######## block 1 ########
Block 1, placement view:
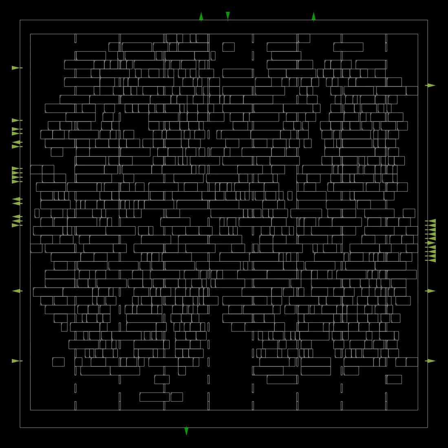

===== src/rtl/clock_pkg.sv =====
// Shared definitions for the clock divider bank: control FSM encoding
// and the configuration-request rejection check.
package clock_pkg;

    // Control FSM states; exposed on the bank's state_dbg output.
    typedef enum logic [1:0] {
        ST_LOCKING = 2'd0,
        ST_LOCKED  = 2'd1,
        ST_APPLY   = 2'd2
    } ctrl_state_e;

    // A request is rejected when it targets a channel that does not exist,
    // or asks for a phase that an enabled channel's counter can never reach.
    // Arguments are zero-extended to 32 bits by the caller.
    function automatic logic cfg_is_rejected(
        input logic [31:0] channel,
        input logic [31:0] channels,
        input logic [31:0] divide,
        input logic [31:0] phase
    );
        return (channel >= channels) || ((divide != 32'd0) && (phase >= divide));
    endfunction

endpackage


===== src/rtl/clock_divider_channel.sv =====
// One divided-enable channel: a wrapping counter compared against the
// divide and phase values, driving registered enable and level outputs.
module clock_divider_channel #(
    parameter int CounterWidth = 8,
    parameter int ResetDivide  = 2
) (
    input  logic                    clock,
    input  logic                    reset,
    input  logic                    load,
    input  logic [CounterWidth-1:0] load_divide,
    input  logic [CounterWidth-1:0] load_phase,
    output logic                    enable,
    output logic                    level
);

    logic [CounterWidth-1:0] divide;
    logic [CounterWidth-1:0] phase;
    logic [CounterWidth-1:0] count;
    logic [CounterWidth:0]   half;

    // High-time threshold, one bit wider so divide = all-ones cannot overflow.
    assign half = ({1'b0, divide} + {{CounterWidth{1'b0}}, 1'b1}) >> 1;

    // Counter, configuration registers and registered compare outputs.
    always_ff @(posedge clock or posedge reset) begin
        if (reset) begin
            divide <= CounterWidth'(ResetDivide);
            phase  <= '0;
            count  <= '0;
            enable <= 1'b0;
            level  <= 1'b0;
        end else begin
            enable <= (divide != '0) && (count == phase);
            level  <= (divide != '0) && ({1'b0, count} < half);
            if (load) begin
                divide <= load_divide;
                phase  <= load_phase;
                count  <= '0;
            end else if ((divide == '0) || (count == divide - CounterWidth'(1))) begin
                count <= '0;
            end else begin
                count <= count + CounterWidth'(1);
            end
        end
    end

endmodule


===== src/rtl/clock_divider_bank.sv =====
// Bank of independent clock-enable dividers sharing one configuration port
// and a lock indicator that asserts once no channel has been reconfigured
// for LockCycles cycles.
//
// Configuration handshake: a request transfers on a rising edge where
// cfg_valid and cfg_ready are both 1; cfg_* are sampled only on that edge.
// cfg_valid may be held while cfg_ready is 0 and the request waits.
module clock_divider_bank
    import clock_pkg::*;
#(
    parameter int Channels     = 4,
    parameter int CounterWidth = 8,
    parameter int LockCycles   = 16,
    parameter int ResetDivide  = 2,
    localparam int ChanW       = (Channels > 1) ? $clog2(Channels) : 1
) (
    input  logic                    clock,
    input  logic                    reset,
    input  logic                    cfg_valid,
    output logic                    cfg_ready,
    input  logic [ChanW-1:0]        cfg_channel,
    input  logic [CounterWidth-1:0] cfg_divide,
    input  logic [CounterWidth-1:0] cfg_phase,
    output logic                    cfg_error,
    output logic                    locked,
    output logic [Channels-1:0]     enable,
    output logic [Channels-1:0]     level,
    output ctrl_state_e             state_dbg
);

    localparam int LockW = $clog2(LockCycles + 1);
    localparam logic [LockW-1:0] LockLast = LockW'(LockCycles - 1);

    ctrl_state_e      state;
    logic [LockW-1:0] lock_cnt;
    logic             accept;
    logic             reject;
    logic             apply;

    assign accept    = cfg_valid && cfg_ready;
    assign reject    = cfg_is_rejected(32'(cfg_channel), 32'(Channels),
                                       32'(cfg_divide), 32'(cfg_phase));
    assign apply     = accept && !reject;
    assign state_dbg = state;

    // Control FSM: lock counting, request application and registered status.
    always_ff @(posedge clock or posedge reset) begin
        if (reset) begin
            state     <= ST_LOCKING;
            lock_cnt  <= '0;
            cfg_ready <= 1'b0;
            cfg_error <= 1'b0;
            locked    <= 1'b0;
        end else begin
            cfg_error <= accept && reject;
            case (state)
                ST_LOCKING: begin
                    if (apply) begin
                        state     <= ST_APPLY;
                        lock_cnt  <= '0;
                        cfg_ready <= 1'b0;
                        locked    <= 1'b0;
                    end else if (lock_cnt == LockLast) begin
                        state     <= ST_LOCKED;
                        cfg_ready <= 1'b1;
                        locked    <= 1'b1;
                    end else begin
                        lock_cnt  <= lock_cnt + LockW'(1);
                        cfg_ready <= 1'b1;
                    end
                end
                ST_LOCKED: begin
                    if (apply) begin
                        state     <= ST_APPLY;
                        lock_cnt  <= '0;
                        cfg_ready <= 1'b0;
                        locked    <= 1'b0;
                    end else begin
                        cfg_ready <= 1'b1;
                    end
                end
                default: begin
                    state     <= ST_LOCKING;
                    cfg_ready <= 1'b1;
                    locked    <= 1'b0;
                end
            endcase
        end
    end

    // One divider per channel; only the addressed channel sees a load.
    for (genvar i = 0; i < Channels; i++) begin : g_chan
        clock_divider_channel #(
            .CounterWidth(CounterWidth),
            .ResetDivide (ResetDivide)
        ) u_chan (
            .clock      (clock),
            .reset      (reset),
            .load       (apply && (cfg_channel == ChanW'(i))),
            .load_divide(cfg_divide),
            .load_phase (cfg_phase),
            .enable     (enable[i]),
            .level      (level[i])
        );
    end

endmodule


===== config.mk =====
export PLATFORM = sky130hd
export DESIGN_NAME = clock_divider_bank
export DESIGN_NICKNAME = d
export VERILOG_FILES = /design/src/rtl/clock_pkg.sv /design/src/rtl/clock_divider_channel.sv /design/src/rtl/clock_divider_bank.sv
export SDC_FILE = /design/constraint.sdc
export NUM_CORES = 1
export LEC_CHECK = 0
export CORE_MARGIN = 3
export CORE_UTILIZATION = 50
export CTS_CLUSTER_SIZE = 16
export DETAILED_ROUTE_END_ITERATION = 16
export GPL_ROUTABILITY_DRIVEN = 0
export PLACE_DENSITY = 0.69
export REMOVE_ABC_BUFFERS = 1
export SYNTH_ARGS = -nofsm -noshare
export SYNTH_HDL_FRONTEND = slang
export SYNTH_SLANG_ARGS = --single-unit

===== constraint.sdc =====
create_clock -name clock -period 8.3 [get_ports clock]
set_input_delay 2.49 -clock clock [delete_from_list [all_inputs] [get_ports clock]]
set_output_delay 2.49 -clock clock [all_outputs]
set_load 0.01 [all_outputs]

######## block 2 ########
## src/rtl/fetch_unit.sv

```systemverilog
// Program-counter / next-instruction unit with branch, jump,
// call/return stack, stall and halt.
module fetch_unit #(
  parameter int PC_W      = 8,
  parameter int OFF_W     = 6,
  parameter int RAS_DEPTH = 4
) (
  input  logic             CLK,
  input  logic             Reset,
  input  logic             Start,
  input  logic [PC_W-1:0]  Start_Addr,
  input  logic             Stall,
  input  logic             Branch,
  input  logic             BranchZ,
  input  logic             Zero,
  input  logic [OFF_W-1:0] Offset,
  input  logic             Jump,
  input  logic             Call,
  input  logic             Ret,
  input  logic [PC_W-1:0]  Target,
  input  logic             Halt,
  output logic [PC_W-1:0]  PC,
  output logic             Halted,
  output logic             RAS_Empty,
  output logic             RAS_Full,
  output logic             RAS_Err
);

  localparam int CW = $clog2(RAS_DEPTH + 1);
  localparam int AW = (RAS_DEPTH > 1) ? $clog2(RAS_DEPTH) : 1;

  typedef enum logic {
    RUN,
    HALTED
  } state_t;

  state_t          state_q;
  state_t          state_d;
  logic [PC_W-1:0] pc_q;
  logic [PC_W-1:0] pc_d;
  logic [CW-1:0]   cnt_q;
  logic [CW-1:0]   cnt_d;
  logic            err_q;
  logic            err_d;

  logic [PC_W-1:0] ras [RAS_DEPTH];
  logic            push;
  logic [AW-1:0]   wr_idx;
  logic [AW-1:0]   top_idx;

  logic [PC_W-1:0] pc_inc;
  logic [PC_W-1:0] pc_rel;
  logic [PC_W-1:0] offs;
  logic            empty;
  logic            full;

  assign offs    = PC_W'($signed(Offset));
  assign pc_inc  = pc_q + PC_W'(1);
  assign pc_rel  = pc_q + offs;
  assign empty   = (cnt_q == '0);
  assign full    = (cnt_q == CW'(RAS_DEPTH));
  assign wr_idx  = AW'(cnt_q);
  assign top_idx = AW'(cnt_q - CW'(1));

  // Next-state selection in request priority order
  always_comb begin
    state_d = state_q;
    pc_d    = pc_q;
    cnt_d   = cnt_q;
    err_d   = err_q;
    push    = 1'b0;
    if (Start) begin
      state_d = RUN;
      pc_d    = Start_Addr;
      cnt_d   = '0;
      err_d   = 1'b0;
    end else if (state_q == HALTED || Stall) begin
      state_d = state_q;
    end else begin
      if (Ret) begin
        if (!empty) begin
          pc_d  = ras[top_idx];
          cnt_d = cnt_q - CW'(1);
        end else begin
          pc_d  = pc_inc;
          err_d = 1'b1;
        end
      end else if (Call) begin
        pc_d = Target;
        if (!full) begin
          push  = 1'b1;
          cnt_d = cnt_q + CW'(1);
        end else begin
          err_d = 1'b1;
        end
      end else if (Jump) begin
        pc_d = Target;
      end else if (Branch || (BranchZ && Zero)) begin
        pc_d = pc_rel;
      end else begin
        pc_d = pc_inc;
      end
      if (Halt) begin
        state_d = HALTED;
      end
    end
  end

  // Control state registers
  always_ff @(posedge CLK) begin
    if (Reset) begin
      state_q <= RUN;
      pc_q    <= '0;
      cnt_q   <= '0;
      err_q   <= 1'b0;
    end else begin
      state_q <= state_d;
      pc_q    <= pc_d;
      cnt_q   <= cnt_d;
      err_q   <= err_d;
    end
  end

  // Return-address storage; contents survive reset
  always_ff @(posedge CLK) begin
    if (push && !Reset) begin
      ras[wr_idx] <= pc_inc;
    end
  end

  assign PC        = pc_q;
  assign Halted    = (state_q == HALTED);
  assign RAS_Empty = empty;
  assign RAS_Full  = full;
  assign RAS_Err   = err_q;

endmodule

```

## config.mk

```make
export PLATFORM = sky130hd
export DESIGN_NAME = fetch_unit
export DESIGN_NICKNAME = d
export VERILOG_FILES = /design/src/rtl/fetch_unit.sv
export SDC_FILE = /design/constraint.sdc
export NUM_CORES = 1
export LEC_CHECK = 0
export ABC_AREA = 1
export CAP_MARGIN = 0
export CORE_MARGIN = 2
export CORE_UTILIZATION = 40
export CTS_CLUSTER_SIZE = 16
export DETAILED_ROUTE_END_ITERATION = 10
export HOLD_SLACK_MARGIN = 0.08
export SYNTH_ARGS = -nofsm -noshare
export SYNTH_HDL_FRONTEND = slang
export SYNTH_SLANG_ARGS = --single-unit
export TNS_END_PERCENT = 5
```

## constraint.sdc

```tcl
create_clock -name CLK -period 3.05 [get_ports CLK]
set_clock_uncertainty 0.15 [all_clocks]
set_input_delay 0.61 -clock CLK [delete_from_list [all_inputs] [get_ports CLK]]
set_output_delay 0.61 -clock CLK [all_outputs]
set_load 0.05 [all_outputs]
```

######## block 3 ########
File: config.mk
export PLATFORM = sky130hd
export DESIGN_NAME = mwc_exp_table
export DESIGN_NICKNAME = d
export VERILOG_FILES = /design/src/rtl/mwc_pkg.sv /design/src/rtl/mwc_exp_table.sv
export SDC_FILE = /design/constraint.sdc
export NUM_CORES = 1
export LEC_CHECK = 0
export ABC_AREA = 1
export CAP_MARGIN = 10
export CORE_MARGIN = 5
export CORE_UTILIZATION = 50
export CTS_BUF_LIST = sky130_fd_sc_hd__clkbuf_16
export DETAILED_ROUTE_END_ITERATION = 8
export GPL_TIMING_DRIVEN = 0
export HOLD_SLACK_MARGIN = 0.03
export PLACE_DENSITY = 0.68
export SETUP_SLACK_MARGIN = 0.2
export SYNTH_ARGS = -nofsm -noshare
export SYNTH_HDL_FRONTEND = slang
export SYNTH_SLANG_ARGS = --single-unit
File: constraint.sdc
create_clock -name clk -period 10.74 [get_ports clk]
set_input_delay 2.685 -clock clk [delete_from_list [all_inputs] [get_ports clk]]
set_output_delay 2.685 -clock clk [all_outputs]
set_load 0.02 [all_outputs]
File: src/rtl/mwc_pkg.sv
// Shared types and constants for the mem_write_checker store-sequence checker.
// The optional watchdog is enabled with the MWC_TIMEOUT_EN macro.
package mwc_pkg;

    typedef enum logic [1:0] {
        MWC_LOAD = 2'd0,
        MWC_RUN  = 2'd1,
        MWC_PASS = 2'd2,
        MWC_FAIL = 2'd3
    } mwc_state_e;

    localparam logic [1:0] MWC_F_NONE     = 2'd0;
    localparam logic [1:0] MWC_F_MISMATCH = 2'd1;
    localparam logic [1:0] MWC_F_TIMEOUT  = 2'd2;
    localparam logic [1:0] MWC_F_EMPTY    = 2'd3;

endpackage

File: src/rtl/mwc_exp_table.sv
// Expected-write table: one synchronous write port and one asynchronous read port.
// Out-of-range reads return zero so the read mux never selects a missing entry.
module mwc_exp_table
    import mwc_pkg::*;
#(
    parameter int ADDR_W = 32,
    parameter int DATA_W = 32,
    parameter int DEPTH  = 8,
    parameter int CW     = $clog2(DEPTH + 1)
) (
    input  logic              clk,
    input  logic              i_wr_en,
    input  logic [CW-1:0]     i_wr_idx,
    input  logic [ADDR_W-1:0] i_wr_addr,
    input  logic [DATA_W-1:0] i_wr_data,
    input  logic [CW-1:0]     i_rd_idx,
    output logic [ADDR_W-1:0] o_rd_addr,
    output logic [DATA_W-1:0] o_rd_data
);

    localparam int IW = (DEPTH > 1) ? $clog2(DEPTH) : 1;
    localparam logic [CW-1:0] DEPTH_C = CW'(DEPTH);

    logic [ADDR_W+DATA_W-1:0] r_mem [DEPTH];
    logic [IW-1:0]            w_wr_i;
    logic [IW-1:0]            w_rd_i;

    assign w_wr_i = i_wr_idx[IW-1:0];
    assign w_rd_i = i_rd_idx[IW-1:0];

    // Table write port; contents need no reset because pointers gate every use
    always_ff @(posedge clk) begin
        if (i_wr_en && (i_wr_idx < DEPTH_C)) begin
            r_mem[w_wr_i] <= {i_wr_addr, i_wr_data};
        end
    end

    // Asynchronous read of the entry currently awaited
    always_comb begin
        o_rd_addr = {ADDR_W{1'b0}};
        o_rd_data = {DATA_W{1'b0}};
        if (i_rd_idx < DEPTH_C) begin
            {o_rd_addr, o_rd_data} = r_mem[w_rd_i];
        end else begin
            o_rd_addr = {ADDR_W{1'b0}};
            o_rd_data = {DATA_W{1'b0}};
        end
    end

endmodule

Block 2, layout detail:
Window x 18 to 68, y 35 to 85 um. Cells in gray, sequential cells in the stronger gray; small squares are vias.
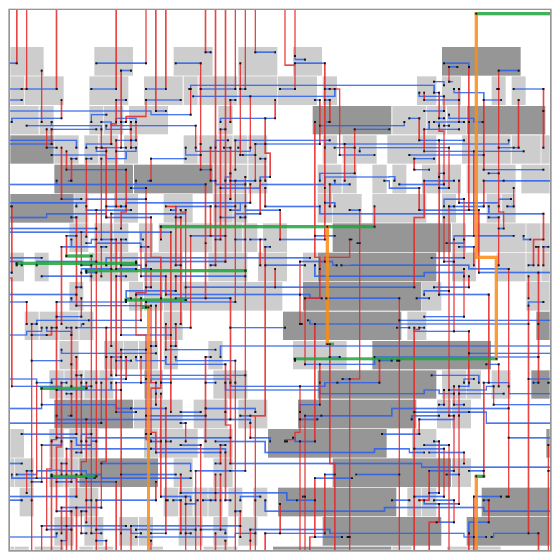
legend:
  met4:
    color: orange
  met3:
    color: green
  met1:
    color: blue
  met2:
    color: red
netlist names of flops here include: `ras` (13), `PC` (4), `cnt_q` (3)
cells with their middle in the window: 170
sequential cells in the window: 22
most frequent: nand2_1 (24), nor2_1 (19)

==> flow_summary_export.csv, block 2 <==
group,metric,value,unit
status,status,"finished, final reports clean",
worst_setup_path,critical_path.top_delay_family,"buffers and inverters",
power_and_ir_drop,p_leak,1.36,nW
worst_setup_path,critPathMaxStageDelay,800,ps
cts,clk_pin_slew,80,ps
die,core_area,0.00639,mm2
final_timing,setup_violations,0,
logic_synthesis,ys_cells,332,
power_and_ir_drop,combPwrFrac,22.9,%
power_and_ir_drop,p_clk_share,29.8,%
logic_synthesis,synthSimpleGateAreaFrac,23.2,%
cts,cts_setup_buffers,0,
finish,logic_area,0.00127,mm2
place,dp.cells,455,
cts,cts_sinks,45,
logic_synthesis,ys_types,32,
drt,wl,6730,um
final_timing,finalClockPeriodUsage,88.4,%
logic_synthesis,synth_area_leader_cell,"edfxtp_1",
worst_setup_path,cp-startpoint,"cnt_q[1]",
power_and_ir_drop,p_sw,0.412,mW
logic_synthesis,top_area_share,36.0,%
logic_synthesis,syn_nets,379,
final_timing,fin_setup_tns,0,ps
finish,n_fill_cell,620,
worst_setup_path,startpoint_type,"register",
global_routing,grt_max_degree,21,
power_and_ir_drop,maxPowerGroup,"registers",
drt,wl_per_cell,14.5,um
finish,final-clk-cell-share,3.17,%
logic_synthesis,synth-edff-count,32,
finish,mostFrequentLayoutCell,"nand2_1",
finish,utilization,52.5,%
die,chipArea,0.00734,mm2
finish,seq_area_share,36.4,%
worst_setup_path,crit-reg2reg-launch,"PC[0]",
drt,ant_nets,0,
finish,ff_count,45,
worst_setup_path,cp.required,2290,ps
final_timing,hold_viol_final,0,
finish,top_register,"ras",
logic_synthesis,ys_warn_count,0,
logic_synthesis,synth_seq_share,45.7,%
die,die_width,85.7,um
drt,drt_pre_antenna_iters,6,
logic_synthesis,yosysMostFrequentCell,"nand2_1",
final_timing,relSlewSlack,66.3,%
finish,layout.cells.most_common_list,"nand2_1, nor2_1, clkdlybuf4s50_1",
die,rows,29,
finish,comb_area_share,38.1,%
finish,largest_reg_flops,32,
cts,hold_buffers,0,
finish,num-nets-final,432,
power_and_ir_drop,powerDensity,436,mW/mm2
cts,cts_root_buf,"clkbuf_8",
finish,largest_class,"multi-input combinational cells",
logic_synthesis,synthesis.area,0.00267,mm2
logic_synthesis,aoi_share,14.2,%
## block 2: per-layer routing
layer	GRT usage (%)	routed length (um)	up-vias
met5	0	0	-
met4	5.63	91	0
met3	3.18	195	8
met2	33.2	3190	48
met1	26.8	3250	1089
li1	-	-	1210
## block 2: worst min path at each step
stage | start | endpoint | slack [ps] | cells past startpoint
floorplan | cnt_q[1] | cnt_q[1] | 360 | 2
global placement | RAS_Err | RAS_Err | 310 | 2
detailed placement | RAS_Err | RAS_Err | 320 | 2
CTS | RAS_Err | RAS_Err | 350 | 2
global route | RAS_Err | RAS_Err | 400 | 2
finish | RAS_Err | RAS_Err | 330 | 2
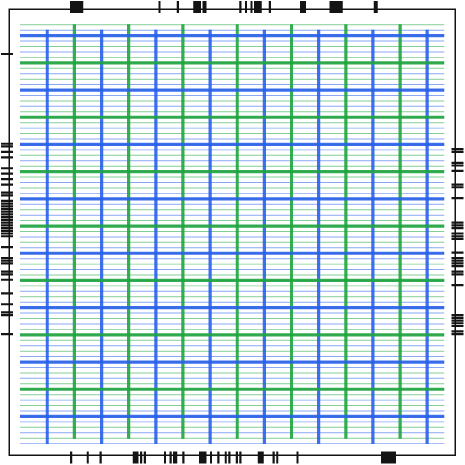
Block 3: floorplan with the power grid
Drawn at 2 px/um. Pins as bars on the die edge.
legend:
  VSS:
    color: blue
  VDD:
    color: green
met1 rails: 78
met4 straps: 15
Die Span X: 222 um
Peak supply drop: 131 uV
Core ar.: 0.0444 mm2
Die Span Y: 222 um

==> flow_summary_export.csv, block 3 <==
group,metric,value,unit
finish,num-nets-final,2522,
cts,cts-buffers-inserted,54,
status,status,"finished, final reports clean",
power_and_ir_drop,maxPowerGroup,"registers",
place,io_buffers,135,
global_routing,grt_pass1_wl,86100,um
logic_synthesis,ys_warn_count,0,
global_routing,grt_util_met3,3.68,%
finish,top_register,"r_mem",
logic_synthesis,aoi_share,0,%
worst_setup_path,cp-startpoint,"i_rd_idx[1]",
power_and_ir_drop,p_sw,0.999,mW
global_routing,grt_pass1_vias,15400,
final_timing,setup_violations,0,
drt,vias,15600,
logic_synthesis,synth_flops,512,
min_path,min_to,"r_mem[4][22]",
block 3: cell type report:
type	count	area, um2
diodes	2	5.00
plain buffers	105	663
clock buffers	55	1380
clock inverters	45	394
fillers	3507	17600
inverters	519	1950
multi-input cells	1103	4600
flip-flops and latches	512	15400
well taps	592	741
repair buffers	153	1730
block 3: stage by stage:
step	setup slack, ps	instances	hold WS [ps]
CTS	2920	3084	2790
detailed placement	2930	2984	3430
finish	2870	3086	2830
floorplan	4420	2239	2780
global placement	1460	2966	3410
global route	2830	3086	2840
Block 1, routed metal per tile:
Drawn at 3 px/um. 25 x 25 tiles, from dark purple (low) to yellow (high), scaled to the fullest tile. Values are wire area over tile area, all layers added.
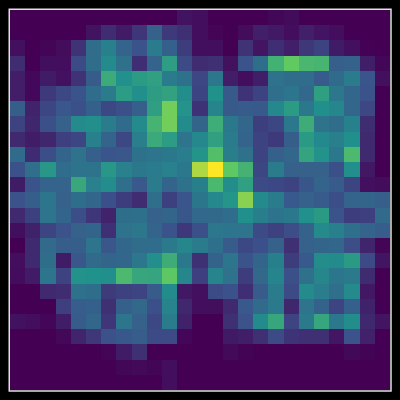
densest ninth of the die: middle
fullest tile: 0.67
nearly empty tiles: 21%
final wirelength: 16200 um
vias: 5183

About 'placement view' of block 1:
Core ar.: 0.0141 mm2
register share of the cell area: 34.5%
TAP cells: 180

==> flow_summary_export.csv, block 1 <==
group,metric,value,unit
status,status,"finished, final reports clean",
finish,insertedDiodeCount,0,
min_path,worstHoldStart,"g_chan[2].u_chan.phase[7]",
drt,vias_per_cell,5.71,
logic_synthesis,ys_types,58,
die,die_y,127,um
place,io_buffers,33,
finish,area_growth,13.8,%
logic_synthesis,top_area_share,37.8,%
cts,cts_resized,0,
power_and_ir_drop,p_total,2.84,mW
global_routing,grt_pass1_wl,27700,um
logic_synthesis,synth-edff-count,0,
job,warnings,33,
logic_synthesis,synth_cells,703,
power_and_ir_drop,p_clk,0.834,mW
cts,clk_path_buf_depth,2,
worst_setup_path,critical_path.top_delay_family,"simple AND/OR/NAND/NOR gates",
power_and_ir_drop,powerDensity,343,mW/mm2
final_timing,fin_ws,2590,ps
die,io_pins,34,
drt,wl_met1,7330,um
global_routing,overflow,0,
power_and_ir_drop,irDropWorstVdd,197,uV
final_timing,relSlewSlack,29.9,%
finish,layout.cells.most_common_list,"dfrtp_1, xnor2_1, ha_1",
global_routing,antenna_found_initial,0,
final_timing,rsz0062_at_grt,"no",
finish,drive_gt1_share,14.4,%
logic_synthesis,ys_warn_count,0,
job,maxCapViolations,0,
place,hpwlAfterDp,11500,um
drt,wl_per_cell,17.9,um
finish,reg_top3,"g_chan.u_chan.count x32, g_chan.u_chan.divide x32, g_chan.u_chan.phase x32",
worst_setup_path,timing.critical_path.buf_inv,2,
power_and_ir_drop,p_seq_share,36.8,%
global_routing,grt.total_usage,21.5,%
power_and_ir_drop,p_clk_share,29.4,%
logic_synthesis,yosys_area,0.00729,mm2
power_and_ir_drop,p_int,1.84,mW
cts,cts-buffers-inserted,17,
worst_setup_path,reg2reg_slack,5610,ps
logic_synthesis,synthTopCellsByCount,"dfrtp_1, xnor2_1, ha_1",
logic_synthesis,syn_area_per_cell,10.4,um2
drt,drt_pre_antenna_iters,4,
worst_setup_path,critPathKind,"input port to register",
## block 1: cell families (layout without fill, tap and decap cells)
group,after synthesis,after routing,synth area share [%]
and+or+nand+nor,210,210,15.3
xor gates and xnor gates,128,128,15.4
DFF,114,114,39.2
buffers and inverters,79,104,5.78
AOI/OAI and AO/OA,62,62,6.50
muxes,56,56,8.60
adders and majority gates,54,54,9.27
## block 1: area by class of cell
type	count	area [um2]
Fill cell	1151	5800
Inverter	34	130
Tap cell	180	225
Multi-Input combinational cell	510	4040
Sequential cell	114	2860
Clock buffer	22	474
Timing Repair Buffer	38	368
Clock inverter	10	203

######## block 4 ########
Block 4, layout detail:
Window x 47 to 97, y 76 to 126 um. Cells in gray, sequential cells in the stronger gray; small squares are vias.
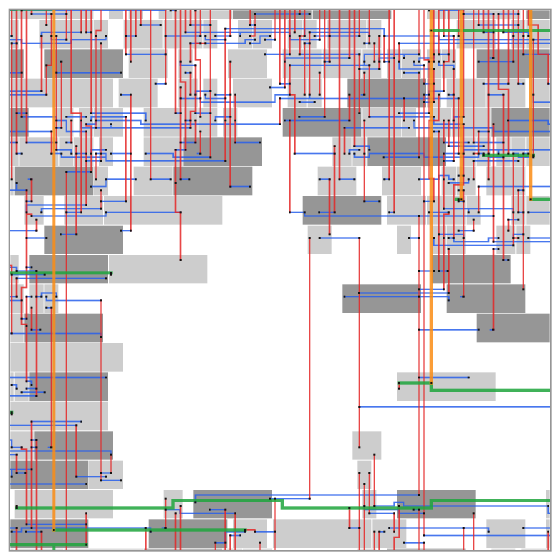

## src/rtl/hls_call_sequencer_if.sv

```systemverilog
// Bundle of run-control, argument-stream, accelerator and result-stream signals.
// The master modport is the sequencer's view; slave is the host/accelerator side.
interface hls_call_sequencer_if #(
   parameter int ARG_W = 32,
   parameter int RET_W = 32,
   parameter int CNT_W = 32
);
   logic             run_start;
   logic [CNT_W-1:0] num_calls;
   logic             run_busy;
   logic             run_done;
   logic             timeout_err;

   logic             arg_valid;
   logic             arg_ready;
   logic [ARG_W-1:0] arg_data;

   logic             acc_start;
   logic             acc_ready;
   logic             acc_finish;
   logic [ARG_W-1:0] acc_arg;
   logic [RET_W-1:0] acc_return_val;

   logic             res_valid;
   logic             res_ready;
   logic [RET_W-1:0] res_data;
   logic [CNT_W-1:0] res_latency;

   logic [CNT_W-1:0] calls_done;
   logic [CNT_W-1:0] cycle_count;

   modport master (
      input  run_start, num_calls, arg_valid, arg_data,
             acc_ready, acc_finish, acc_return_val, res_ready,
      output run_busy, run_done, timeout_err, arg_ready,
             acc_start, acc_arg, res_valid, res_data, res_latency,
             calls_done, cycle_count
   );

   modport slave (
      output run_start, num_calls, arg_valid, arg_data,
             acc_ready, acc_finish, acc_return_val, res_ready,
      input  run_busy, run_done, timeout_err, arg_ready,
             acc_start, acc_arg, res_valid, res_data, res_latency,
             calls_done, cycle_count
   );
endinterface

```

## src/rtl/hls_call_sequencer.sv

```systemverilog
// Drives an HLS start/ready/finish accelerator once per popped argument, streams
// each return value with its latency, and tracks run statistics with a watchdog.
module hls_call_sequencer #(
   parameter int ARG_W   = 32,
   parameter int RET_W   = 32,
   parameter int CNT_W   = 32,
   parameter int TIMEOUT = 0
) (
   input  logic                 clk,
   input  logic                 reset,
   hls_call_sequencer_if.master bus
);

   typedef enum logic [2:0] {
      S_IDLE,
      S_FETCH,
      S_ISSUE,
      S_WAIT,
      S_EMIT,
      S_DONE
   } state_e;

   localparam logic [CNT_W-1:0] CNT_ONE  = CNT_W'(1);
   localparam logic [CNT_W-1:0] CNT_ZERO = '0;
   localparam logic [CNT_W-1:0] WD_LIMIT = CNT_W'(TIMEOUT);

   state_e           state_q;
   logic [CNT_W-1:0] num_calls_q;
   logic [CNT_W-1:0] calls_done_q;
   logic [CNT_W-1:0] cycle_count_q;
   logic [CNT_W-1:0] latency_q;
   logic [CNT_W-1:0] res_latency_q;
   logic [ARG_W-1:0] acc_arg_q;
   logic [RET_W-1:0] res_data_q;
   logic             run_busy_q;
   logic             run_done_q;
   logic             timeout_err_q;
   logic             arg_ready_q;
   logic             acc_start_q;
   logic             res_valid_q;

   // NOTE: all state below is updated with non-blocking assignments so every
   // register samples the pre-edge values of the others, independent of order.
   always_ff @(posedge clk) begin
      if (reset) begin
         state_q       <= S_IDLE;
         num_calls_q   <= '0;
         calls_done_q  <= '0;
         cycle_count_q <= '0;
         latency_q     <= '0;
         res_latency_q <= '0;
         acc_arg_q     <= '0;
         res_data_q    <= '0;
         run_busy_q    <= 1'b0;
         run_done_q    <= 1'b0;
         timeout_err_q <= 1'b0;
         arg_ready_q   <= 1'b0;
         acc_start_q   <= 1'b0;
         res_valid_q   <= 1'b0;
      end else begin
         run_done_q <= 1'b0;
         if (run_busy_q) begin
            cycle_count_q <= cycle_count_q + CNT_ONE;
         end

         unique case (state_q)
            S_IDLE: begin
               if (bus.run_start) begin
                  num_calls_q   <= bus.num_calls;
                  calls_done_q  <= '0;
                  cycle_count_q <= '0;
                  timeout_err_q <= 1'b0;
                  run_busy_q    <= 1'b1;
                  if (bus.num_calls == CNT_ZERO) begin
                     state_q <= S_DONE;
                  end else begin
                     arg_ready_q <= 1'b1;
                     state_q     <= S_FETCH;
                  end
               end
            end

            S_FETCH: begin
               if (bus.arg_valid) begin
                  acc_arg_q   <= bus.arg_data;
                  arg_ready_q <= 1'b0;
                  acc_start_q <= 1'b1;
                  state_q     <= S_ISSUE;
               end
            end

            // A finish seen here belongs to no call of ours and is dropped.
            S_ISSUE: begin
               if (bus.acc_ready) begin
                  acc_start_q <= 1'b0;
                  latency_q   <= CNT_ONE;
                  state_q     <= S_WAIT;
               end
            end

            // Finish wins over the watchdog when both land on the same cycle.
            S_WAIT: begin
               if (bus.acc_finish) begin
                  res_data_q    <= bus.acc_return_val;
                  res_latency_q <= latency_q;
                  res_valid_q   <= 1'b1;
                  state_q       <= S_EMIT;
               end else if ((TIMEOUT > 0) && (latency_q == WD_LIMIT)) begin
                  timeout_err_q <= 1'b1;
                  state_q       <= S_DONE;
               end else begin
                  latency_q <= latency_q + CNT_ONE;
               end
            end

            S_EMIT: begin
               if (bus.res_ready) begin
                  res_valid_q  <= 1'b0;
                  calls_done_q <= calls_done_q + CNT_ONE;
                  if (calls_done_q + CNT_ONE == num_calls_q) begin
                     state_q <= S_DONE;
                  end else begin
                     arg_ready_q <= 1'b1;
                     state_q     <= S_FETCH;
                  end
               end
            end

            S_DONE: begin
               run_busy_q <= 1'b0;
               run_done_q <= 1'b1;
               state_q    <= S_IDLE;
            end

            default: state_q <= S_IDLE;
         endcase
      end
   end

   // NOTE: the two handshake-initiating outputs are masked by reset so they fall
   // in the same cycle reset rises, before the synchronous clear takes effect.
   assign bus.acc_start   = acc_start_q & ~reset;
   assign bus.res_valid   = res_valid_q & ~reset;

   assign bus.run_busy    = run_busy_q;
   assign bus.run_done    = run_done_q;
   assign bus.timeout_err = timeout_err_q;
   assign bus.arg_ready   = arg_ready_q;
   assign bus.acc_arg     = acc_arg_q;
   assign bus.res_data    = res_data_q;
   assign bus.res_latency = res_latency_q;
   assign bus.calls_done  = calls_done_q;
   assign bus.cycle_count = cycle_count_q;

endmodule
```

## src/flat_wrapper.sv

```systemverilog
// flat-port wrapper written by rule: the top's interface ports become plain ports
module hls_call_sequencer_flat 
#(
   parameter int ARG_W   = 32,
   parameter int RET_W   = 32,
   parameter int CNT_W   = 32,
   parameter int TIMEOUT = 0
)
  (clk, reset, bus_run_start, bus_num_calls, bus_arg_valid, bus_arg_data, bus_acc_ready, bus_acc_finish, bus_acc_return_val, bus_res_ready, bus_run_busy, bus_run_done, bus_timeout_err, bus_arg_ready, bus_acc_start, bus_acc_arg, bus_res_valid, bus_res_data, bus_res_latency, bus_calls_done, bus_cycle_count);
  hls_call_sequencer_if #(.ARG_W(ARG_W), .RET_W(RET_W), .CNT_W(CNT_W)) bus_i ();
  input  logic clk;
  input  logic reset;
  input wire logic [$bits(bus_i.run_start)-1:0] bus_run_start;
  input wire logic [$bits(bus_i.num_calls)-1:0] bus_num_calls;
  input wire logic [$bits(bus_i.arg_valid)-1:0] bus_arg_valid;
  input wire logic [$bits(bus_i.arg_data)-1:0] bus_arg_data;
  input wire logic [$bits(bus_i.acc_ready)-1:0] bus_acc_ready;
  input wire logic [$bits(bus_i.acc_finish)-1:0] bus_acc_finish;
  input wire logic [$bits(bus_i.acc_return_val)-1:0] bus_acc_return_val;
  input wire logic [$bits(bus_i.res_ready)-1:0] bus_res_ready;
  output wire logic [$bits(bus_i.run_busy)-1:0] bus_run_busy;
  output wire logic [$bits(bus_i.run_done)-1:0] bus_run_done;
  output wire logic [$bits(bus_i.timeout_err)-1:0] bus_timeout_err;
  output wire logic [$bits(bus_i.arg_ready)-1:0] bus_arg_ready;
  output wire logic [$bits(bus_i.acc_start)-1:0] bus_acc_start;
  output wire logic [$bits(bus_i.acc_arg)-1:0] bus_acc_arg;
  output wire logic [$bits(bus_i.res_valid)-1:0] bus_res_valid;
  output wire logic [$bits(bus_i.res_data)-1:0] bus_res_data;
  output wire logic [$bits(bus_i.res_latency)-1:0] bus_res_latency;
  output wire logic [$bits(bus_i.calls_done)-1:0] bus_calls_done;
  output wire logic [$bits(bus_i.cycle_count)-1:0] bus_cycle_count;
  assign bus_i.run_start = bus_run_start;
  assign bus_i.num_calls = bus_num_calls;
  assign bus_i.arg_valid = bus_arg_valid;
  assign bus_i.arg_data = bus_arg_data;
  assign bus_i.acc_ready = bus_acc_ready;
  assign bus_i.acc_finish = bus_acc_finish;
  assign bus_i.acc_return_val = bus_acc_return_val;
  assign bus_i.res_ready = bus_res_ready;
  assign bus_run_busy = bus_i.run_busy;
  assign bus_run_done = bus_i.run_done;
  assign bus_timeout_err = bus_i.timeout_err;
  assign bus_arg_ready = bus_i.arg_ready;
  assign bus_acc_start = bus_i.acc_start;
  assign bus_acc_arg = bus_i.acc_arg;
  assign bus_res_valid = bus_i.res_valid;
  assign bus_res_data = bus_i.res_data;
  assign bus_res_latency = bus_i.res_latency;
  assign bus_calls_done = bus_i.calls_done;
  assign bus_cycle_count = bus_i.cycle_count;
  hls_call_sequencer #(.ARG_W(ARG_W), .RET_W(RET_W), .CNT_W(CNT_W), .TIMEOUT(TIMEOUT)) u_core (.clk(clk), .reset(reset), .bus(bus_i));
endmodule
```

## config.mk

```make
export PLATFORM = sky130hd
export DESIGN_NAME = hls_call_sequencer_flat
export DESIGN_NICKNAME = d
export VERILOG_FILES = /design/src/rtl/hls_call_sequencer_if.sv /design/src/rtl/hls_call_sequencer.sv /design/src/flat_wrapper.sv
export SDC_FILE = /design/constraint.sdc
export NUM_CORES = 1
export LEC_CHECK = 0
export ABC_AREA = 0
export CAP_MARGIN = 10
export CORE_MARGIN = 2
export CORE_UTILIZATION = 53
export CTS_CLUSTER_SIZE = 28
export DETAILED_ROUTE_END_ITERATION = 10
export HOLD_SLACK_MARGIN = 0.15
export PLACE_DENSITY = 0.9
export RECOVER_POWER = 25
export SLEW_MARGIN = 15
export SYNTH_ARGS = -nofsm -noshare
export SYNTH_HDL_FRONTEND = slang
export SYNTH_SLANG_ARGS = --single-unit
```

## constraint.sdc

```tcl
create_clock -name clk -period 4 [get_ports clk]
set_clock_uncertainty 0.2 [all_clocks]
set_input_delay 1.2 -clock clk [delete_from_list [all_inputs] [get_ports clk]]
set_output_delay 1.2 -clock clk [all_outputs]
set_load 0.03 [all_outputs]
```

######## block 5 ########
### src/rtl/ila_sample_unpack_pkg.sv
// ============================================================================
// Module   : ila_sample_unpack_pkg
// Brief    : Shared state encodings and sizing helper for the ILA sample unpacker
// Revision : 1.0 - initial release
// ============================================================================
`default_nettype none

package ila_sample_unpack_pkg;

  typedef enum logic [1:0] {
    IOB_ILA_UNPK_IDLE  = 2'd0,
    IOB_ILA_UNPK_RECV  = 2'd1,
    IOB_ILA_UNPK_DRAIN = 2'd2,
    IOB_ILA_UNPK_DONE  = 2'd3
  } unpk_state_t;

  function automatic int ceil_div(input int a, input int b);
    return (a + b - 1) / b;
  endfunction

endpackage

`default_nettype wire

### src/rtl/ila_sample_unpack_fifo.sv
// ============================================================================
// Module   : ila_sample_fifo
// Brief    : Register-based first-word-fall-through FIFO with flush and clock enable
// Revision : 1.0 - initial release
// ============================================================================
`default_nettype none

module ila_sample_fifo #(
  parameter int DATA_W = 56,
  parameter int ADDR_W = 2
) (
  input  logic              clk_i,
  input  logic              cke_i,
  input  logic              rst_i,
  input  logic              flush_i,
  input  logic              push_i,
  input  logic [DATA_W-1:0] data_i,
  input  logic              pop_i,
  output logic [DATA_W-1:0] data_o,
  output logic              full_o,
  output logic              empty_o
);

  localparam int DEPTH = 1 << ADDR_W;

  logic [DATA_W-1:0] r_mem [DEPTH];
  logic [ADDR_W-1:0] r_wr_ptr;
  logic [ADDR_W-1:0] r_rd_ptr;
  logic [ADDR_W:0]   r_count;
  logic              w_push;
  logic              w_pop;

  assign full_o  = r_count[ADDR_W];
  assign empty_o = (r_count == '0);
  assign w_push  = push_i & ~full_o;
  assign w_pop   = pop_i & ~empty_o;
  // Head reads as zero when empty so the unpacker's outputs are clean after reset/flush.
  assign data_o  = empty_o ? '0 : r_mem[r_rd_ptr];

  always_ff @(posedge clk_i) begin
    if (cke_i && w_push && !flush_i) begin
      r_mem[r_wr_ptr] <= data_i;
    end
  end

  always_ff @(posedge clk_i) begin
    if (rst_i) begin
      r_wr_ptr <= '0;
      r_rd_ptr <= '0;
      r_count  <= '0;
    end else if (cke_i) begin
      if (flush_i) begin
        r_wr_ptr <= '0;
        r_rd_ptr <= '0;
        r_count  <= '0;
      end else begin
        if (w_push) r_wr_ptr <= r_wr_ptr + 1'b1;
        if (w_pop)  r_rd_ptr <= r_rd_ptr + 1'b1;
        case ({w_push, w_pop})
          2'b10:   r_count <= r_count + 1'b1;
          2'b01:   r_count <= r_count - 1'b1;
          default: r_count <= r_count;
        endcase
      end
    end
  end

endmodule

`default_nettype wire

### src/rtl/ila_sample_unpack.sv
// ============================================================================
// Module   : ila_sample_unpack
// Brief    : Reassembles multi-word ILA stream samples and queues them for readout
// Revision : 1.0 - initial release
// ============================================================================
`default_nettype none

module ila_sample_unpack
  import ila_sample_unpack_pkg::*;
#(
  parameter int DATA_W        = 32,
  parameter int SIGNAL_W      = 40,
  parameter int CLK_COUNTER   = 0,
  parameter int CLK_COUNTER_W = 16,
  parameter int BUFFER_W      = 10,
  parameter int FIFO_W        = 2
) (
  input  logic                     clk_i,
  input  logic                     cke_i,
  input  logic                     rst_i,
  input  logic                     start_i,
  input  logic                     abort_i,
  input  logic [BUFFER_W-1:0]      n_samples_i,
  input  logic [DATA_W-1:0]        s_tdata_i,
  input  logic                     s_tvalid_i,
  output logic                     s_tready_o,
  output logic [SIGNAL_W-1:0]      sample_o,
  output logic [CLK_COUNTER_W-1:0] clk_count_o,
  output logic                     sample_valid_o,
  input  logic                     sample_ready_i,
  output logic [BUFFER_W-1:0]      received_o,
  output logic                     busy_o,
  output logic                     done_o
);

  localparam int I_SIGNAL_W = SIGNAL_W + ((CLK_COUNTER != 0) ? CLK_COUNTER_W : 0);
  localparam int N_PARTS    = ceil_div(I_SIGNAL_W, DATA_W);
  localparam int PI_W       = (N_PARTS > 1) ? $clog2(N_PARTS) : 1;
  localparam logic [PI_W-1:0] c_last_part = PI_W'(N_PARTS - 1);

  unpk_state_t                r_state;
  unpk_state_t                w_state_nxt;
  logic [PI_W-1:0]            r_part_idx;
  logic [BUFFER_W-1:0]        r_expected;
  logic [BUFFER_W-1:0]        r_received;
  logic [BUFFER_W-1:0]        w_recv_inc;
  logic                       w_start_arm;
  logic                       w_last;
  logic                       w_hs;
  logic                       w_push;
  logic                       w_fifo_full;
  logic                       w_fifo_empty;
  logic [N_PARTS*DATA_W-1:0]  w_assembled;
  logic [I_SIGNAL_W-1:0]      w_head;

  assign w_last     = (r_part_idx == c_last_part);
  // Only the last part needs FIFO room; earlier parts land in assembly slots.
  assign s_tready_o = (r_state == IOB_ILA_UNPK_RECV) & (~w_last | ~w_fifo_full);
  assign w_hs       = s_tvalid_i & s_tready_o;
  assign w_push     = w_hs & w_last;
  assign w_recv_inc = (&r_received) ? r_received : r_received + 1'b1;

  generate
    if (N_PARTS > 1) begin : g_slots
      logic [(N_PARTS-1)*DATA_W-1:0] r_slots;
      always_ff @(posedge clk_i) begin
        if (rst_i) begin
          r_slots <= '0;
        end else if (cke_i && w_hs && !w_last) begin
          r_slots[int'(r_part_idx)*DATA_W +: DATA_W] <= s_tdata_i;
        end
      end
      assign w_assembled = {s_tdata_i, r_slots};
    end else begin : g_no_slots
      assign w_assembled = s_tdata_i;
    end

    if (N_PARTS*DATA_W > I_SIGNAL_W) begin : g_pad
      logic w_pad_unused;
      assign w_pad_unused = ^w_assembled[N_PARTS*DATA_W-1:I_SIGNAL_W];
    end
  endgenerate

  always_comb begin
    w_state_nxt = r_state;
    w_start_arm = 1'b0;
    if (abort_i) begin
      w_state_nxt = IOB_ILA_UNPK_IDLE;
    end else begin
      case (r_state)
        IOB_ILA_UNPK_IDLE, IOB_ILA_UNPK_DONE: begin
          if (start_i) begin
            w_start_arm = 1'b1;
            if (n_samples_i == '0) w_state_nxt = IOB_ILA_UNPK_DONE;
            else                   w_state_nxt = IOB_ILA_UNPK_RECV;
          end
        end
        IOB_ILA_UNPK_RECV: begin
          if (w_push && (w_recv_inc == r_expected)) w_state_nxt = IOB_ILA_UNPK_DRAIN;
        end
        IOB_ILA_UNPK_DRAIN: begin
          if (w_fifo_empty) w_state_nxt = IOB_ILA_UNPK_DONE;
        end
        default: w_state_nxt = IOB_ILA_UNPK_IDLE;
      endcase
    end
  end

  always_ff @(posedge clk_i) begin
    if (rst_i) begin
      r_state <= IOB_ILA_UNPK_IDLE;
    end else if (cke_i) begin
      r_state <= w_state_nxt;
    end
  end

  // Abort keeps the received count so software can see how far the transfer got.
  always_ff @(posedge clk_i) begin
    if (rst_i) begin
      r_part_idx <= '0;
      r_expected <= '0;
      r_received <= '0;
    end else if (cke_i) begin
      if (abort_i) begin
        r_part_idx <= '0;
      end else if (w_start_arm) begin
        r_expected <= n_samples_i;
        r_received <= '0;
        r_part_idx <= '0;
      end else if (w_hs) begin
        if (w_last) begin
          r_part_idx <= '0;
          r_received <= w_recv_inc;
        end else begin
          r_part_idx <= r_part_idx + 1'b1;
        end
      end
    end
  end

  ila_sample_fifo #(
    .DATA_W (I_SIGNAL_W),
    .ADDR_W (FIFO_W)
  ) u_fifo (
    .clk_i   (clk_i),
    .cke_i   (cke_i),
    .rst_i   (rst_i),
    .flush_i (abort_i),
    .push_i  (w_push),
    .data_i  (w_assembled[I_SIGNAL_W-1:0]),
    .pop_i   (sample_ready_i),
    .data_o  (w_head),
    .full_o  (w_fifo_full),
    .empty_o (w_fifo_empty)
  );

  assign sample_valid_o = ~w_fifo_empty;
  assign sample_o       = w_head[I_SIGNAL_W-1 -: SIGNAL_W];
  assign received_o     = r_received;
  assign busy_o         = (r_state == IOB_ILA_UNPK_RECV) | (r_state == IOB_ILA_UNPK_DRAIN);
  assign done_o         = (r_state == IOB_ILA_UNPK_DONE);

  generate
    if (CLK_COUNTER != 0) begin : g_clk_cnt
      assign clk_count_o = w_head[CLK_COUNTER_W-1:0];
    end else begin : g_no_clk_cnt
      assign clk_count_o = '0;
    end
  endgenerate

endmodule

`default_nettype wire

### config.mk
export PLATFORM = sky130hd
export DESIGN_NAME = ila_sample_unpack
export DESIGN_NICKNAME = d
export VERILOG_FILES = /design/src/rtl/ila_sample_unpack_pkg.sv /design/src/rtl/ila_sample_unpack_fifo.sv /design/src/rtl/ila_sample_unpack.sv
export SDC_FILE = /design/constraint.sdc
export NUM_CORES = 1
export LEC_CHECK = 0
export ABC_AREA = 1
export CORE_MARGIN = 2
export CORE_UTILIZATION = 55
export CTS_CLUSTER_DIAMETER = 200
export CTS_CLUSTER_SIZE = 12
export DETAILED_ROUTE_END_ITERATION = 8
export HOLD_SLACK_MARGIN = 0.1
export PLACE_DENSITY = 0.79
export SYNTH_ARGS = -nofsm -noshare
export SYNTH_HDL_FRONTEND = slang
export SYNTH_SLANG_ARGS = --single-unit
### constraint.sdc
create_clock -name clk_i -period 3.54 [get_ports clk_i]
set_input_delay 0.708 -clock clk_i [delete_from_list [all_inputs] [get_ports clk_i]]
set_output_delay 0.708 -clock clk_i [all_outputs]
set_load 0.03 [all_outputs]
######## block 6 ########
--- src/rtl/writeback_unit_pkg.sv ---
// Shared definitions for the write-back sequencer: default datapath width,
// RV32 load funct3 encodings and the sequencer state encoding.
package writeback_unit_pkg;

  localparam int XLEN_DEFAULT = 32;

  localparam logic [2:0] F3_LB  = 3'b000;
  localparam logic [2:0] F3_LH  = 3'b001;
  localparam logic [2:0] F3_LW  = 3'b010;
  localparam logic [2:0] F3_LBU = 3'b100;
  localparam logic [2:0] F3_LHU = 3'b101;

  typedef enum logic [1:0] {
    WB_IDLE      = 2'd0,
    WB_LOAD_WAIT = 2'd1,
    WB_WRITE     = 2'd2
  } wb_state_e;

endpackage

--- src/rtl/writeback_unit_load_align.sv ---
// load_align: picks the addressed byte/halfword out of a read word and
// sign- or zero-extends it. LW and unknown funct3 pass the word through.
module load_align
  import writeback_unit_pkg::*;
#(
  parameter int XLEN = XLEN_DEFAULT
) (
  input  logic [XLEN-1:0] rdata,
  input  logic [2:0]      funct3,
  input  logic [1:0]      sh,
  output logic [XLEN-1:0] result
);

  logic [7:0]  byte_sel;
  logic [15:0] half_sel;

  // Lane select then extension; halfword lane uses addr[1] only.
  always_comb begin
    byte_sel = rdata[{sh, 3'b000} +: 8];
    half_sel = rdata[{sh[1], 4'b0000} +: 16];
    case (funct3)
      F3_LB:   result = {{(XLEN-8){byte_sel[7]}}, byte_sel};
      F3_LBU:  result = {{(XLEN-8){1'b0}}, byte_sel};
      F3_LH:   result = {{(XLEN-16){half_sel[15]}}, half_sel};
      F3_LHU:  result = {{(XLEN-16){1'b0}}, half_sel};
      F3_LW:   result = rdata;
      default: result = rdata;
    endcase
  end

endmodule

--- src/rtl/writeback_unit.sv ---
// writeback_unit: retires one instruction per handshake from execute and
// drives the register-file write port. ALU results are written the cycle
// after accept; loads go through a data-memory request/ack with timeout.
// Optional macro WB_FWD_EN adds fwd_valid/fwd_rd/fwd_data bypass outputs.
module writeback_unit
  import writeback_unit_pkg::*;
#(
  parameter int XLEN        = XLEN_DEFAULT,
  parameter int ACK_TIMEOUT = 255
) (
  input  logic            clk,
  input  logic            rst,
  input  logic            in_valid,
  output logic            in_ready,
  input  logic            in_wr_en,
  input  logic            in_is_load,
  input  logic [2:0]      in_funct3,
  input  logic [4:0]      in_rd,
  input  logic [XLEN-1:0] in_result,
  output logic            mem_req,
  output logic [XLEN-1:0] mem_addr,
  input  logic            mem_ack,
  input  logic [XLEN-1:0] mem_rdata,
  output logic            reg_write,
  output logic [4:0]      wb_rd,
  output logic [XLEN-1:0] wb_data,
  output logic            load_err
`ifdef WB_FWD_EN
  ,
  output logic            fwd_valid,
  output logic [4:0]      fwd_rd,
  output logic [XLEN-1:0] fwd_data
`endif
);

  localparam int CW = $clog2(ACK_TIMEOUT + 1);
  // Last count value without ack; the edge leaving it is the timeout.
  localparam logic [CW-1:0] TO_LAST = CW'(ACK_TIMEOUT - 1);

  wb_state_e       state_q, state_d;
  logic [CW-1:0]   cnt_q;
  logic            mem_req_q;
  logic [XLEN-1:0] mem_addr_q;
  logic [4:0]      wb_rd_q;
  logic [XLEN-1:0] wb_data_q;
  logic            load_err_q;

  // Context of the outstanding load
  logic [4:0]      pend_rd;
  logic [2:0]      pend_f3;
  logic [1:0]      pend_sh;
  logic            pend_wr;

  logic            alu_wr;
  logic            ld_issue;
  logic            ld_done;
  logic            ack_wr;
  logic            timeout;
  logic            in_writes;
  logic [XLEN-1:0] aligned;

  assign in_writes = in_wr_en && (in_rd != 5'd0);

  load_align #(.XLEN(XLEN)) u_align (
    .rdata  (mem_rdata),
    .funct3 (pend_f3),
    .sh     (pend_sh),
    .result (aligned)
  );

  // State register
  always_ff @(posedge clk or posedge rst) begin
    if (rst) state_q <= WB_IDLE;
    else     state_q <= state_d;
  end

  // Next state, accept/completion strobes and status outputs
  always_comb begin
    state_d   = state_q;
    in_ready  = 1'b0;
    reg_write = 1'b0;
    alu_wr    = 1'b0;
    ld_issue  = 1'b0;
    ld_done   = 1'b0;
    ack_wr    = 1'b0;
    timeout   = 1'b0;
    case (state_q)
      WB_IDLE, WB_WRITE: begin
        in_ready  = 1'b1;
        reg_write = (state_q == WB_WRITE);
        state_d   = WB_IDLE;
        if (in_valid) begin
          if (in_is_load) begin
            ld_issue = 1'b1;
            state_d  = WB_LOAD_WAIT;
          end else if (in_writes) begin
            alu_wr  = 1'b1;
            state_d = WB_WRITE;
          end
        end
      end
      WB_LOAD_WAIT: begin
        // Ack is checked first so an ack in the last cycle still completes
        if (mem_ack) begin
          ld_done = 1'b1;
          ack_wr  = pend_wr;
          state_d = pend_wr ? WB_WRITE : WB_IDLE;
        end else if (cnt_q == TO_LAST) begin
          timeout = 1'b1;
          state_d = WB_IDLE;
        end
      end
      default: state_d = WB_IDLE;
    endcase
  end

  // Timeout counter: cleared on issue, counts LOAD_WAIT cycles without ack
  always_ff @(posedge clk or posedge rst) begin
    if (rst) begin
      cnt_q <= '0;
    end else if (ld_issue || ld_done || timeout) begin
      cnt_q <= '0;
    end else if (state_q == WB_LOAD_WAIT) begin
      cnt_q <= cnt_q + CW'(1);
    end
  end

  // Memory request and captured load context
  always_ff @(posedge clk or posedge rst) begin
    if (rst) begin
      mem_req_q  <= 1'b0;
      mem_addr_q <= '0;
      pend_rd    <= 5'd0;
      pend_f3    <= 3'd0;
      pend_sh    <= 2'd0;
      pend_wr    <= 1'b0;
    end else if (ld_issue) begin
      mem_req_q  <= 1'b1;
      mem_addr_q <= {in_result[XLEN-1:2], 2'b00};
      pend_rd    <= in_rd;
      pend_f3    <= in_funct3;
      pend_sh    <= in_result[1:0];
      pend_wr    <= in_writes;
    end else if (ld_done || timeout) begin
      mem_req_q  <= 1'b0;
    end
  end

  // Write-port data: only updated when entering WRITE, held otherwise
  always_ff @(posedge clk or posedge rst) begin
    if (rst) begin
      wb_rd_q   <= 5'd0;
      wb_data_q <= '0;
    end else if (alu_wr) begin
      wb_rd_q   <= in_rd;
      wb_data_q <= in_result;
    end else if (ack_wr) begin
      wb_rd_q   <= pend_rd;
      wb_data_q <= aligned;
    end
  end

  // One-cycle abort pulse after the final unacknowledged cycle
  always_ff @(posedge clk or posedge rst) begin
    if (rst) load_err_q <= 1'b0;
    else     load_err_q <= timeout;
  end

  assign mem_req  = mem_req_q;
  assign mem_addr = mem_addr_q;
  assign wb_rd    = wb_rd_q;
  assign wb_data  = wb_data_q;
  assign load_err = load_err_q;

`ifdef WB_FWD_EN
  assign fwd_valid = reg_write;
  assign fwd_rd    = wb_rd_q;
  assign fwd_data  = wb_data_q;
`endif

endmodule
--- config.mk ---
export PLATFORM = sky130hd
export DESIGN_NAME = writeback_unit
export DESIGN_NICKNAME = d
export VERILOG_FILES = /design/src/rtl/writeback_unit_pkg.sv /design/src/rtl/writeback_unit_load_align.sv /design/src/rtl/writeback_unit.sv
export SDC_FILE = /design/constraint.sdc
export NUM_CORES = 1
export LEC_CHECK = 0
export CORE_ASPECT_RATIO = 1.5
export CORE_MARGIN = 2
export CORE_UTILIZATION = 40
export CTS_BUF_LIST = sky130_fd_sc_hd__clkbuf_8
export DETAILED_ROUTE_END_ITERATION = 10
export PLACE_DENSITY = 0.75
export SLEW_MARGIN = 20
export SYNTH_ARGS = -nofsm -noshare
export SYNTH_HDL_FRONTEND = slang
export SYNTH_SLANG_ARGS = --single-unit
--- constraint.sdc ---
create_clock -name clk -period 2.8 [get_ports clk]
set_input_delay 0.56 -clock clk [delete_from_list [all_inputs] [get_ports clk]]
set_output_delay 0.56 -clock clk [all_outputs]
set_load 0.1 [all_outputs]
Block 4, floorplan with the power grid:
Drawn at 3 px/um. Pins as bars on the die edge.
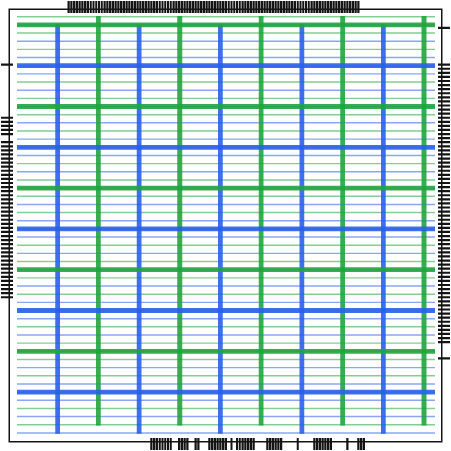
legend:
  VSS:
    color: blue
  VDD:
    color: green
rows: 51
signal pins: 269
met5 straps: 10
met4 straps: 10
Core ar.: 0.0193 mm2
Peak supply drop: 291 uV
Die Span X: 144 um

Block 4, drive-strength map:
Drawn at 2 px/um.
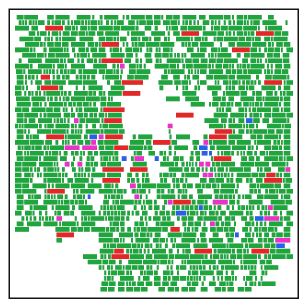
legend:
  drive 1 or less:
    color: green
    cells: 1485
  drive 2:
    color: blue
    cells: 13
  drive 3 to 4:
    color: magenta
    cells: 25
  drive 6 and up:
    color: red
    cells: 34
Final Instance Area: 0.0140 mm2
setup ws final: 403 ps
Layout area overhead: 35.3%
Signal buffers: 286

## Picture notes: 'layout detail' of block 4
legend:
  met1:
    color: blue
  met3:
    color: green
  met4:
    color: orange
  met2:
    color: red
sequential cells in the window: 24
netlist names of flops here include: `u_core.bus.res_data` (13), `u_core.latency_q` (6), `u_core.bus.acc_arg` (2)
most frequent: nand2_1 (33), clkdlybuf4s50_1 (29), dfxtp_1 (24)
cells with their middle in the window: 122

==> flow_summary_export.csv, block 4 <==
group,metric,value,unit
global_routing,grt_max_degree,166,
finish,insertedDiodeCount,0,
status,status,"complete, but fails checks",
worst_setup_path,worst-path-stages,6,
power_and_ir_drop,p_leak,4.83,nW
logic_synthesis,top_area_share,44.9,%
global_routing,top_usage_layer,"met2",
logic_synthesis,synth_seq_share,44.9,%
logic_synthesis,yosysMostFrequentCell,"nand2_1",
cts,cts-buffers-inserted,25,
worst_setup_path,critPathMaxStageDelay,950,ps
global_routing,grt.total_usage,27.9,%
finish,comb_area_share,38.0,%
cts,cts_setup_buffers,0,
global_routing,grt_pass1_vias,9401,
logic_synthesis,synth_flops,232,
final_timing,setup_violations,0,
global_routing,grt_util_met3,5.13,%
logic_synthesis,syn_area_per_cell,7.86,um2
finish,final_cell_count_no_fill,1822,
job,maxCapViolations,1,
global_routing,use_met1,36.6,%
logic_synthesis,area_leaders,"dfxtp_1, nand2_1, a21oi_1",
worst_setup_path,critPathKind,"input port to register",
worst_setup_path,crit-reg2reg-launch,"u_core.bus.calls_done[0]",
drt,drt_pre_antenna_iters,6,
min_path,min_to,"u_core.bus.res_data[19]",
drt,drtIter0Drc,932,
drt,ant_nets,0,
final_timing,finalClockPeriodUsage,89.9,%
logic_synthesis,synth_area_leader_cell,"dfxtp_1",
worst_setup_path,reg2reg_slack,690,ps
power_and_ir_drop,powerDensity,399,mW/mm2
logic_synthesis,ys_warn_count,0,
place,place_area,0.0132,mm2
die,fp_util,53.5,%
drt,vias_per_cell,5.64,
cts,cts_tree,"done",
final_timing,slew_violations,166,
worst_setup_path,path_cells,"dlygate4sd3_1, buf_4, nand3_1, clkbuf_2, nand2_1, a21oi_1",
worst_setup_path,r2r_cells,8,
global_routing,antenna_found_initial,0,
global_routing,overflow,0,
status,violations,"capacitance limit, slew limit",
## block 4: power by group
| group | internal, mW | total, mW | switching (mW) |
|---|---|---|---|
| combinational | 0.299 | 0.715 | 0.416 |
| sequential | 2.39 | 2.47 | 0.0783 |
| clock | 1.48 | 2.40 | 0.918 |
## block 4: kinds of logic after synthesis
kind of cell               synth area share (%)
adders and majority gates                 0.363
and+or+nand+nor                            27.9
other                                    0.0363
buffers and inverters                      3.77
xor gates and xnor gates                   7.96
AOI/OAI and AO/OA                          14.8
muxes                                     0.302
DFF                                        44.9
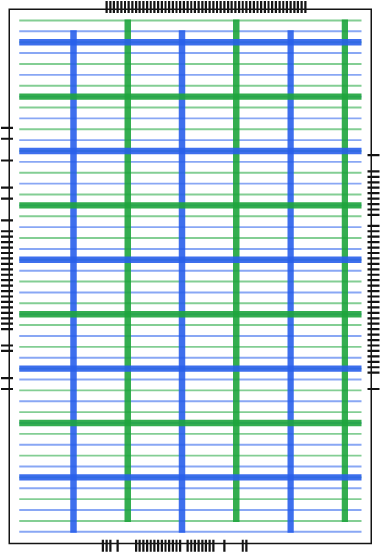
Block 6: floorplan with the power grid
Drawn at 4 px/um. Pins as bars on the die edge.
legend:
  VDD:
    color: green
  VSS:
    color: blue
met5 straps: 9
signal pins: 151
met1 rails: 48
Die Span X: 90.1 um
Peak supply drop: 663 uV
Die Span Y: 133 um
Core ar.: 0.0109 mm2

==> flow_summary_export.csv, block 6 <==
group,metric,value,unit
finish,insertedDiodeCount,0,
logic_synthesis,synthesis.area,0.00445,mm2
drt,vias,4161,
worst_setup_path,r2r_cells,5,
job,warnings,27,
cts,cts_resized,0,
status,status,"finished, final reports clean",
finish,largest_reg_flops,32,
place,dp.cells,736,
final_timing,fin_skew,8.16,ps
finish,finish.instance_area,0.00611,mm2
worst_setup_path,worst_path_max_delay_cell,"dfrtp_1",
cts,clk_pin_slew,90,ps
global_routing,grt_pass1_vias,4060,
cts,hold_buffers,0,
finish,mostFrequentLayoutCell,"nand2_1",
logic_synthesis,ys_types,57,
-- block 6: kinds of logic (layout without fill, tap and decap cells) --
family	count (synthesis)	in the layout	synth area share, %
adder cells (fa/ha/maj)	2	2	0.562
XOR/XNOR	6	6	1.18
flip-flops	90	90	50.6
other	1	2	0.0843
multiplexers	17	17	4.25
AND/OR/NAND/NOR	191	191	18.4
AND-OR/OR-AND	107	107	19.3
buffers and inverters	49	190	5.54
Block 5, layout detail:
Window x 42 to 92, y 69 to 119 um. Cells in gray, sequential cells in the stronger gray; small squares are vias.
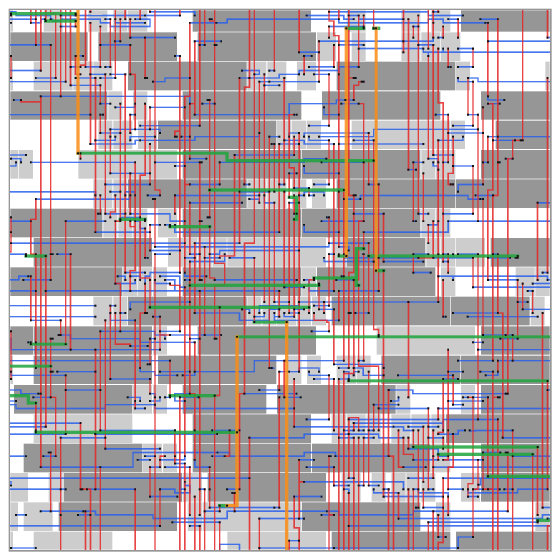
legend:
  met1:
    color: blue
  met3:
    color: green
  met2:
    color: red
  met4:
    color: orange
most frequent: nor2_1 (50), edfxtp_1 (48), o21ai_0 (24)
netlist names of flops here include: `u_fifo.r_mem` (48), `g_slots.r_slots` (4)
sequential cells in the window: 53
cells with their middle in the window: 157

==> flow_summary_export.csv, block 5 <==
group,metric,value,unit
status,status,"finished, final reports clean",
die,core_area,0.0165,mm2
final_timing,setup_violations,0,
drt,vias_per_cell,5.40,
final_timing,fin_ws,363,ps
worst_setup_path,end_kind,"output port",
cts,cts_sinks,224,
global_routing,antenna_found_initial,0,
worst_setup_path,r2r_end,"u_fifo.r_mem[2][17]",
finish,num-nets-final,1075,
cts,cts_resized,0,
die,io_pins,119,
logic_synthesis,mux_share,0,%
worst_setup_path,cp-endpoint,"sample_o[21]",
worst_setup_path,path_cells,"buf_6, nor2_1, nor2_1, o21ai_0, a21oi_1, buf_4",
finish,utilization,67.5,%
finish,logic_area,0.00280,mm2
finish,signal_buffers,118,
cts,hold_buffers,0,
worst_setup_path,cp.required,2830,ps
global_routing,grt_util_met3,3.23,%
worst_setup_path,r2r_cells,9,
final_timing,fmax,315,MHz
power_and_ir_drop,irDropWorstVdd,330,uV
cts,cts-buffers-inserted,22,
logic_synthesis,synth-edff-count,160,
drt,routed-wl-met2,10200,um
finish,final-clk-cell-share,5.89,%
global_routing,overflow,0,
logic_synthesis,logic_family,"simple AND/OR/NAND/NOR gates",
block 5: synthesized netlist by cell type, types with 3 or more instances:
cell type	number	area share, %
clkbuf_1	42	1.7
nand3_2	4	0.43
nand3_1	20	1.1
nand2_1	79	3.2
inv_1	46	1.9
buf_4	16	1.3
a21oi_1	71	3.8
o21ai_0	128	6.9
xnor2_1	3	0.28
edfxtp_1	160	52
nor2_1	252	10
dfxtp_1	64	14
ha_1	9	1.2
block 5: where the power goes:
group          switching [mW]  internal [mW]
Sequential             0.0316           2.82
Combinational           0.175          0.109
Clock                   0.915           1.24

######## block 7 ########
Block 7, placement view:
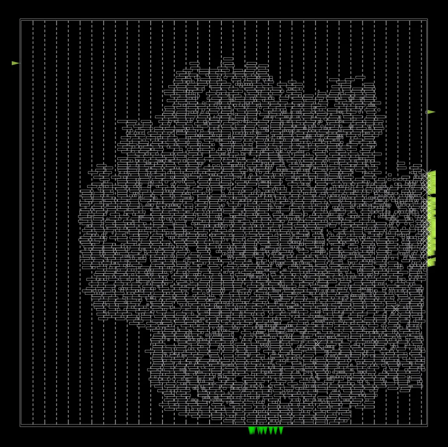

### config.mk
export PLATFORM = sky130hd
export DESIGN_NAME = chan_memory
export DESIGN_NICKNAME = d
export VERILOG_FILES = /design/src/rtl/chan_memory.sv
export SDC_FILE = /design/constraint.sdc
export NUM_CORES = 2
export LEC_CHECK = 0
export ABC_CLOCK_PERIOD_IN_PS = 7400
export CAP_MARGIN = 25
export CORE_UTILIZATION = 35
export CTS_CLUSTER_SIZE = 28
export DETAILED_ROUTE_END_ITERATION = 8
export SETUP_SLACK_MARGIN = 0.05
export SYNTH_ARGS = -nofsm -noshare
export SYNTH_HDL_FRONTEND = slang
export SYNTH_SLANG_ARGS = --single-unit
### constraint.sdc
create_clock -name clk -period 7.4 [get_ports clk]
set_clock_uncertainty 0.1 [all_clocks]
set_input_delay 1.48 -clock clk [delete_from_list [all_inputs] [get_ports clk]]
set_output_delay 1.48 -clock clk [all_outputs]
set_load 0.005 [all_outputs]
### src/rtl/chan_memory.sv
`default_nettype none
// ============================================================================
// Module   : chan_memory
// Purpose  : Single-array synchronous RAM of DEPTH words shared by N_PORTS
//            valid/ready request ports. A round-robin arbiter accepts at most
//            one access per clock. Each port owns a registered read response
//            that is held until the port drains it. Accepted accesses are
//            counted (saturating), and out-of-range addresses raise a sticky
//            flag.
// Revision : 1.0 - initial clocked implementation
// ----------------------------------------------------------------------------
// Ports
//   clk        in   clock, all state on rising edge
//   rst_n      in   asynchronous active-low reset
//   req_valid  in   [N_PORTS]         per-port request valid
//   req_ready  out  [N_PORTS]         per-port request accepted (one-hot/zero)
//   req_we     in   [N_PORTS]         1 = write, 0 = read
//   req_addr   in   [N_PORTS*ADDR_W]  packed addresses, port i at i*ADDR_W
//   req_wdata  in   [N_PORTS*WIDTH]   packed write data
//   rsp_valid  out  [N_PORTS]         per-port read data valid
//   rsp_ready  in   [N_PORTS]         per-port read data consumed
//   rsp_rdata  out  [N_PORTS*WIDTH]   packed read data
//   wr_count   out  [CNT_W]           accepted writes, saturating
//   rd_count   out  [CNT_W]           accepted reads, saturating
//   addr_err   out  1                 sticky: an accepted address was >= DEPTH
// ============================================================================
module chan_memory #(
  parameter int WIDTH   = 8,
  parameter int DEPTH   = 256,
  parameter int ADDR_W  = 8,
  parameter int N_PORTS = 2,
  parameter int CNT_W   = 16
) (
  input  logic                        clk,
  input  logic                        rst_n,
  input  logic [N_PORTS-1:0]          req_valid,
  output logic [N_PORTS-1:0]          req_ready,
  input  logic [N_PORTS-1:0]          req_we,
  input  logic [N_PORTS*ADDR_W-1:0]   req_addr,
  input  logic [N_PORTS*WIDTH-1:0]    req_wdata,
  output logic [N_PORTS-1:0]          rsp_valid,
  input  logic [N_PORTS-1:0]          rsp_ready,
  output logic [N_PORTS*WIDTH-1:0]    rsp_rdata,
  output logic [CNT_W-1:0]            wr_count,
  output logic [CNT_W-1:0]            rd_count,
  output logic                        addr_err
);

  localparam int PTR_W  = (N_PORTS > 1) ? $clog2(N_PORTS) : 1;
  localparam int MEM_AW = (DEPTH > 1) ? $clog2(DEPTH) : 1;

  // DEPTH may equal 2^ADDR_W, so the range compare needs one extra bit.
  localparam logic [ADDR_W:0]  C_DEPTH     = (ADDR_W+1)'(DEPTH);
  localparam logic [PTR_W-1:0] C_LAST_PORT = PTR_W'(N_PORTS - 1);
  localparam logic [CNT_W-1:0] C_CNT_MAX   = {CNT_W{1'b1}};

  logic [WIDTH-1:0]   mem [DEPTH];

  logic [PTR_W-1:0]   r_rr_ptr;
  logic [N_PORTS-1:0] w_eligible;
  logic               w_gnt_any;
  logic [PTR_W-1:0]   w_gnt_idx;
  logic [ADDR_W-1:0]  w_sel_addr;
  logic [WIDTH-1:0]   w_sel_wdata;
  logic               w_sel_we;
  logic               w_in_range;
  logic [WIDTH-1:0]   w_rd_word;

  // A port holding an undrained response is never granted, even for a write.
  // Gating with rst_n keeps req_ready low for the whole time reset is held.
  assign w_eligible = req_valid & ~rsp_valid & {N_PORTS{rst_n}};

  // Round-robin search starting at r_rr_ptr. The first pass covers ports at
  // or above the pointer; the second pass picks up the wrap-around ports
  // below it in ascending order, which is the same circular search order.
  always_comb begin
    w_gnt_any = 1'b0;
    w_gnt_idx = '0;
    for (int p = 0; p < N_PORTS; p++) begin
      if (!w_gnt_any && w_eligible[p] && (PTR_W'(p) >= r_rr_ptr)) begin
        w_gnt_any = 1'b1;
        w_gnt_idx = PTR_W'(p);
      end
    end
    for (int p = 0; p < N_PORTS; p++) begin
      if (!w_gnt_any && w_eligible[p]) begin
        w_gnt_any = 1'b1;
        w_gnt_idx = PTR_W'(p);
      end
    end
  end

  always_comb begin
    req_ready = '0;
    if (w_gnt_any) begin
      req_ready[w_gnt_idx] = 1'b1;
    end
  end

  // req_ready is one-hot or zero, so an OR-free priority mux is sufficient.
  always_comb begin
    w_sel_addr  = '0;
    w_sel_wdata = '0;
    w_sel_we    = 1'b0;
    for (int p = 0; p < N_PORTS; p++) begin
      if (req_ready[p]) begin
        w_sel_addr  = req_addr[p*ADDR_W +: ADDR_W];
        w_sel_wdata = req_wdata[p*WIDTH +: WIDTH];
        w_sel_we    = req_we[p];
      end
    end
  end

  assign w_in_range = ({1'b0, w_sel_addr} < C_DEPTH);

  // Out-of-range reads return zero instead of an aliased array word.
  assign w_rd_word = w_in_range ? mem[w_sel_addr[MEM_AW-1:0]] : '0;

  // Array storage has no reset: contents survive rst_n.
  always_ff @(posedge clk) begin
    if (w_gnt_any && w_sel_we && w_in_range) begin
      mem[w_sel_addr[MEM_AW-1:0]] <= w_sel_wdata;
    end
  end

  always_ff @(posedge clk or negedge rst_n) begin
    if (!rst_n) begin
      r_rr_ptr  <= '0;
      rsp_valid <= '0;
      rsp_rdata <= '0;
      wr_count  <= '0;
      rd_count  <= '0;
      addr_err  <= 1'b0;
    end else begin
      // A granted port never has a pending response, so loading a new
      // response and draining an old one cannot collide on the same port.
      for (int p = 0; p < N_PORTS; p++) begin
        if (req_ready[p] && !w_sel_we) begin
          rsp_valid[p]                  <= 1'b1;
          rsp_rdata[p*WIDTH +: WIDTH]   <= w_rd_word;
        end else if (rsp_ready[p]) begin
          rsp_valid[p] <= 1'b0;
        end
      end

      if (w_gnt_any) begin
        r_rr_ptr <= (w_gnt_idx == C_LAST_PORT) ? '0 : w_gnt_idx + 1'b1;

        if (!w_in_range) begin
          addr_err <= 1'b1;
        end

        if (w_sel_we) begin
          if (wr_count != C_CNT_MAX) begin
            wr_count <= wr_count + CNT_W'(1);
          end
        end else begin
          if (rd_count != C_CNT_MAX) begin
            rd_count <= rd_count + CNT_W'(1);
          end
        end
      end
    end
  end

endmodule
`default_nettype wire

######## block 8 ########
**config.mk**
```make
export PLATFORM = sky130hd
export DESIGN_NAME = imem_loader_flat
export DESIGN_NICKNAME = d
export VERILOG_FILES = /design/src/rtl/imem_loader_if.sv /design/src/rtl/imem_loader.sv /design/src/flat_wrapper.sv
export SDC_FILE = /design/constraint.sdc
export NUM_CORES = 1
export LEC_CHECK = 0
export ABC_AREA = 1
export CORE_MARGIN = 5
export CORE_UTILIZATION = 45
export DETAILED_ROUTE_END_ITERATION = 8
export PLACE_DENSITY_LB_ADDON = 0.25
export SETUP_SLACK_MARGIN = 0.1
export SLEW_MARGIN = 20
export SYNTH_ARGS = -nofsm -noshare
export SYNTH_HDL_FRONTEND = slang
export SYNTH_SLANG_ARGS = --single-unit
```
**constraint.sdc**
```tcl
create_clock -name clk -period 1.7 [get_ports clk]
set_input_delay 0.34 -clock clk [delete_from_list [all_inputs] [get_ports clk]]
set_output_delay 0.34 -clock clk [all_outputs]
set_load 0.01 [all_outputs]
```
**src/rtl/imem_loader_if.sv**
```systemverilog
// Bundles the loader's control, byte-stream and instruction-memory write signals.
// The slave modport is the loader; the master modport is whoever drives the stream and observes the writes.
interface imem_loader_if #(
    parameter int ADDR_W = 10
);
    logic              start;
    logic [7:0]        in_data;
    logic              in_valid;
    logic              in_ready;
    logic              wr_en;
    logic [ADDR_W-1:0] wr_addr;
    logic [31:0]       wr_data;
    logic              cpu_rst_n;
    logic              busy;
    logic              done;
    logic              err;

    modport slave (
        input  start, in_data, in_valid,
        output in_ready, wr_en, wr_addr, wr_data, cpu_rst_n, busy, done, err
    );

    modport master (
        output start, in_data, in_valid,
        input  in_ready, wr_en, wr_addr, wr_data, cpu_rst_n, busy, done, err
    );
endinterface

```
**src/rtl/imem_loader.sv**
```systemverilog
// Boot-time instruction-memory writer: length-prefixed little-endian byte stream in, one word write per 4 bytes.
// Define IMEM_CHECKSUM_EN to require a trailing XOR checksum byte after the payload.
module imem_loader #(
    parameter int ADDR_W = 10
) (
    input  logic          clk,
    input  logic          rst,
    imem_loader_if.slave  bus
);

`ifdef IMEM_CHECKSUM_EN
    typedef enum logic [2:0] {IDLE, LEN0, LEN1, DATA, WRITE, CHK, DONE, ERR} state_t;
`else
    typedef enum logic [2:0] {IDLE, LEN0, LEN1, DATA, WRITE, DONE, ERR} state_t;
`endif

    localparam int unsigned MAX_WORDS = 1 << ADDR_W;

    state_t            state;
    state_t            next_state;
    logic [7:0]        len_lo;
    logic [15:0]       len;
    logic [15:0]       len_word;
    logic [ADDR_W:0]   word_cnt;
    logic [1:0]        byte_cnt;
    logic [23:0]       asm_buf;
    logic [ADDR_W-1:0] wr_addr_q;
    logic [31:0]       wr_data_q;
    logic              accept;
    logic              last_word;
    logic              in_ready_c;
    logic              busy_c;
`ifdef IMEM_CHECKSUM_EN
    logic [7:0]        checksum;
`endif

    assign len_word  = {bus.in_data, len_lo};
    assign accept    = bus.in_valid & in_ready_c;
    assign last_word = (32'(word_cnt) + 32'd1) == 32'(len);

    always_ff @(posedge clk or negedge rst) begin
        if (!rst) begin
            state <= IDLE;
        end else begin
            state <= next_state;
        end
    end

    always_comb begin
        next_state = state;
        in_ready_c = 1'b0;
        busy_c     = 1'b0;
        case (state)
            IDLE, DONE, ERR: begin
                if (bus.start) next_state = LEN0;
            end
            LEN0: begin
                in_ready_c = 1'b1;
                busy_c     = 1'b1;
                if (bus.in_valid) next_state = LEN1;
            end
            LEN1: begin
                in_ready_c = 1'b1;
                busy_c     = 1'b1;
                if (bus.in_valid) begin
                    if (32'(len_word) > MAX_WORDS) next_state = ERR;
                    else if (len_word == 16'd0)    next_state = DONE;
                    else                           next_state = DATA;
                end
            end
            DATA: begin
                in_ready_c = 1'b1;
                busy_c     = 1'b1;
                if (bus.in_valid && byte_cnt == 2'd3) next_state = WRITE;
            end
            WRITE: begin
                busy_c = 1'b1;
`ifdef IMEM_CHECKSUM_EN
                next_state = last_word ? CHK : DATA;
`else
                next_state = last_word ? DONE : DATA;
`endif
            end
`ifdef IMEM_CHECKSUM_EN
            CHK: begin
                in_ready_c = 1'b1;
                busy_c     = 1'b1;
                if (bus.in_valid) next_state = (bus.in_data == checksum) ? DONE : ERR;
            end
`endif
            default: next_state = IDLE;
        endcase
    end

    // The word is assembled in asm_buf so wr_data only changes when a write is issued.
    always_ff @(posedge clk or negedge rst) begin
        if (!rst) begin
            len_lo    <= '0;
            len       <= '0;
            word_cnt  <= '0;
            byte_cnt  <= '0;
            asm_buf   <= '0;
            wr_addr_q <= '0;
            wr_data_q <= '0;
`ifdef IMEM_CHECKSUM_EN
            checksum  <= '0;
`endif
        end else begin
            if (bus.start && !busy_c) begin
                word_cnt <= '0;
                byte_cnt <= '0;
`ifdef IMEM_CHECKSUM_EN
                checksum <= '0;
`endif
            end
            if (accept) begin
                case (state)
                    LEN0: len_lo <= bus.in_data;
                    LEN1: len    <= len_word;
                    DATA: begin
                        byte_cnt <= byte_cnt + 2'd1;
`ifdef IMEM_CHECKSUM_EN
                        checksum <= checksum ^ bus.in_data;
`endif
                        case (byte_cnt)
                            2'd0: asm_buf[7:0]   <= bus.in_data;
                            2'd1: asm_buf[15:8]  <= bus.in_data;
                            2'd2: asm_buf[23:16] <= bus.in_data;
                            default: begin
                                wr_data_q <= {bus.in_data, asm_buf};
                                wr_addr_q <= word_cnt[ADDR_W-1:0];
                            end
                        endcase
                    end
                    default: ;
                endcase
            end
            if (state == WRITE) word_cnt <= word_cnt + 1'b1;
        end
    end

    assign bus.in_ready  = in_ready_c;
    assign bus.busy      = busy_c;
    assign bus.wr_en     = (state == WRITE);
    assign bus.wr_addr   = wr_addr_q;
    assign bus.wr_data   = wr_data_q;
    assign bus.done      = (state == DONE);
    assign bus.err       = (state == ERR);
    assign bus.cpu_rst_n = rst & ~busy_c;

endmodule

```
**src/flat_wrapper.sv**
```systemverilog
// flat-port wrapper written by rule: the top's interface ports become plain ports
module imem_loader_flat 
#(
    parameter int ADDR_W = 10
)
  (clk, rst, bus_start, bus_in_data, bus_in_valid, bus_in_ready, bus_wr_en, bus_wr_addr, bus_wr_data, bus_cpu_rst_n, bus_busy, bus_done, bus_err);
  imem_loader_if #(.ADDR_W(ADDR_W)) bus_i ();
  input  logic clk;
  input  logic rst;
  input wire logic [$bits(bus_i.start)-1:0] bus_start;
  input wire logic [$bits(bus_i.in_data)-1:0] bus_in_data;
  input wire logic [$bits(bus_i.in_valid)-1:0] bus_in_valid;
  output wire logic [$bits(bus_i.in_ready)-1:0] bus_in_ready;
  output wire logic [$bits(bus_i.wr_en)-1:0] bus_wr_en;
  output wire logic [$bits(bus_i.wr_addr)-1:0] bus_wr_addr;
  output wire logic [$bits(bus_i.wr_data)-1:0] bus_wr_data;
  output wire logic [$bits(bus_i.cpu_rst_n)-1:0] bus_cpu_rst_n;
  output wire logic [$bits(bus_i.busy)-1:0] bus_busy;
  output wire logic [$bits(bus_i.done)-1:0] bus_done;
  output wire logic [$bits(bus_i.err)-1:0] bus_err;
  assign bus_i.start = bus_start;
  assign bus_i.in_data = bus_in_data;
  assign bus_i.in_valid = bus_in_valid;
  assign bus_in_ready = bus_i.in_ready;
  assign bus_wr_en = bus_i.wr_en;
  assign bus_wr_addr = bus_i.wr_addr;
  assign bus_wr_data = bus_i.wr_data;
  assign bus_cpu_rst_n = bus_i.cpu_rst_n;
  assign bus_busy = bus_i.busy;
  assign bus_done = bus_i.done;
  assign bus_err = bus_i.err;
  imem_loader #(.ADDR_W(ADDR_W)) u_core (.clk(clk), .rst(rst), .bus(bus_i));
endmodule
```
######## block 9 ########
--- config.mk ---
export PLATFORM = sky130hd
export DESIGN_NAME = turn_fsm_n
export DESIGN_NICKNAME = d
export VERILOG_FILES = /design/src/rtl/turn_pkg.sv /design/src/rtl/next_player_sel.sv /design/src/rtl/turn_fsm_n.sv
export SDC_FILE = /design/constraint.sdc
export NUM_CORES = 1
export LEC_CHECK = 0
export CAP_MARGIN = 20
export CORE_ASPECT_RATIO = 1.75
export CORE_MARGIN = 5
export CORE_UTILIZATION = 33
export DETAILED_ROUTE_END_ITERATION = 10
export GPL_ROUTABILITY_DRIVEN = 0
export SYNTH_ARGS = -nofsm -noshare
export SYNTH_HDL_FRONTEND = slang
export SYNTH_SLANG_ARGS = --single-unit
--- constraint.sdc ---
create_clock -name i_clk -period 1.9 [get_ports i_clk]
set_clock_uncertainty 0.05 [all_clocks]
set_input_delay 0.38 -clock i_clk [delete_from_list [all_inputs] [get_ports i_clk]]
set_output_delay 0.38 -clock i_clk [all_outputs]
set_load 0.005 [all_outputs]
--- src/rtl/turn_pkg.sv ---
// Shared types and constants for the N-player turn controller.
package turn_pkg;

    typedef enum logic [3:0] {
        StIdle   = 4'd0,
        StSetup  = 4'd1,
        StAttack = 4'd2,
        StRandom = 4'd3,
        StCheck  = 4'd4,
        StNext   = 4'd5,
        StOver   = 4'd6
    } state_e;

    localparam int unsigned TURN_COUNT_W = 16;
    localparam int unsigned MAX_PLAYERS  = 8;

    function automatic logic [TURN_COUNT_W-1:0] sat_inc(input logic [TURN_COUNT_W-1:0] v);
        return (&v) ? v : v + 1'b1;
    endfunction

endpackage

--- src/rtl/next_player_sel.sv ---
// Combinational rotation scan: first non-eliminated player after i_current, modulo i_num_active.
module next_player_sel
    import turn_pkg::*;
#(
    parameter  int unsigned NUM_PLAYERS = 2,
    localparam int unsigned PW          = $clog2(NUM_PLAYERS)
) (
    input  logic [PW-1:0]          i_current,
    input  logic [PW:0]            i_num_active,
    input  logic [NUM_PLAYERS-1:0] i_eliminated,
    output logic [PW-1:0]          o_next,
    output logic                   o_none_left
);

    logic [PW+1:0] w_cand;

    // Scan offsets from largest to smallest so the nearest live player is the last write.
    always_comb begin
        o_next      = i_current;
        o_none_left = 1'b1;
        w_cand      = '0;
        for (int i = NUM_PLAYERS - 1; i >= 1; i--) begin
            w_cand = {2'b00, i_current} + (PW+2)'(i);
            if (w_cand >= {1'b0, i_num_active}) begin
                w_cand = w_cand - {1'b0, i_num_active};
            end
            if (((PW+2)'(i) < {1'b0, i_num_active}) && !i_eliminated[w_cand[PW-1:0]]) begin
                o_next      = w_cand[PW-1:0];
                o_none_left = 1'b0;
            end
        end
    end

endmodule

--- src/rtl/turn_fsm_n.sv ---
// Turn controller for the N-player board game: setup, attack turns, random fallback, checking.
// Optional macro TURN_TIMER_EN builds the internal per-turn timeout counter.
module turn_fsm_n
    import turn_pkg::*;
#(
    parameter  int unsigned NUM_PLAYERS = 2,
    parameter  int unsigned TURN_CYCLES = 1000,
    localparam int unsigned PW          = $clog2(NUM_PLAYERS)
) (
    input  logic                    i_clk,
    input  logic                    i_rst,
    input  logic                    i_start,
    input  logic [PW:0]             i_num_active,
    input  logic [PW-1:0]           i_first_player,
    input  logic                    i_select,
    input  logic [NUM_PLAYERS-1:0]  i_end_attack,
    input  logic                    i_random_done,
    input  logic                    i_check_done,
    input  logic                    i_gameover,
    input  logic [NUM_PLAYERS-1:0]  i_eliminated,
    input  logic                    i_timeout_ext,
    output logic [PW-1:0]           o_current_player,
    output logic [3:0]              o_temp_state,
    output logic [NUM_PLAYERS-1:0]  o_en_attack,
    output logic                    o_en_attack_random,
    output logic                    o_en_check,
    output logic                    o_game_over,
    output logic [PW-1:0]           o_winner,
    output logic [TURN_COUNT_W-1:0] o_turn_count
);

    state_e                  r_state, w_state_next;
    logic [PW-1:0]           r_cur, w_cur_next;
    logic [PW:0]             r_num, w_num_next;
    logic [PW-1:0]           r_first, w_first_next;
    logic [PW-1:0]           r_winner, w_winner_next;
    logic [TURN_COUNT_W-1:0] r_turns, w_turns_next;

    logic [PW:0]             w_num_clamped;
    logic [PW-1:0]           w_first_clamped;
    logic [PW-1:0]           w_next;
    logic                    w_none_left;
    logic                    w_timeout;

    always_comb begin
        if (i_num_active < (PW+1)'(2)) begin
            w_num_clamped = (PW+1)'(2);
        end else if (i_num_active > (PW+1)'(NUM_PLAYERS)) begin
            w_num_clamped = (PW+1)'(NUM_PLAYERS);
        end else begin
            w_num_clamped = i_num_active;
        end
        w_first_clamped = ({1'b0, i_first_player} >= w_num_clamped) ? '0 : i_first_player;
    end

    next_player_sel #(
        .NUM_PLAYERS(NUM_PLAYERS)
    ) u_next_sel (
        .i_current   (r_cur),
        .i_num_active(r_num),
        .i_eliminated(i_eliminated),
        .o_next      (w_next),
        .o_none_left (w_none_left)
    );

`ifdef TURN_TIMER_EN
    localparam int unsigned TW = $clog2(TURN_CYCLES + 1);

    logic [TW-1:0] r_timer, w_timer_next;
    logic          w_unused_ext;

    assign w_unused_ext = i_timeout_ext;
    // r_timer counts completed ATTACK cycles, so this fires on the TURN_CYCLES-th one.
    assign w_timeout    = (r_timer == TW'(TURN_CYCLES - 1));

    always_comb begin
        w_timer_next = '0;
        if ((r_state == StAttack) && (w_state_next == StAttack)) begin
            w_timer_next = r_timer + 1'b1;
        end
    end

    always_ff @(posedge i_clk or posedge i_rst) begin
        if (i_rst) begin
            r_timer <= '0;
        end else begin
            r_timer <= w_timer_next;
        end
    end
`else
    logic w_unused_tc;

    assign w_unused_tc = (TURN_CYCLES != 0);
    assign w_timeout   = i_timeout_ext;
`endif

    always_comb begin
        w_state_next  = r_state;
        w_cur_next    = r_cur;
        w_num_next    = r_num;
        w_first_next  = r_first;
        w_winner_next = r_winner;
        w_turns_next  = r_turns;
        case (r_state)
            StIdle, StOver: begin
                if (i_start) begin
                    w_state_next = StSetup;
                    w_num_next   = w_num_clamped;
                    w_first_next = w_first_clamped;
                    w_turns_next = '0;
                end
            end
            StSetup: begin
                if (i_select) begin
                    w_state_next = StAttack;
                    w_cur_next   = r_first;
                end
            end
            StAttack: begin
                if (i_end_attack[r_cur]) begin
                    w_state_next = StCheck;
                end else if (w_timeout) begin
                    w_state_next = StRandom;
                end
            end
            StRandom: begin
                if (i_random_done) begin
                    w_state_next = StCheck;
                end
            end
            StCheck: begin
                if (i_check_done) begin
                    if (i_gameover) begin
                        w_state_next  = StOver;
                        w_winner_next = r_cur;
                    end else begin
                        w_state_next = StNext;
                    end
                end
            end
            StNext: begin
                w_turns_next = sat_inc(r_turns);
                if (w_none_left) begin
                    w_state_next  = StOver;
                    w_winner_next = r_cur;
                end else begin
                    w_state_next = StAttack;
                    w_cur_next   = w_next;
                end
            end
            default: begin
                w_state_next = StIdle;
            end
        endcase
    end

    always_ff @(posedge i_clk or posedge i_rst) begin
        if (i_rst) begin
            r_state  <= StIdle;
            r_cur    <= '0;
            r_num    <= '0;
            r_first  <= '0;
            r_winner <= '0;
            r_turns  <= '0;
        end else begin
            r_state  <= w_state_next;
            r_cur    <= w_cur_next;
            r_num    <= w_num_next;
            r_first  <= w_first_next;
            r_winner <= w_winner_next;
            r_turns  <= w_turns_next;
        end
    end

    assign o_current_player   = r_cur;
    assign o_temp_state       = r_state;
    assign o_en_attack        = (r_state == StAttack) ? (NUM_PLAYERS'(1) << r_cur) : '0;
    assign o_en_attack_random = (r_state == StRandom);
    assign o_en_check         = (r_state == StCheck);
    assign o_game_over        = (r_state == StOver);
    assign o_winner           = o_game_over ? r_winner : '0;
    assign o_turn_count       = r_turns;

endmodule
######## block 10 ########
[config.mk]
export PLATFORM = sky130hd
export DESIGN_NAME = cache_requester
export DESIGN_NICKNAME = d
export VERILOG_FILES = /design/src/rtl/cache_requester_pkg.sv /design/src/rtl/cache_requester_sat_counter.sv /design/src/rtl/cache_requester.sv
export SDC_FILE = /design/constraint.sdc
export NUM_CORES = 1
export LEC_CHECK = 0
export ABC_CLOCK_PERIOD_IN_PS = 5300
export CAP_MARGIN = 20
export CORE_UTILIZATION = 52
export CTS_BUF_LIST = sky130_fd_sc_hd__clkbuf_8 sky130_fd_sc_hd__clkbuf_16
export CTS_CLUSTER_SIZE = 30
export DETAILED_ROUTE_END_ITERATION = 6
export PLACE_DENSITY = 0.87
export SLEW_MARGIN = 10
export SYNTH_ARGS = -nofsm -noshare
export SYNTH_HDL_FRONTEND = slang
export SYNTH_SLANG_ARGS = --single-unit
[constraint.sdc]
create_clock -name clk -period 5.3 [get_ports clk]
set_input_delay 0.795 -clock clk [delete_from_list [all_inputs] [get_ports clk]]
set_output_delay 0.795 -clock clk [all_outputs]
set_load 0.005 [all_outputs]
[src/rtl/cache_requester_pkg.sv]
`default_nettype none
// ============================================================================
//  Module      : cache_requester_pkg
//  Description : Shared definitions for the cache requester: FSM state
//                encoding, default data/address widths, statistics counter
//                width and memory timeout defaults.
//  Revision    : 1.0 - initial release
// ============================================================================
package cache_requester_pkg;

  // Default interface widths
  localparam int c_LINE_SIZE   = 32;
  localparam int c_ADDR_WIDTH  = 8;

  // Backing-memory wait limit; the timeout counter is 8 bits wide
  localparam int c_MEM_TIMEOUT = 255;
  localparam int c_TMO_WIDTH   = 8;

  // Hit/miss statistics counter width
  localparam int c_CNT_WIDTH   = 16;

  // FSM state encoding
  localparam int c_STATE_W = 3;
  typedef logic [c_STATE_W-1:0] state_t;

  localparam logic [2:0] c_IDLE     = 3'd0;
  localparam logic [2:0] c_ISSUE    = 3'd1;
  localparam logic [2:0] c_CHECK    = 3'd2;
  localparam logic [2:0] c_MEM_WAIT = 3'd3;
  localparam logic [2:0] c_FILL     = 3'd4;
  localparam logic [2:0] c_RESP     = 3'd5;

  // True in the states that are allowed to touch the cache port
  function automatic logic is_cache_state(input state_t st);
    return (st == c_ISSUE) || (st == c_FILL);
  endfunction

endpackage : cache_requester_pkg
`default_nettype wire

[src/rtl/cache_requester_sat_counter.sv]
`default_nettype none
// ============================================================================
//  Module      : sat_counter
//  Description : Up-counter that stops at its all-ones value.
//  Ports       : clk     - clock
//                rst_n   - asynchronous active-low reset (count -> 0)
//                i_inc   - increment request for this cycle
//                o_count - current count value
//  Revision    : 1.0 - initial release
// ============================================================================
module sat_counter #(
  parameter int WIDTH = 16
) (
  input  logic             clk,
  input  logic             rst_n,
  input  logic             i_inc,
  output logic [WIDTH-1:0] o_count
);

  localparam logic [WIDTH-1:0] c_ONE = {{(WIDTH-1){1'b0}}, 1'b1};
  localparam logic [WIDTH-1:0] c_MAX = {WIDTH{1'b1}};

  logic [WIDTH-1:0] r_count;
  logic             w_sat;

  assign w_sat = (r_count == c_MAX);

  always_ff @(posedge clk or negedge rst_n) begin
    if (!rst_n) begin
      r_count <= '0;
    end else if (i_inc && !w_sat) begin
      r_count <= r_count + c_ONE;
    end
  end

  assign o_count = r_count;

endmodule : sat_counter
`default_nettype wire

[src/rtl/cache_requester.sv]
`default_nettype none
// ============================================================================
//  Module      : cache_requester
//  Description : Single-outstanding command front end for a cache controller.
//                Reads probe the cache, and on a miss fetch the line from
//                backing memory, fill the cache and return the data. Writes go
//                straight to the cache. Read hits/misses are counted.
//  Ports       : clk, rst_n                  - clock, async active-low reset
//                i_cmd_* / o_cmd_ready       - command channel (valid/ready)
//                o_rsp_* / i_rsp_ready       - response channel (valid/ready)
//                o_cache_* / i_cache_*       - cache controller port; read
//                                              result arrives one cycle after
//                                              o_cache_rd_en
//                o_mem_req/o_mem_addr        - line fetch request, held to ack
//                i_mem_ack/i_mem_rdata       - one-cycle ack with fill data
//                o_hit_cnt/o_miss_cnt        - saturating read statistics
//  Revision    : 1.0 - initial release
// ============================================================================
module cache_requester
  import cache_requester_pkg::*;
#(
  parameter int LINE_SIZE   = c_LINE_SIZE,
  parameter int ADDR_WIDTH  = c_ADDR_WIDTH,
  parameter int MEM_TIMEOUT = c_MEM_TIMEOUT
) (
  input  logic                   clk,
  input  logic                   rst_n,
  // command channel
  input  logic                   i_cmd_valid,
  output logic                   o_cmd_ready,
  input  logic                   i_cmd_wr,
  input  logic [ADDR_WIDTH-1:0]  i_cmd_addr,
  input  logic [LINE_SIZE-1:0]   i_cmd_wdata,
  // response channel
  output logic                   o_rsp_valid,
  input  logic                   i_rsp_ready,
  output logic [LINE_SIZE-1:0]   o_rsp_data,
  output logic                   o_rsp_hit,
  output logic                   o_rsp_err,
  // cache controller port
  output logic [ADDR_WIDTH-1:0]  o_cache_addr,
  output logic                   o_cache_wr_en,
  output logic                   o_cache_rd_en,
  output logic [LINE_SIZE-1:0]   o_cache_data_in,
  input  logic [LINE_SIZE-1:0]   i_cache_data_out,
  input  logic                   i_cache_hit,
  // backing memory
  output logic                   o_mem_req,
  output logic [ADDR_WIDTH-1:0]  o_mem_addr,
  input  logic                   i_mem_ack,
  input  logic [LINE_SIZE-1:0]   i_mem_rdata,
  // statistics
  output logic [c_CNT_WIDTH-1:0] o_hit_cnt,
  output logic [c_CNT_WIDTH-1:0] o_miss_cnt
);

  // Last MEM_WAIT cycle index; MEM_WAIT lasts exactly MEM_TIMEOUT cycles
  // when no ack arrives (MEM_TIMEOUT is expected to be 1..255).
  localparam logic [c_TMO_WIDTH-1:0] c_TMO_LAST = c_TMO_WIDTH'(MEM_TIMEOUT - 1);
  localparam logic [c_TMO_WIDTH-1:0] c_TMO_ONE  = {{(c_TMO_WIDTH-1){1'b0}}, 1'b1};

  state_t                  r_state;
  logic                    r_wr;
  logic [ADDR_WIDTH-1:0]   r_addr;
  logic [LINE_SIZE-1:0]    r_wdata;
  logic [LINE_SIZE-1:0]    r_fill;
  logic [c_TMO_WIDTH-1:0]  r_tmo;
  logic [LINE_SIZE-1:0]    r_rsp_data;
  logic                    r_rsp_hit;
  logic                    r_rsp_err;

  logic                    w_hit_inc;
  logic                    w_miss_inc;
  logic                    w_cache_op;

  // --------------------------------------------------------------------------
  // Main FSM
  // --------------------------------------------------------------------------
  always_ff @(posedge clk or negedge rst_n) begin
    if (!rst_n) begin
      r_state    <= c_IDLE;
      r_wr       <= 1'b0;
      r_addr     <= '0;
      r_wdata    <= '0;
      r_fill     <= '0;
      r_tmo      <= '0;
      r_rsp_data <= '0;
      r_rsp_hit  <= 1'b0;
      r_rsp_err  <= 1'b0;
    end else begin
      case (r_state)
        c_IDLE: begin
          if (i_cmd_valid) begin
            r_wr    <= i_cmd_wr;
            r_addr  <= i_cmd_addr;
            r_wdata <= i_cmd_wdata;
            r_state <= c_ISSUE;
          end
        end

        c_ISSUE: begin
          if (r_wr) begin
            // Writes complete as soon as the cache write is issued
            r_rsp_data <= r_wdata;
            r_rsp_hit  <= 1'b0;
            r_rsp_err  <= 1'b0;
            r_state    <= c_RESP;
          end else begin
            r_state    <= c_CHECK;
          end
        end

        c_CHECK: begin
          // Cache result is registered, so it is valid in the cycle after ISSUE
          if (i_cache_hit) begin
            r_rsp_data <= i_cache_data_out;
            r_rsp_hit  <= 1'b1;
            r_rsp_err  <= 1'b0;
            r_state    <= c_RESP;
          end else begin
            r_tmo      <= '0;
            r_state    <= c_MEM_WAIT;
          end
        end

        c_MEM_WAIT: begin
          // An ack on the final allowed cycle still wins over the timeout
          if (i_mem_ack) begin
            r_fill  <= i_mem_rdata;
            r_state <= c_FILL;
          end else if (r_tmo == c_TMO_LAST) begin
            r_rsp_data <= '0;
            r_rsp_hit  <= 1'b0;
            r_rsp_err  <= 1'b1;
            r_state    <= c_RESP;
          end else begin
            r_tmo <= r_tmo + c_TMO_ONE;
          end
        end

        c_FILL: begin
          r_rsp_data <= r_fill;
          r_rsp_hit  <= 1'b0;
          r_rsp_err  <= 1'b0;
          r_state    <= c_RESP;
        end

        c_RESP: begin
          if (i_rsp_ready) begin
            r_state <= c_IDLE;
          end
        end

        default: begin
          r_state <= c_IDLE;
        end
      endcase
    end
  end

  // --------------------------------------------------------------------------
  // Outputs decoded from state. Decoding from the asynchronously reset state
  // register makes mem_req and the cache strobes drop as soon as rst_n falls.
  // --------------------------------------------------------------------------
  assign w_cache_op      = is_cache_state(r_state);

  assign o_cmd_ready     = (r_state == c_IDLE);
  assign o_rsp_valid     = (r_state == c_RESP);
  assign o_rsp_data      = r_rsp_data;
  assign o_rsp_hit       = r_rsp_hit;
  assign o_rsp_err       = r_rsp_err;

  assign o_cache_rd_en   = (r_state == c_ISSUE) && !r_wr;
  assign o_cache_wr_en   = ((r_state == c_ISSUE) && r_wr) || (r_state == c_FILL);
  assign o_cache_addr    = w_cache_op ? r_addr : '0;
  assign o_cache_data_in = (r_state == c_FILL)             ? r_fill  :
                           ((r_state == c_ISSUE) && r_wr)  ? r_wdata : '0;

  assign o_mem_req       = (r_state == c_MEM_WAIT);
  assign o_mem_addr      = o_mem_req ? r_addr : '0;

  // --------------------------------------------------------------------------
  // Read statistics, resolved in CHECK
  // --------------------------------------------------------------------------
  assign w_hit_inc  = (r_state == c_CHECK) &&  i_cache_hit;
  assign w_miss_inc = (r_state == c_CHECK) && !i_cache_hit;

  sat_counter #(
    .WIDTH (c_CNT_WIDTH)
  ) u_hit_cnt (
    .clk     (clk),
    .rst_n   (rst_n),
    .i_inc   (w_hit_inc),
    .o_count (o_hit_cnt)
  );

  sat_counter #(
    .WIDTH (c_CNT_WIDTH)
  ) u_miss_cnt (
    .clk     (clk),
    .rst_n   (rst_n),
    .i_inc   (w_miss_inc),
    .o_count (o_miss_cnt)
  );

endmodule : cache_requester
`default_nettype wire


==> gallery <==
Drive-strength map.
panel A
Drawn at 2 px/um.
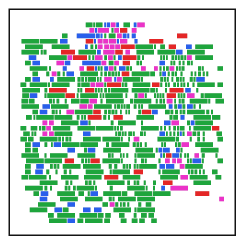
panel B
Drawn at 2 px/um.
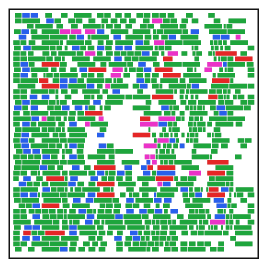
panel C
Drawn at 4 px/um.
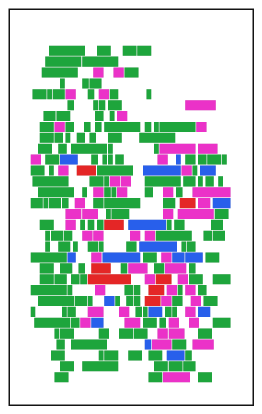
Panel A is block 8.
Panel B is block 10.
Panel C is block 9.
The one with the fewest cells is panel C.

Key to panel C:
legend:
  drive 1 or less:
    color: green
    cells: 167
  drive 2:
    color: blue
    cells: 17
  drive 3 to 4:
    color: magenta
    cells: 54
  drive 6 and up:
    color: red
    cells: 8

Block 10, layout detail:
Window x 37 to 87, y 62 to 112 um. Cells in gray, sequential cells in the stronger gray; small squares are vias.
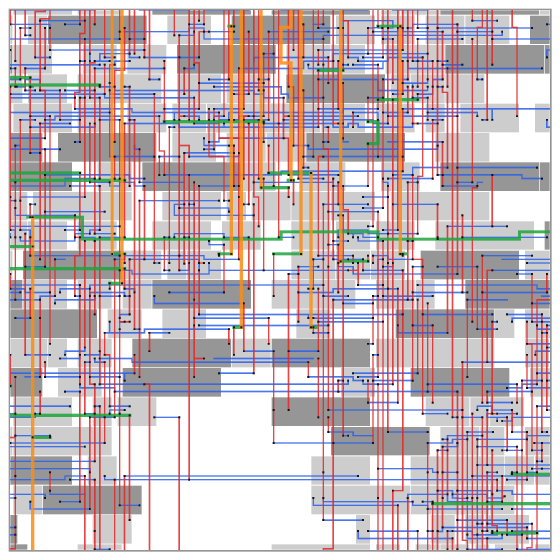
legend:
  met2:
    color: red
  met4:
    color: orange
  met1:
    color: blue
  met3:
    color: green
most frequent: dfrtp_1 (24), clkdlybuf4s50_1 (19), mux2_2 (16)
sequential cells in the window: 24
netlist names of flops here include: `r_fill` (9), `r_wdata` (7), `o_rsp_data` (5)
cells with their middle in the window: 133

Block 10, placement view:
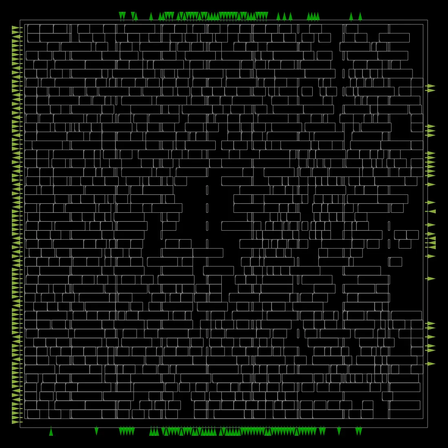
register share of the cell area: 34.9%
Core ar.: 0.0145 mm2
final std cells w/o fill: 1041
Post-Route Utilization: 74.4%

==> flow_summary_export.csv, block 10 <==
group,metric,value,unit
status,status,"finished, final reports clean",
worst_setup_path,startpoint_type,"register",
logic_synthesis,synth-edff-count,0,
finish,bufAreaShareNonClock,22.3,%
worst_setup_path,reg2reg_slack,2000,ps
logic_synthesis,yosys_area,0.00770,mm2
place,dp.cells,1008,
drt,drtIter0Drc,412,
die,die_y,124,um
logic_synthesis,ys_types,63,
finish,layout.cells.most_common_list,"clkdlybuf4s50_1, dfrtp_1, mux2_2",
worst_setup_path,worst_path_max_delay_cell,"dfrtp_2",
cts,cts_sinks,150,
logic_synthesis,synth_area_leader_cell,"dfrtp_1",
global_routing,grt_util_met3,10.6,%
die,chipArea,0.0153,mm2
job,maxCapViolations,0,
power_and_ir_drop,powerDensity,553,mW/mm2
worst_setup_path,cp.required,4510,ps
power_and_ir_drop,p_sw,2.00,mW
logic_synthesis,synthAdderAreaFrac,0.650,%
drt,top_layer_used,"met4",
logic_synthesis,synth_flops,150,
final_timing,hold_viol_final,0,
drt,wl_met3,1760,um
cts,clk_pin_slew,60,ps
finish,logic_gates,428,
final_timing,fin_crit,3920,ps
worst_setup_path,critical_path.top_delay_family,"flip-flops",
finish,clock_buffers,21,
power_and_ir_drop,p_leak,4.68,nW
final_timing,whs,277,ps
cts,cts_root_buf,"clkbuf_16",
drt,ant_nets,0,
power_and_ir_drop,switching_share,33.5,%
finish,largest_class,"registers",
logic_synthesis,synthTopCellsByCount,"dfrtp_1, mux2_2, a21oi_1",
worst_setup_path,crit_arrival,3120,ps
block 10: worst max path at each step:
stage / startpoint / to / slack [ps] / cells past startpoint
final: r_state[2] / o_cache_wr_en / 1380 / 4
after global routing: r_state[2] / o_cache_addr[3] / 1250 / 5
after CTS: r_state[2] / o_cache_wr_en / 1370 / 4
after detailed placement: r_state[2] / o_cache_wr_en / 1830 / 4
after global placement: r_state[2] / o_cache_wr_en / 1900 / 4
after floorplan: r_state[2] / o_cache_addr[0] / 3020 / 6
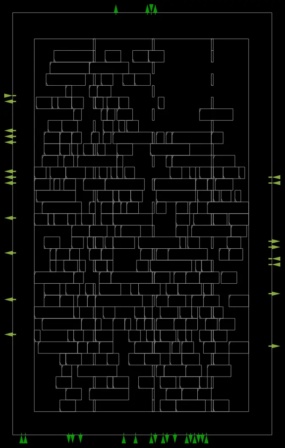
Block 9: placement view
registers: 24
FILL cells: 401
TAP cells: 51
final std cells w/o fill: 297
register share of the cell area: 24.7%

==> flow_summary_export.csv, block 9 <==
group,metric,value,unit
logic_synthesis,synthTopCellsByCount,"dfrtp_1, nand2_1, nor2_1",
final_timing,rsz0062_at_grt,"yes",
logic_synthesis,ys.flop_type,"dfrtp_1",
die,chipArea,0.00598,mm2
final_timing,fmax,522,MHz
final_timing,hold_viol_final,0,
finish,flop_area,606,um2
logic_synthesis,synth_flops,24,
logic_synthesis,synthesis.area,0.00148,mm2
power_and_ir_drop,p_leak,1.11,nW
min_path,min_path_type,"input port to asynchronous set/reset pin",
final_timing,slew_violations,0,
job,warnings,30,
final_timing,setup_violations,1,
finish,insertedDiodeCount,0,
worst_setup_path,critical_path.top_delay_family,"AND-OR/OR-AND gates",
power_and_ir_drop,p_seq,0.688,mW
final_timing,finalClockPeriodUsage,101,%
status,status,"complete, but fails checks",
finish,bufAreaShareNonClock,28.9,%
cts,cts-buffers-inserted,3,
worst_setup_path,path_max_fanout,3,
worst_setup_path,r2r_cells,5,
global_routing,grt_max_degree,19,
finish,n_all_inverters,8,
logic_synthesis,top_area_share,40.6,%
worst_setup_path,cp-endpoint,"o_temp_state[2]",
status,violations,"setup timing",
finish,clock_buffers,3,
finish,signal_buffers,80,
place,hpwlAfterDp,3340,um
cts,clk_pin_slew,90,ps
logic_synthesis,ys_warn_count,0,
power_and_ir_drop,switching_share,34.9,%
drt,drtIter0Drc,25,
power_and_ir_drop,comb_cell_power,1.49,mW
drt,wl_per_cell,15.3,um
logic_synthesis,synth_area_leader_cell,"dfrtp_1",
final_timing,fin_ws,-15.5,ps
power_and_ir_drop,p_total,2.63,mW
finish,comb_area_share,39.7,%
job,maxCapViolations,0,
global_routing,antenna_found_initial,0,
drt,wl,4540,um
drt,routed-wl-met2,2630,um
cts,htreeDepth,1,
logic_synthesis,yosysMostFrequentCell,"dfrtp_1",
die,rows,32,
global_routing,top_usage_layer,"met2",
drt,wl_met3,186,um
worst_setup_path,r2r_end,"o_temp_state[2]",
worst_setup_path,timing.critical_path.buf_inv,0,
logic_synthesis,synth_cells,168,
finish,logic_gates,130,
finish,largest_class,"multi-input combinational cells",
worst_setup_path,worst-path-stages,5,
die,core_area,0.00436,mm2
-- block 9: registers in the layout, indices dropped and copies added (netlist names) --
register,cells
o_current_player,1
o_temp_state,3
o_turn_count,16
r_first,1
r_num,2
r_winner,1
-- block 9: logic make-up after synthesis --
group / share of synthesized area, %
compound gates: 13.2
xor+xnor: 4.73
fa+ha+maj: 2.54
buf+inv: 3.80
flops: 40.6
mux: 4.90
other cells: 0.253
simple gates: 30.0
-- block 9: repair_timing --
action                     4_1_cts  5_1_grt
pin swaps                        8        5
hold buffers                     0        0
setup endpoints to repair        9       16
resized                         31       15
buffers inserted                10        3
Block 8, floorplan with the power grid:
Drawn at 4 px/um. Pins as bars on the die edge.
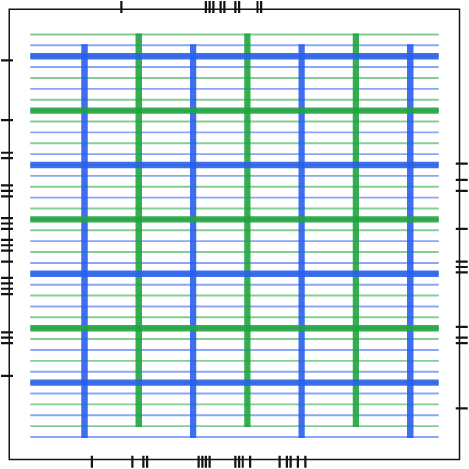
legend:
  VSS:
    color: blue
  VDD:
    color: green
signal pins: 60
rows: 37
met4 straps: 7
met5 straps: 7
met1 rails: 38
Core ar.: 0.0103 mm2
Die Span Y: 112 um
Die Span X: 112 um
Peak supply drop: 641 uV

Block 8, routed metal per tile:
Drawn at 3 px/um. 22 x 22 tiles, from dark purple (low) to yellow (high), scaled to the fullest tile. Values are wire area over tile area, all layers added.
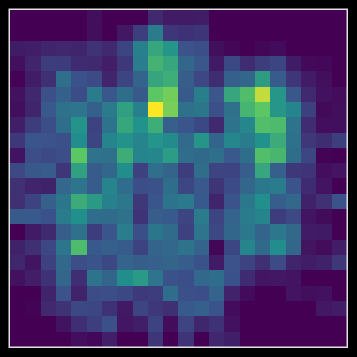
nearly empty tiles: 18%
fullest tile: 0.66
emptiest ninth of the die: bottom right
mean over tiles: 0.15
tiles over half the peak: 8.3%
vias: 3911
final wirelength: 11700 um
Overall Global Routing Usage: 18.1%
DR WL/cell: 15.3 um

==> flow_summary_export.csv, block 8 <==
group,metric,value,unit
status,status,"complete, but fails checks",
status,violations,"setup timing",
logic_synthesis,ys_types,26,
finish,utilization,61.0,%
finish,finish.instance_area,0.00626,mm2
cts,cts_resized,88,
power_and_ir_drop,p_leak,3.24,nW
finish,seq_area_share,42.4,%
global_routing,grt_max_degree,107,
die,chipArea,0.0126,mm2
drt,drt_pre_antenna_iters,5,
worst_setup_path,worst-path-stages,9,
worst_setup_path,cp-startpoint,"u_core.state[1]",
cts,cts_setup_buffers,10,
logic_synthesis,synthSimpleGateAreaFrac,19.8,%
finish,mostFrequentLayoutCell,"nand2_1",
final_timing,fin_crit,1930,ps
cts,clk_pin_slew,100,ps
final_timing,fin_ws,-233,ps
cts,clock_latency,360,ps
final_timing,setup_violations,12,
job,maxCapViolations,0,
logic_synthesis,synthTopCellsByCount,"nand2_1, dfrtp_1, inv_1",
die,rows,37,
worst_setup_path,r2r_cells,13,
place,place_area,0.00569,mm2
drt,drtIter0Drc,217,
logic_synthesis,syn_area_per_cell,9.11,um2
[block 8: per-layer routing]
| layer | share of wire (%) | vias to the layer above | wire (um) | global-route usage (%) |
|---|---|---|---|---|
| met5 | 0 | - | 0 | 0 |
| met4 | 1.6 | 0 | 184 | 4.73 |
| met3 | 4.5 | 20 | 530 | 4.37 |
| met2 | 51 | 108 | 6010 | 30.9 |
| met1 | 42 | 1900 | 4960 | 23.2 |
| li1 | - | 1883 | - | - |
[block 8: report_power, final]
part / internal (mW) / switching [mW] / total, mW
Sequential: 3.09 / 0.387 / 3.47
Combinational: 1.37 / 1.70 / 3.07
Clock: 0.546 / 0.852 / 1.40
Block 7, floorplan with the power grid:
Drawn at 1 px/um. Pins as bars on the die edge.
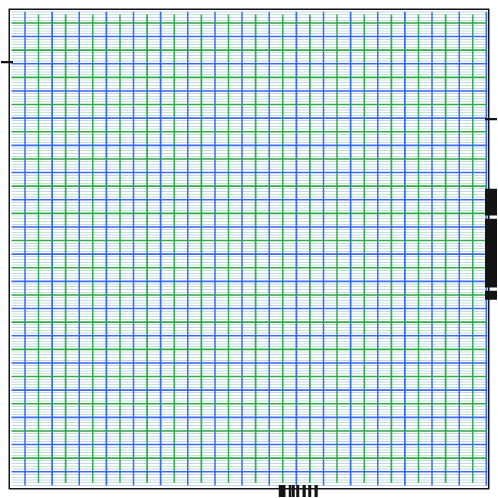
legend:
  VSS:
    color: blue
  VDD:
    color: green
met4 straps: 35
met5 straps: 34
Die Span X: 478 um
Core ar.: 0.225 mm2
Die Span Y: 478 um
Peak supply drop: 174 uV

About 'placement view' of block 7:
FILL cells: 20200
register share of the cell area: 68.9%
row count: 174
final std cells w/o fill: 8037

==> flow_summary_export.csv, block 7 <==
group,metric,value,unit
status,status,"complete, but fails checks",
status,violations,"DRC",
global_routing,use_met1,27.0,%
global_routing,grt_util_met3,3.27,%
final_timing,setup_violations,0,
finish,clock_buffers,273,
logic_synthesis,syn_area_per_cell,16.8,um2
die,fp_util,35.2,%
drt,wl,224000,um
final_timing,rsz0062_at_grt,"no",
power_and_ir_drop,p_clk,10.3,mW
place,finalWeightedCongestion,0.855,
logic_synthesis,logic_family,"AND-OR/OR-AND gates",
logic_synthesis,synth_flops,2099,
cts,cts_setup_buffers,0,
finish,num-nets-final,4910,
power_and_ir_drop,comb_cell_power,2.06,mW
drt,routed-wl-met2,105000,um
drt,drc,20,
cts,cts_root_buf,"clkbuf_16",
worst_setup_path,startpoint_type,"input port",
die,io_pins,93,
finish,layout.cells.most_common_list,"edfxtp_1, nand2_1, a222oi_1",
global_routing,grt_max_degree,170,
power_and_ir_drop,p_sw,6.02,mW
place,place_ws,599,ps
place,place_area,0.0844,mm2
finish,insertedDiodeCount,0,
power_and_ir_drop,combPwrFrac,8.0,%
finish,ff_count,2099,
finish,largest_class,"registers",
logic_synthesis,synthSimpleGateAreaFrac,4.69,%
power_and_ir_drop,p_int,19.7,mW
global_routing,top_usage_layer,"met2",
worst_setup_path,critPathMaxStageDelay,1050,ps
logic_synthesis,synth_area_leader_cell,"edfxtp_1",
power_and_ir_drop,p_total,25.7,mW
drt,top_layer_used,"met5",
logic_synthesis,synthesis.area,0.0793,mm2
power_and_ir_drop,p_seq_share,51.9,%
global_routing,grt_pass1_wl,323000,um
final_timing,fin_crit,6070,ps
logic_synthesis,top_area_share,77.5,%
worst_setup_path,end_kind,"register",
logic_synthesis,ys_cells,4728,
logic_synthesis,syn_nets,4770,
finish,signal_buffers,284,
## block 7: final timing paths
path	start	end	slack, ps	cells after the start
min reg2reg	wr_count[9]	wr_count[9]	390	1
max reg2reg	rsp_valid[1]	rsp_rdata[1]	2040	12
min in group asynchronous	rst_n	rsp_valid[1]	750	2
max	req_valid[1]	rsp_rdata[1]	1330	13
max in group asynchronous	rst_n	rsp_rdata[2]	5900	2
min	wr_count[9]	wr_count[9]	390	1
## block 7: critical path, delay by kind of cell
kind	cells	cell delay, ps
AND-OR/OR-AND	7	2910
buffers and inverters	3	1160
AND/OR/NAND/NOR	3	1080

######## block 11 ########
Block 11, layout detail:
Window x 24 to 74, y 44 to 94 um. Cells in gray, sequential cells in the stronger gray; small squares are vias.
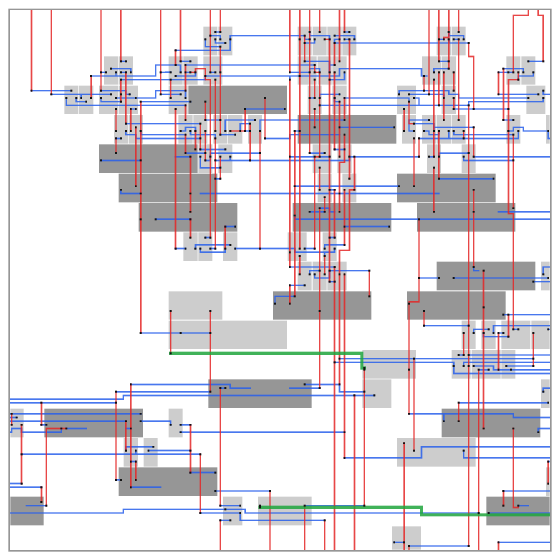
### src/rtl/ahb_bm_input_stage_pkg.sv
// Encodings shared by the bus-matrix input stages, decoder and output arbiters.
// Holds AHB HTRANS/HBURST/HRESP values plus a small transfer-type helper.
package ahb_bm_input_stage_pkg;

  typedef enum logic [1:0] {
    TRANS_IDLE   = 2'b00,
    TRANS_BUSY   = 2'b01,
    TRANS_NONSEQ = 2'b10,
    TRANS_SEQ    = 2'b11
  } htrans_e;

  typedef enum logic [2:0] {
    BURST_SINGLE = 3'b000,
    BURST_INCR   = 3'b001,
    BURST_WRAP4  = 3'b010,
    BURST_INCR4  = 3'b011,
    BURST_WRAP8  = 3'b100,
    BURST_INCR8  = 3'b101,
    BURST_WRAP16 = 3'b110,
    BURST_INCR16 = 3'b111
  } hburst_e;

  typedef enum logic {
    RESP_OKAY  = 1'b0,
    RESP_ERROR = 1'b1
  } hresp_e;

  // NONSEQ and SEQ both carry a real transfer; IDLE and BUSY do not.
  function automatic logic is_active(input logic [1:0] trans);
    return trans[1];
  endfunction

endpackage

### src/rtl/ahb_bm_input_stage.sv
// Master-side input stage: passes the address phase through, or holds it when not granted; zero added latency when granted.
// Backpressure: HREADYOUTS is held low while a transfer sits in the hold bank, otherwise mirrors the routed slave ready.
module ahb_bm_input_stage
  import ahb_bm_input_stage_pkg::*;
#(
  parameter int ADDR_W = 32,
  parameter int PROT_W = 4
) (
  input  logic              HCLK,
  input  logic              HRESETn,
  input  logic              HSELS,
  input  logic [ADDR_W-1:0] HADDRS,
  input  logic [1:0]        HTRANSS,
  input  logic              HWRITES,
  input  logic [2:0]        HSIZES,
  input  logic [2:0]        HBURSTS,
  input  logic [PROT_W-1:0] HPROTS,
  input  logic              HMASTLOCKS,
  input  logic              HREADYS,
  output logic              HREADYOUTS,
  output logic              HRESPS,
  output logic              sel_out,
  output logic [ADDR_W-1:0] addr_out,
  output logic [1:0]        trans_out,
  output logic              write_out,
  output logic [2:0]        size_out,
  output logic [2:0]        burst_out,
  output logic [PROT_W-1:0] prot_out,
  output logic              mastlock_out,
  output logic              held_tran,
  input  logic              addr_accept,
  input  logic              dphase_active,
  input  logic              readyout_dec,
  input  logic              resp_dec
);

  typedef struct packed {
    logic [ADDR_W-1:0] addr;
    logic [1:0]        trans;
    logic              write;
    logic [2:0]        size;
    logic [2:0]        burst;
    logic [PROT_W-1:0] prot;
    logic              mastlock;
  } aphase_t;

  logic    pend;
  aphase_t hold;
  aphase_t live;
  aphase_t present;
  logic    new_tran;
  logic    capture;
  logic    rel_tran;

  assign live = '{addr:     HADDRS,
                  trans:    HTRANSS,
                  write:    HWRITES,
                  size:     HSIZES,
                  burst:    HBURSTS,
                  prot:     HPROTS,
                  mastlock: HMASTLOCKS};

  assign new_tran = HSELS & HREADYS & is_active(HTRANSS);
  assign capture  = !pend & new_tran & !addr_accept;
  assign rel_tran = pend & addr_accept;

  always_ff @(posedge HCLK or negedge HRESETn) begin
    if (!HRESETn) begin
      pend <= 1'b0;
      hold <= '0;
    end else if (capture) begin
      pend <= 1'b1;
      hold <= live;
    end else if (rel_tran) begin
      pend <= 1'b0;
    end
  end

  // A held SEQ may have lost its burst context to another master, so reissue it as a fresh INCR.
  always_comb begin
    present = live;
    sel_out = HSELS & HREADYS;
    if (pend) begin
      present = hold;
      sel_out = 1'b1;
      if (hold.trans == TRANS_SEQ) begin
        present.trans = TRANS_NONSEQ;
        present.burst = BURST_INCR;
      end
    end
  end

  assign addr_out     = present.addr;
  assign trans_out    = present.trans;
  assign write_out    = present.write;
  assign size_out     = present.size;
  assign burst_out    = present.burst;
  assign prot_out     = present.prot;
  assign mastlock_out = present.mastlock;
  assign held_tran    = pend;

  assign HREADYOUTS = pend ? 1'b0 : (dphase_active ? readyout_dec : 1'b1);
  assign HRESPS     = dphase_active ? resp_dec : RESP_OKAY;

endmodule

### config.mk
export PLATFORM = sky130hd
export DESIGN_NAME = ahb_bm_input_stage
export DESIGN_NICKNAME = d
export VERILOG_FILES = /design/src/rtl/ahb_bm_input_stage_pkg.sv /design/src/rtl/ahb_bm_input_stage.sv
export SDC_FILE = /design/constraint.sdc
export NUM_CORES = 1
export LEC_CHECK = 0
export ABC_AREA = 1
export CAP_MARGIN = 20
export CORE_MARGIN = 4
export CORE_UTILIZATION = 30
export DETAILED_ROUTE_END_ITERATION = 16
export DONT_BUFFER_PORTS = 1
export SLEW_MARGIN = 40
export SYNTH_ARGS = -nofsm -noshare
export SYNTH_HDL_FRONTEND = slang
export SYNTH_SLANG_ARGS = --single-unit
### constraint.sdc
create_clock -name HCLK -period 2.35 [get_ports HCLK]
set_clock_uncertainty 0.2 [all_clocks]
set_input_delay 0.47 -clock HCLK [delete_from_list [all_inputs] [get_ports HCLK]]
set_output_delay 0.47 -clock HCLK [all_outputs]
set_load 0.005 [all_outputs]
==> flow_summary_export.csv <==
group,metric,value,unit
power_and_ir_drop,p_sw,0.587,mW
power_and_ir_drop,powerDensity,773,mW/mm2
global_routing,antenna_found_initial,0,
global_routing,top_usage_layer,"met2",
finish,seq_area_share,43.3,%
drt,wl_met1,2760,um
final_timing,fin_crit,2110,ps
logic_synthesis,synth_seq_share,47.4,%
finish,area_growth,9.63,%
worst_setup_path,r2r_cells,5,
logic_synthesis,synth_flops,47,
die,chipArea,0.00979,mm2
logic_synthesis,yosys_area,0.00248,mm2
final_timing,setup_violations,0,
worst_setup_path,path_max_fanout,18,
worst_setup_path,path_cells,"inv_1, buf_4, nor2_1, a21oi_1",
finish,num-nets-final,405,
drt,wl,6270,um
global_routing,overflow,0,
power_and_ir_drop,combPwrFrac,16.2,%
worst_setup_path,critPathMaxStageDelay,540,ps
place,io_buffers,0,
cts,cts_setup_buffers,0,
global_routing,grt.total_usage,13.2,%
logic_synthesis,ys_warn_count,0,
finish,signal_buffers,10,
drt,routed-wl-met2,2920,um
status,status,"finished, final reports clean",
power_and_ir_drop,p_leak,1.53,nW
logic_synthesis,synthSimpleGateAreaFrac,45.4,%
About 'layout detail' of block 11:
legend:
  met1:
    color: blue
  met3:
    color: green
  met2:
    color: red
most frequent: nand2_1 (54), dfrtp_1 (15), nand3_1 (12)
cells with their middle in the window: 95
sequential cells in the window: 16
netlist names of flops here include: `hold` (15), `held_tran` (1)

[registers in the layout (all words and copies together), names as in the netlist]
register and flops:
hold 46, held_tran 1
[per-stage QoR]
step / setup WS, ps / instances / utilization (%) / hold slack (ps)
5_1_grt: 92.5 / 454 / 34.5 / 27.0
3_3_place_gp: 582 / 444 / 32.3 / -24.4
6_report: 243 / 454 / 34.5 / 45.9
3_5_place_dp: 581 / 444 / 32.3 / -23.9
4_1_cts: 233 / 454 / 34.5 / 31.8
2_1_floorplan: 614 / 358 / - / -25.6


==> screenshots <==
Placement view.
picture 1
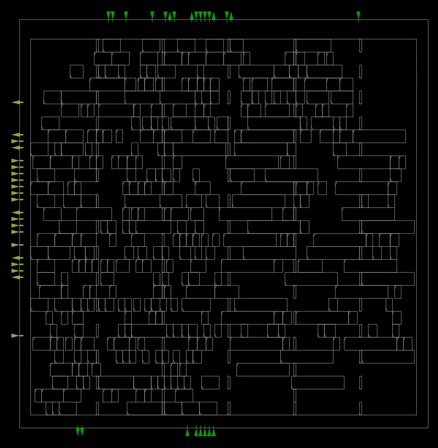
picture 2
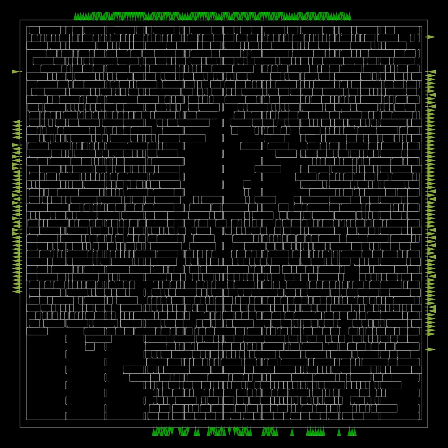
picture 3
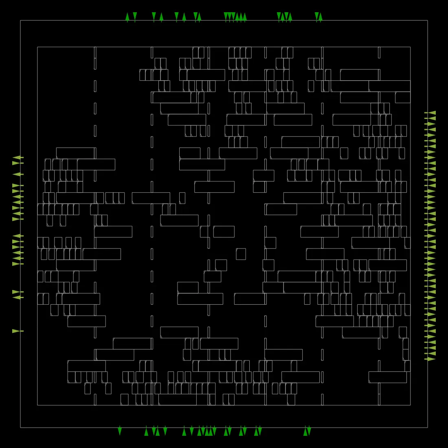
picture 4
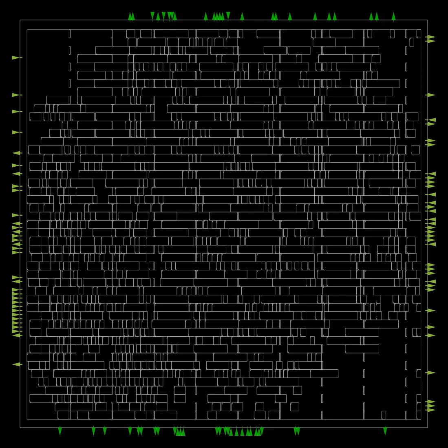
picture 5
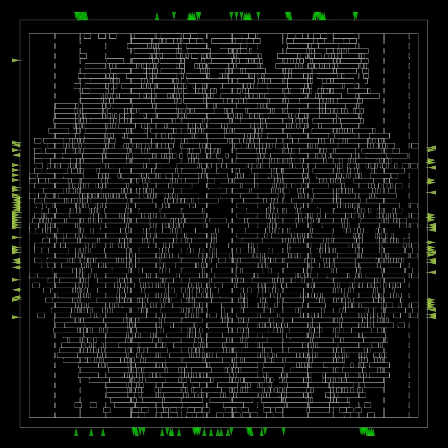
picture 6
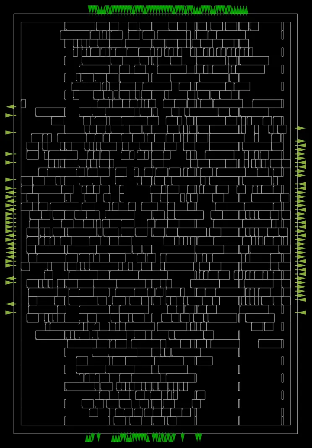
- picture 1 = block 2
- picture 5 = block 3
- picture 6 = block 6
- picture 2 = block 4
- picture 3 = block 11
- picture 4 = block 5


==> layout pictures side by side <==
Drive-strength map.
image #1
Drawn at 3 px/um.
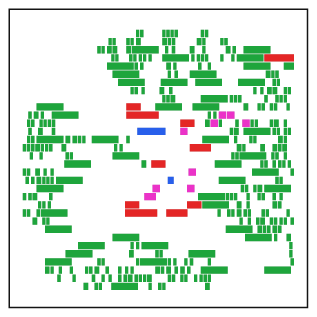
image #2
Drawn at 3 px/um.
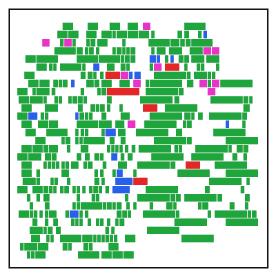
image #3
Drawn at 2 px/um.
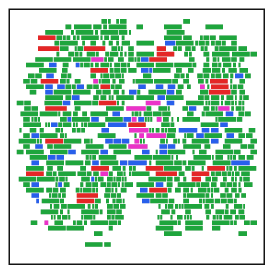
image #4
Drawn at 2 px/um.
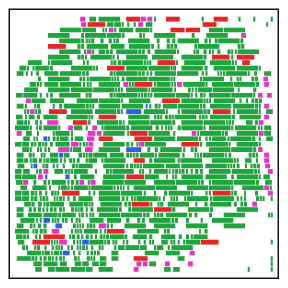
image #5
Drawn at 2 px/um.
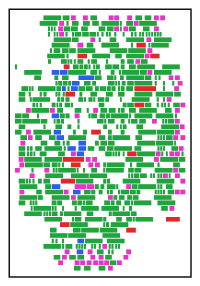
image #3: block 1
image #2: block 2
image #5: block 6
image #4: block 5
image #1: block 11

Power is estimated from default activity; no workload was simulated.
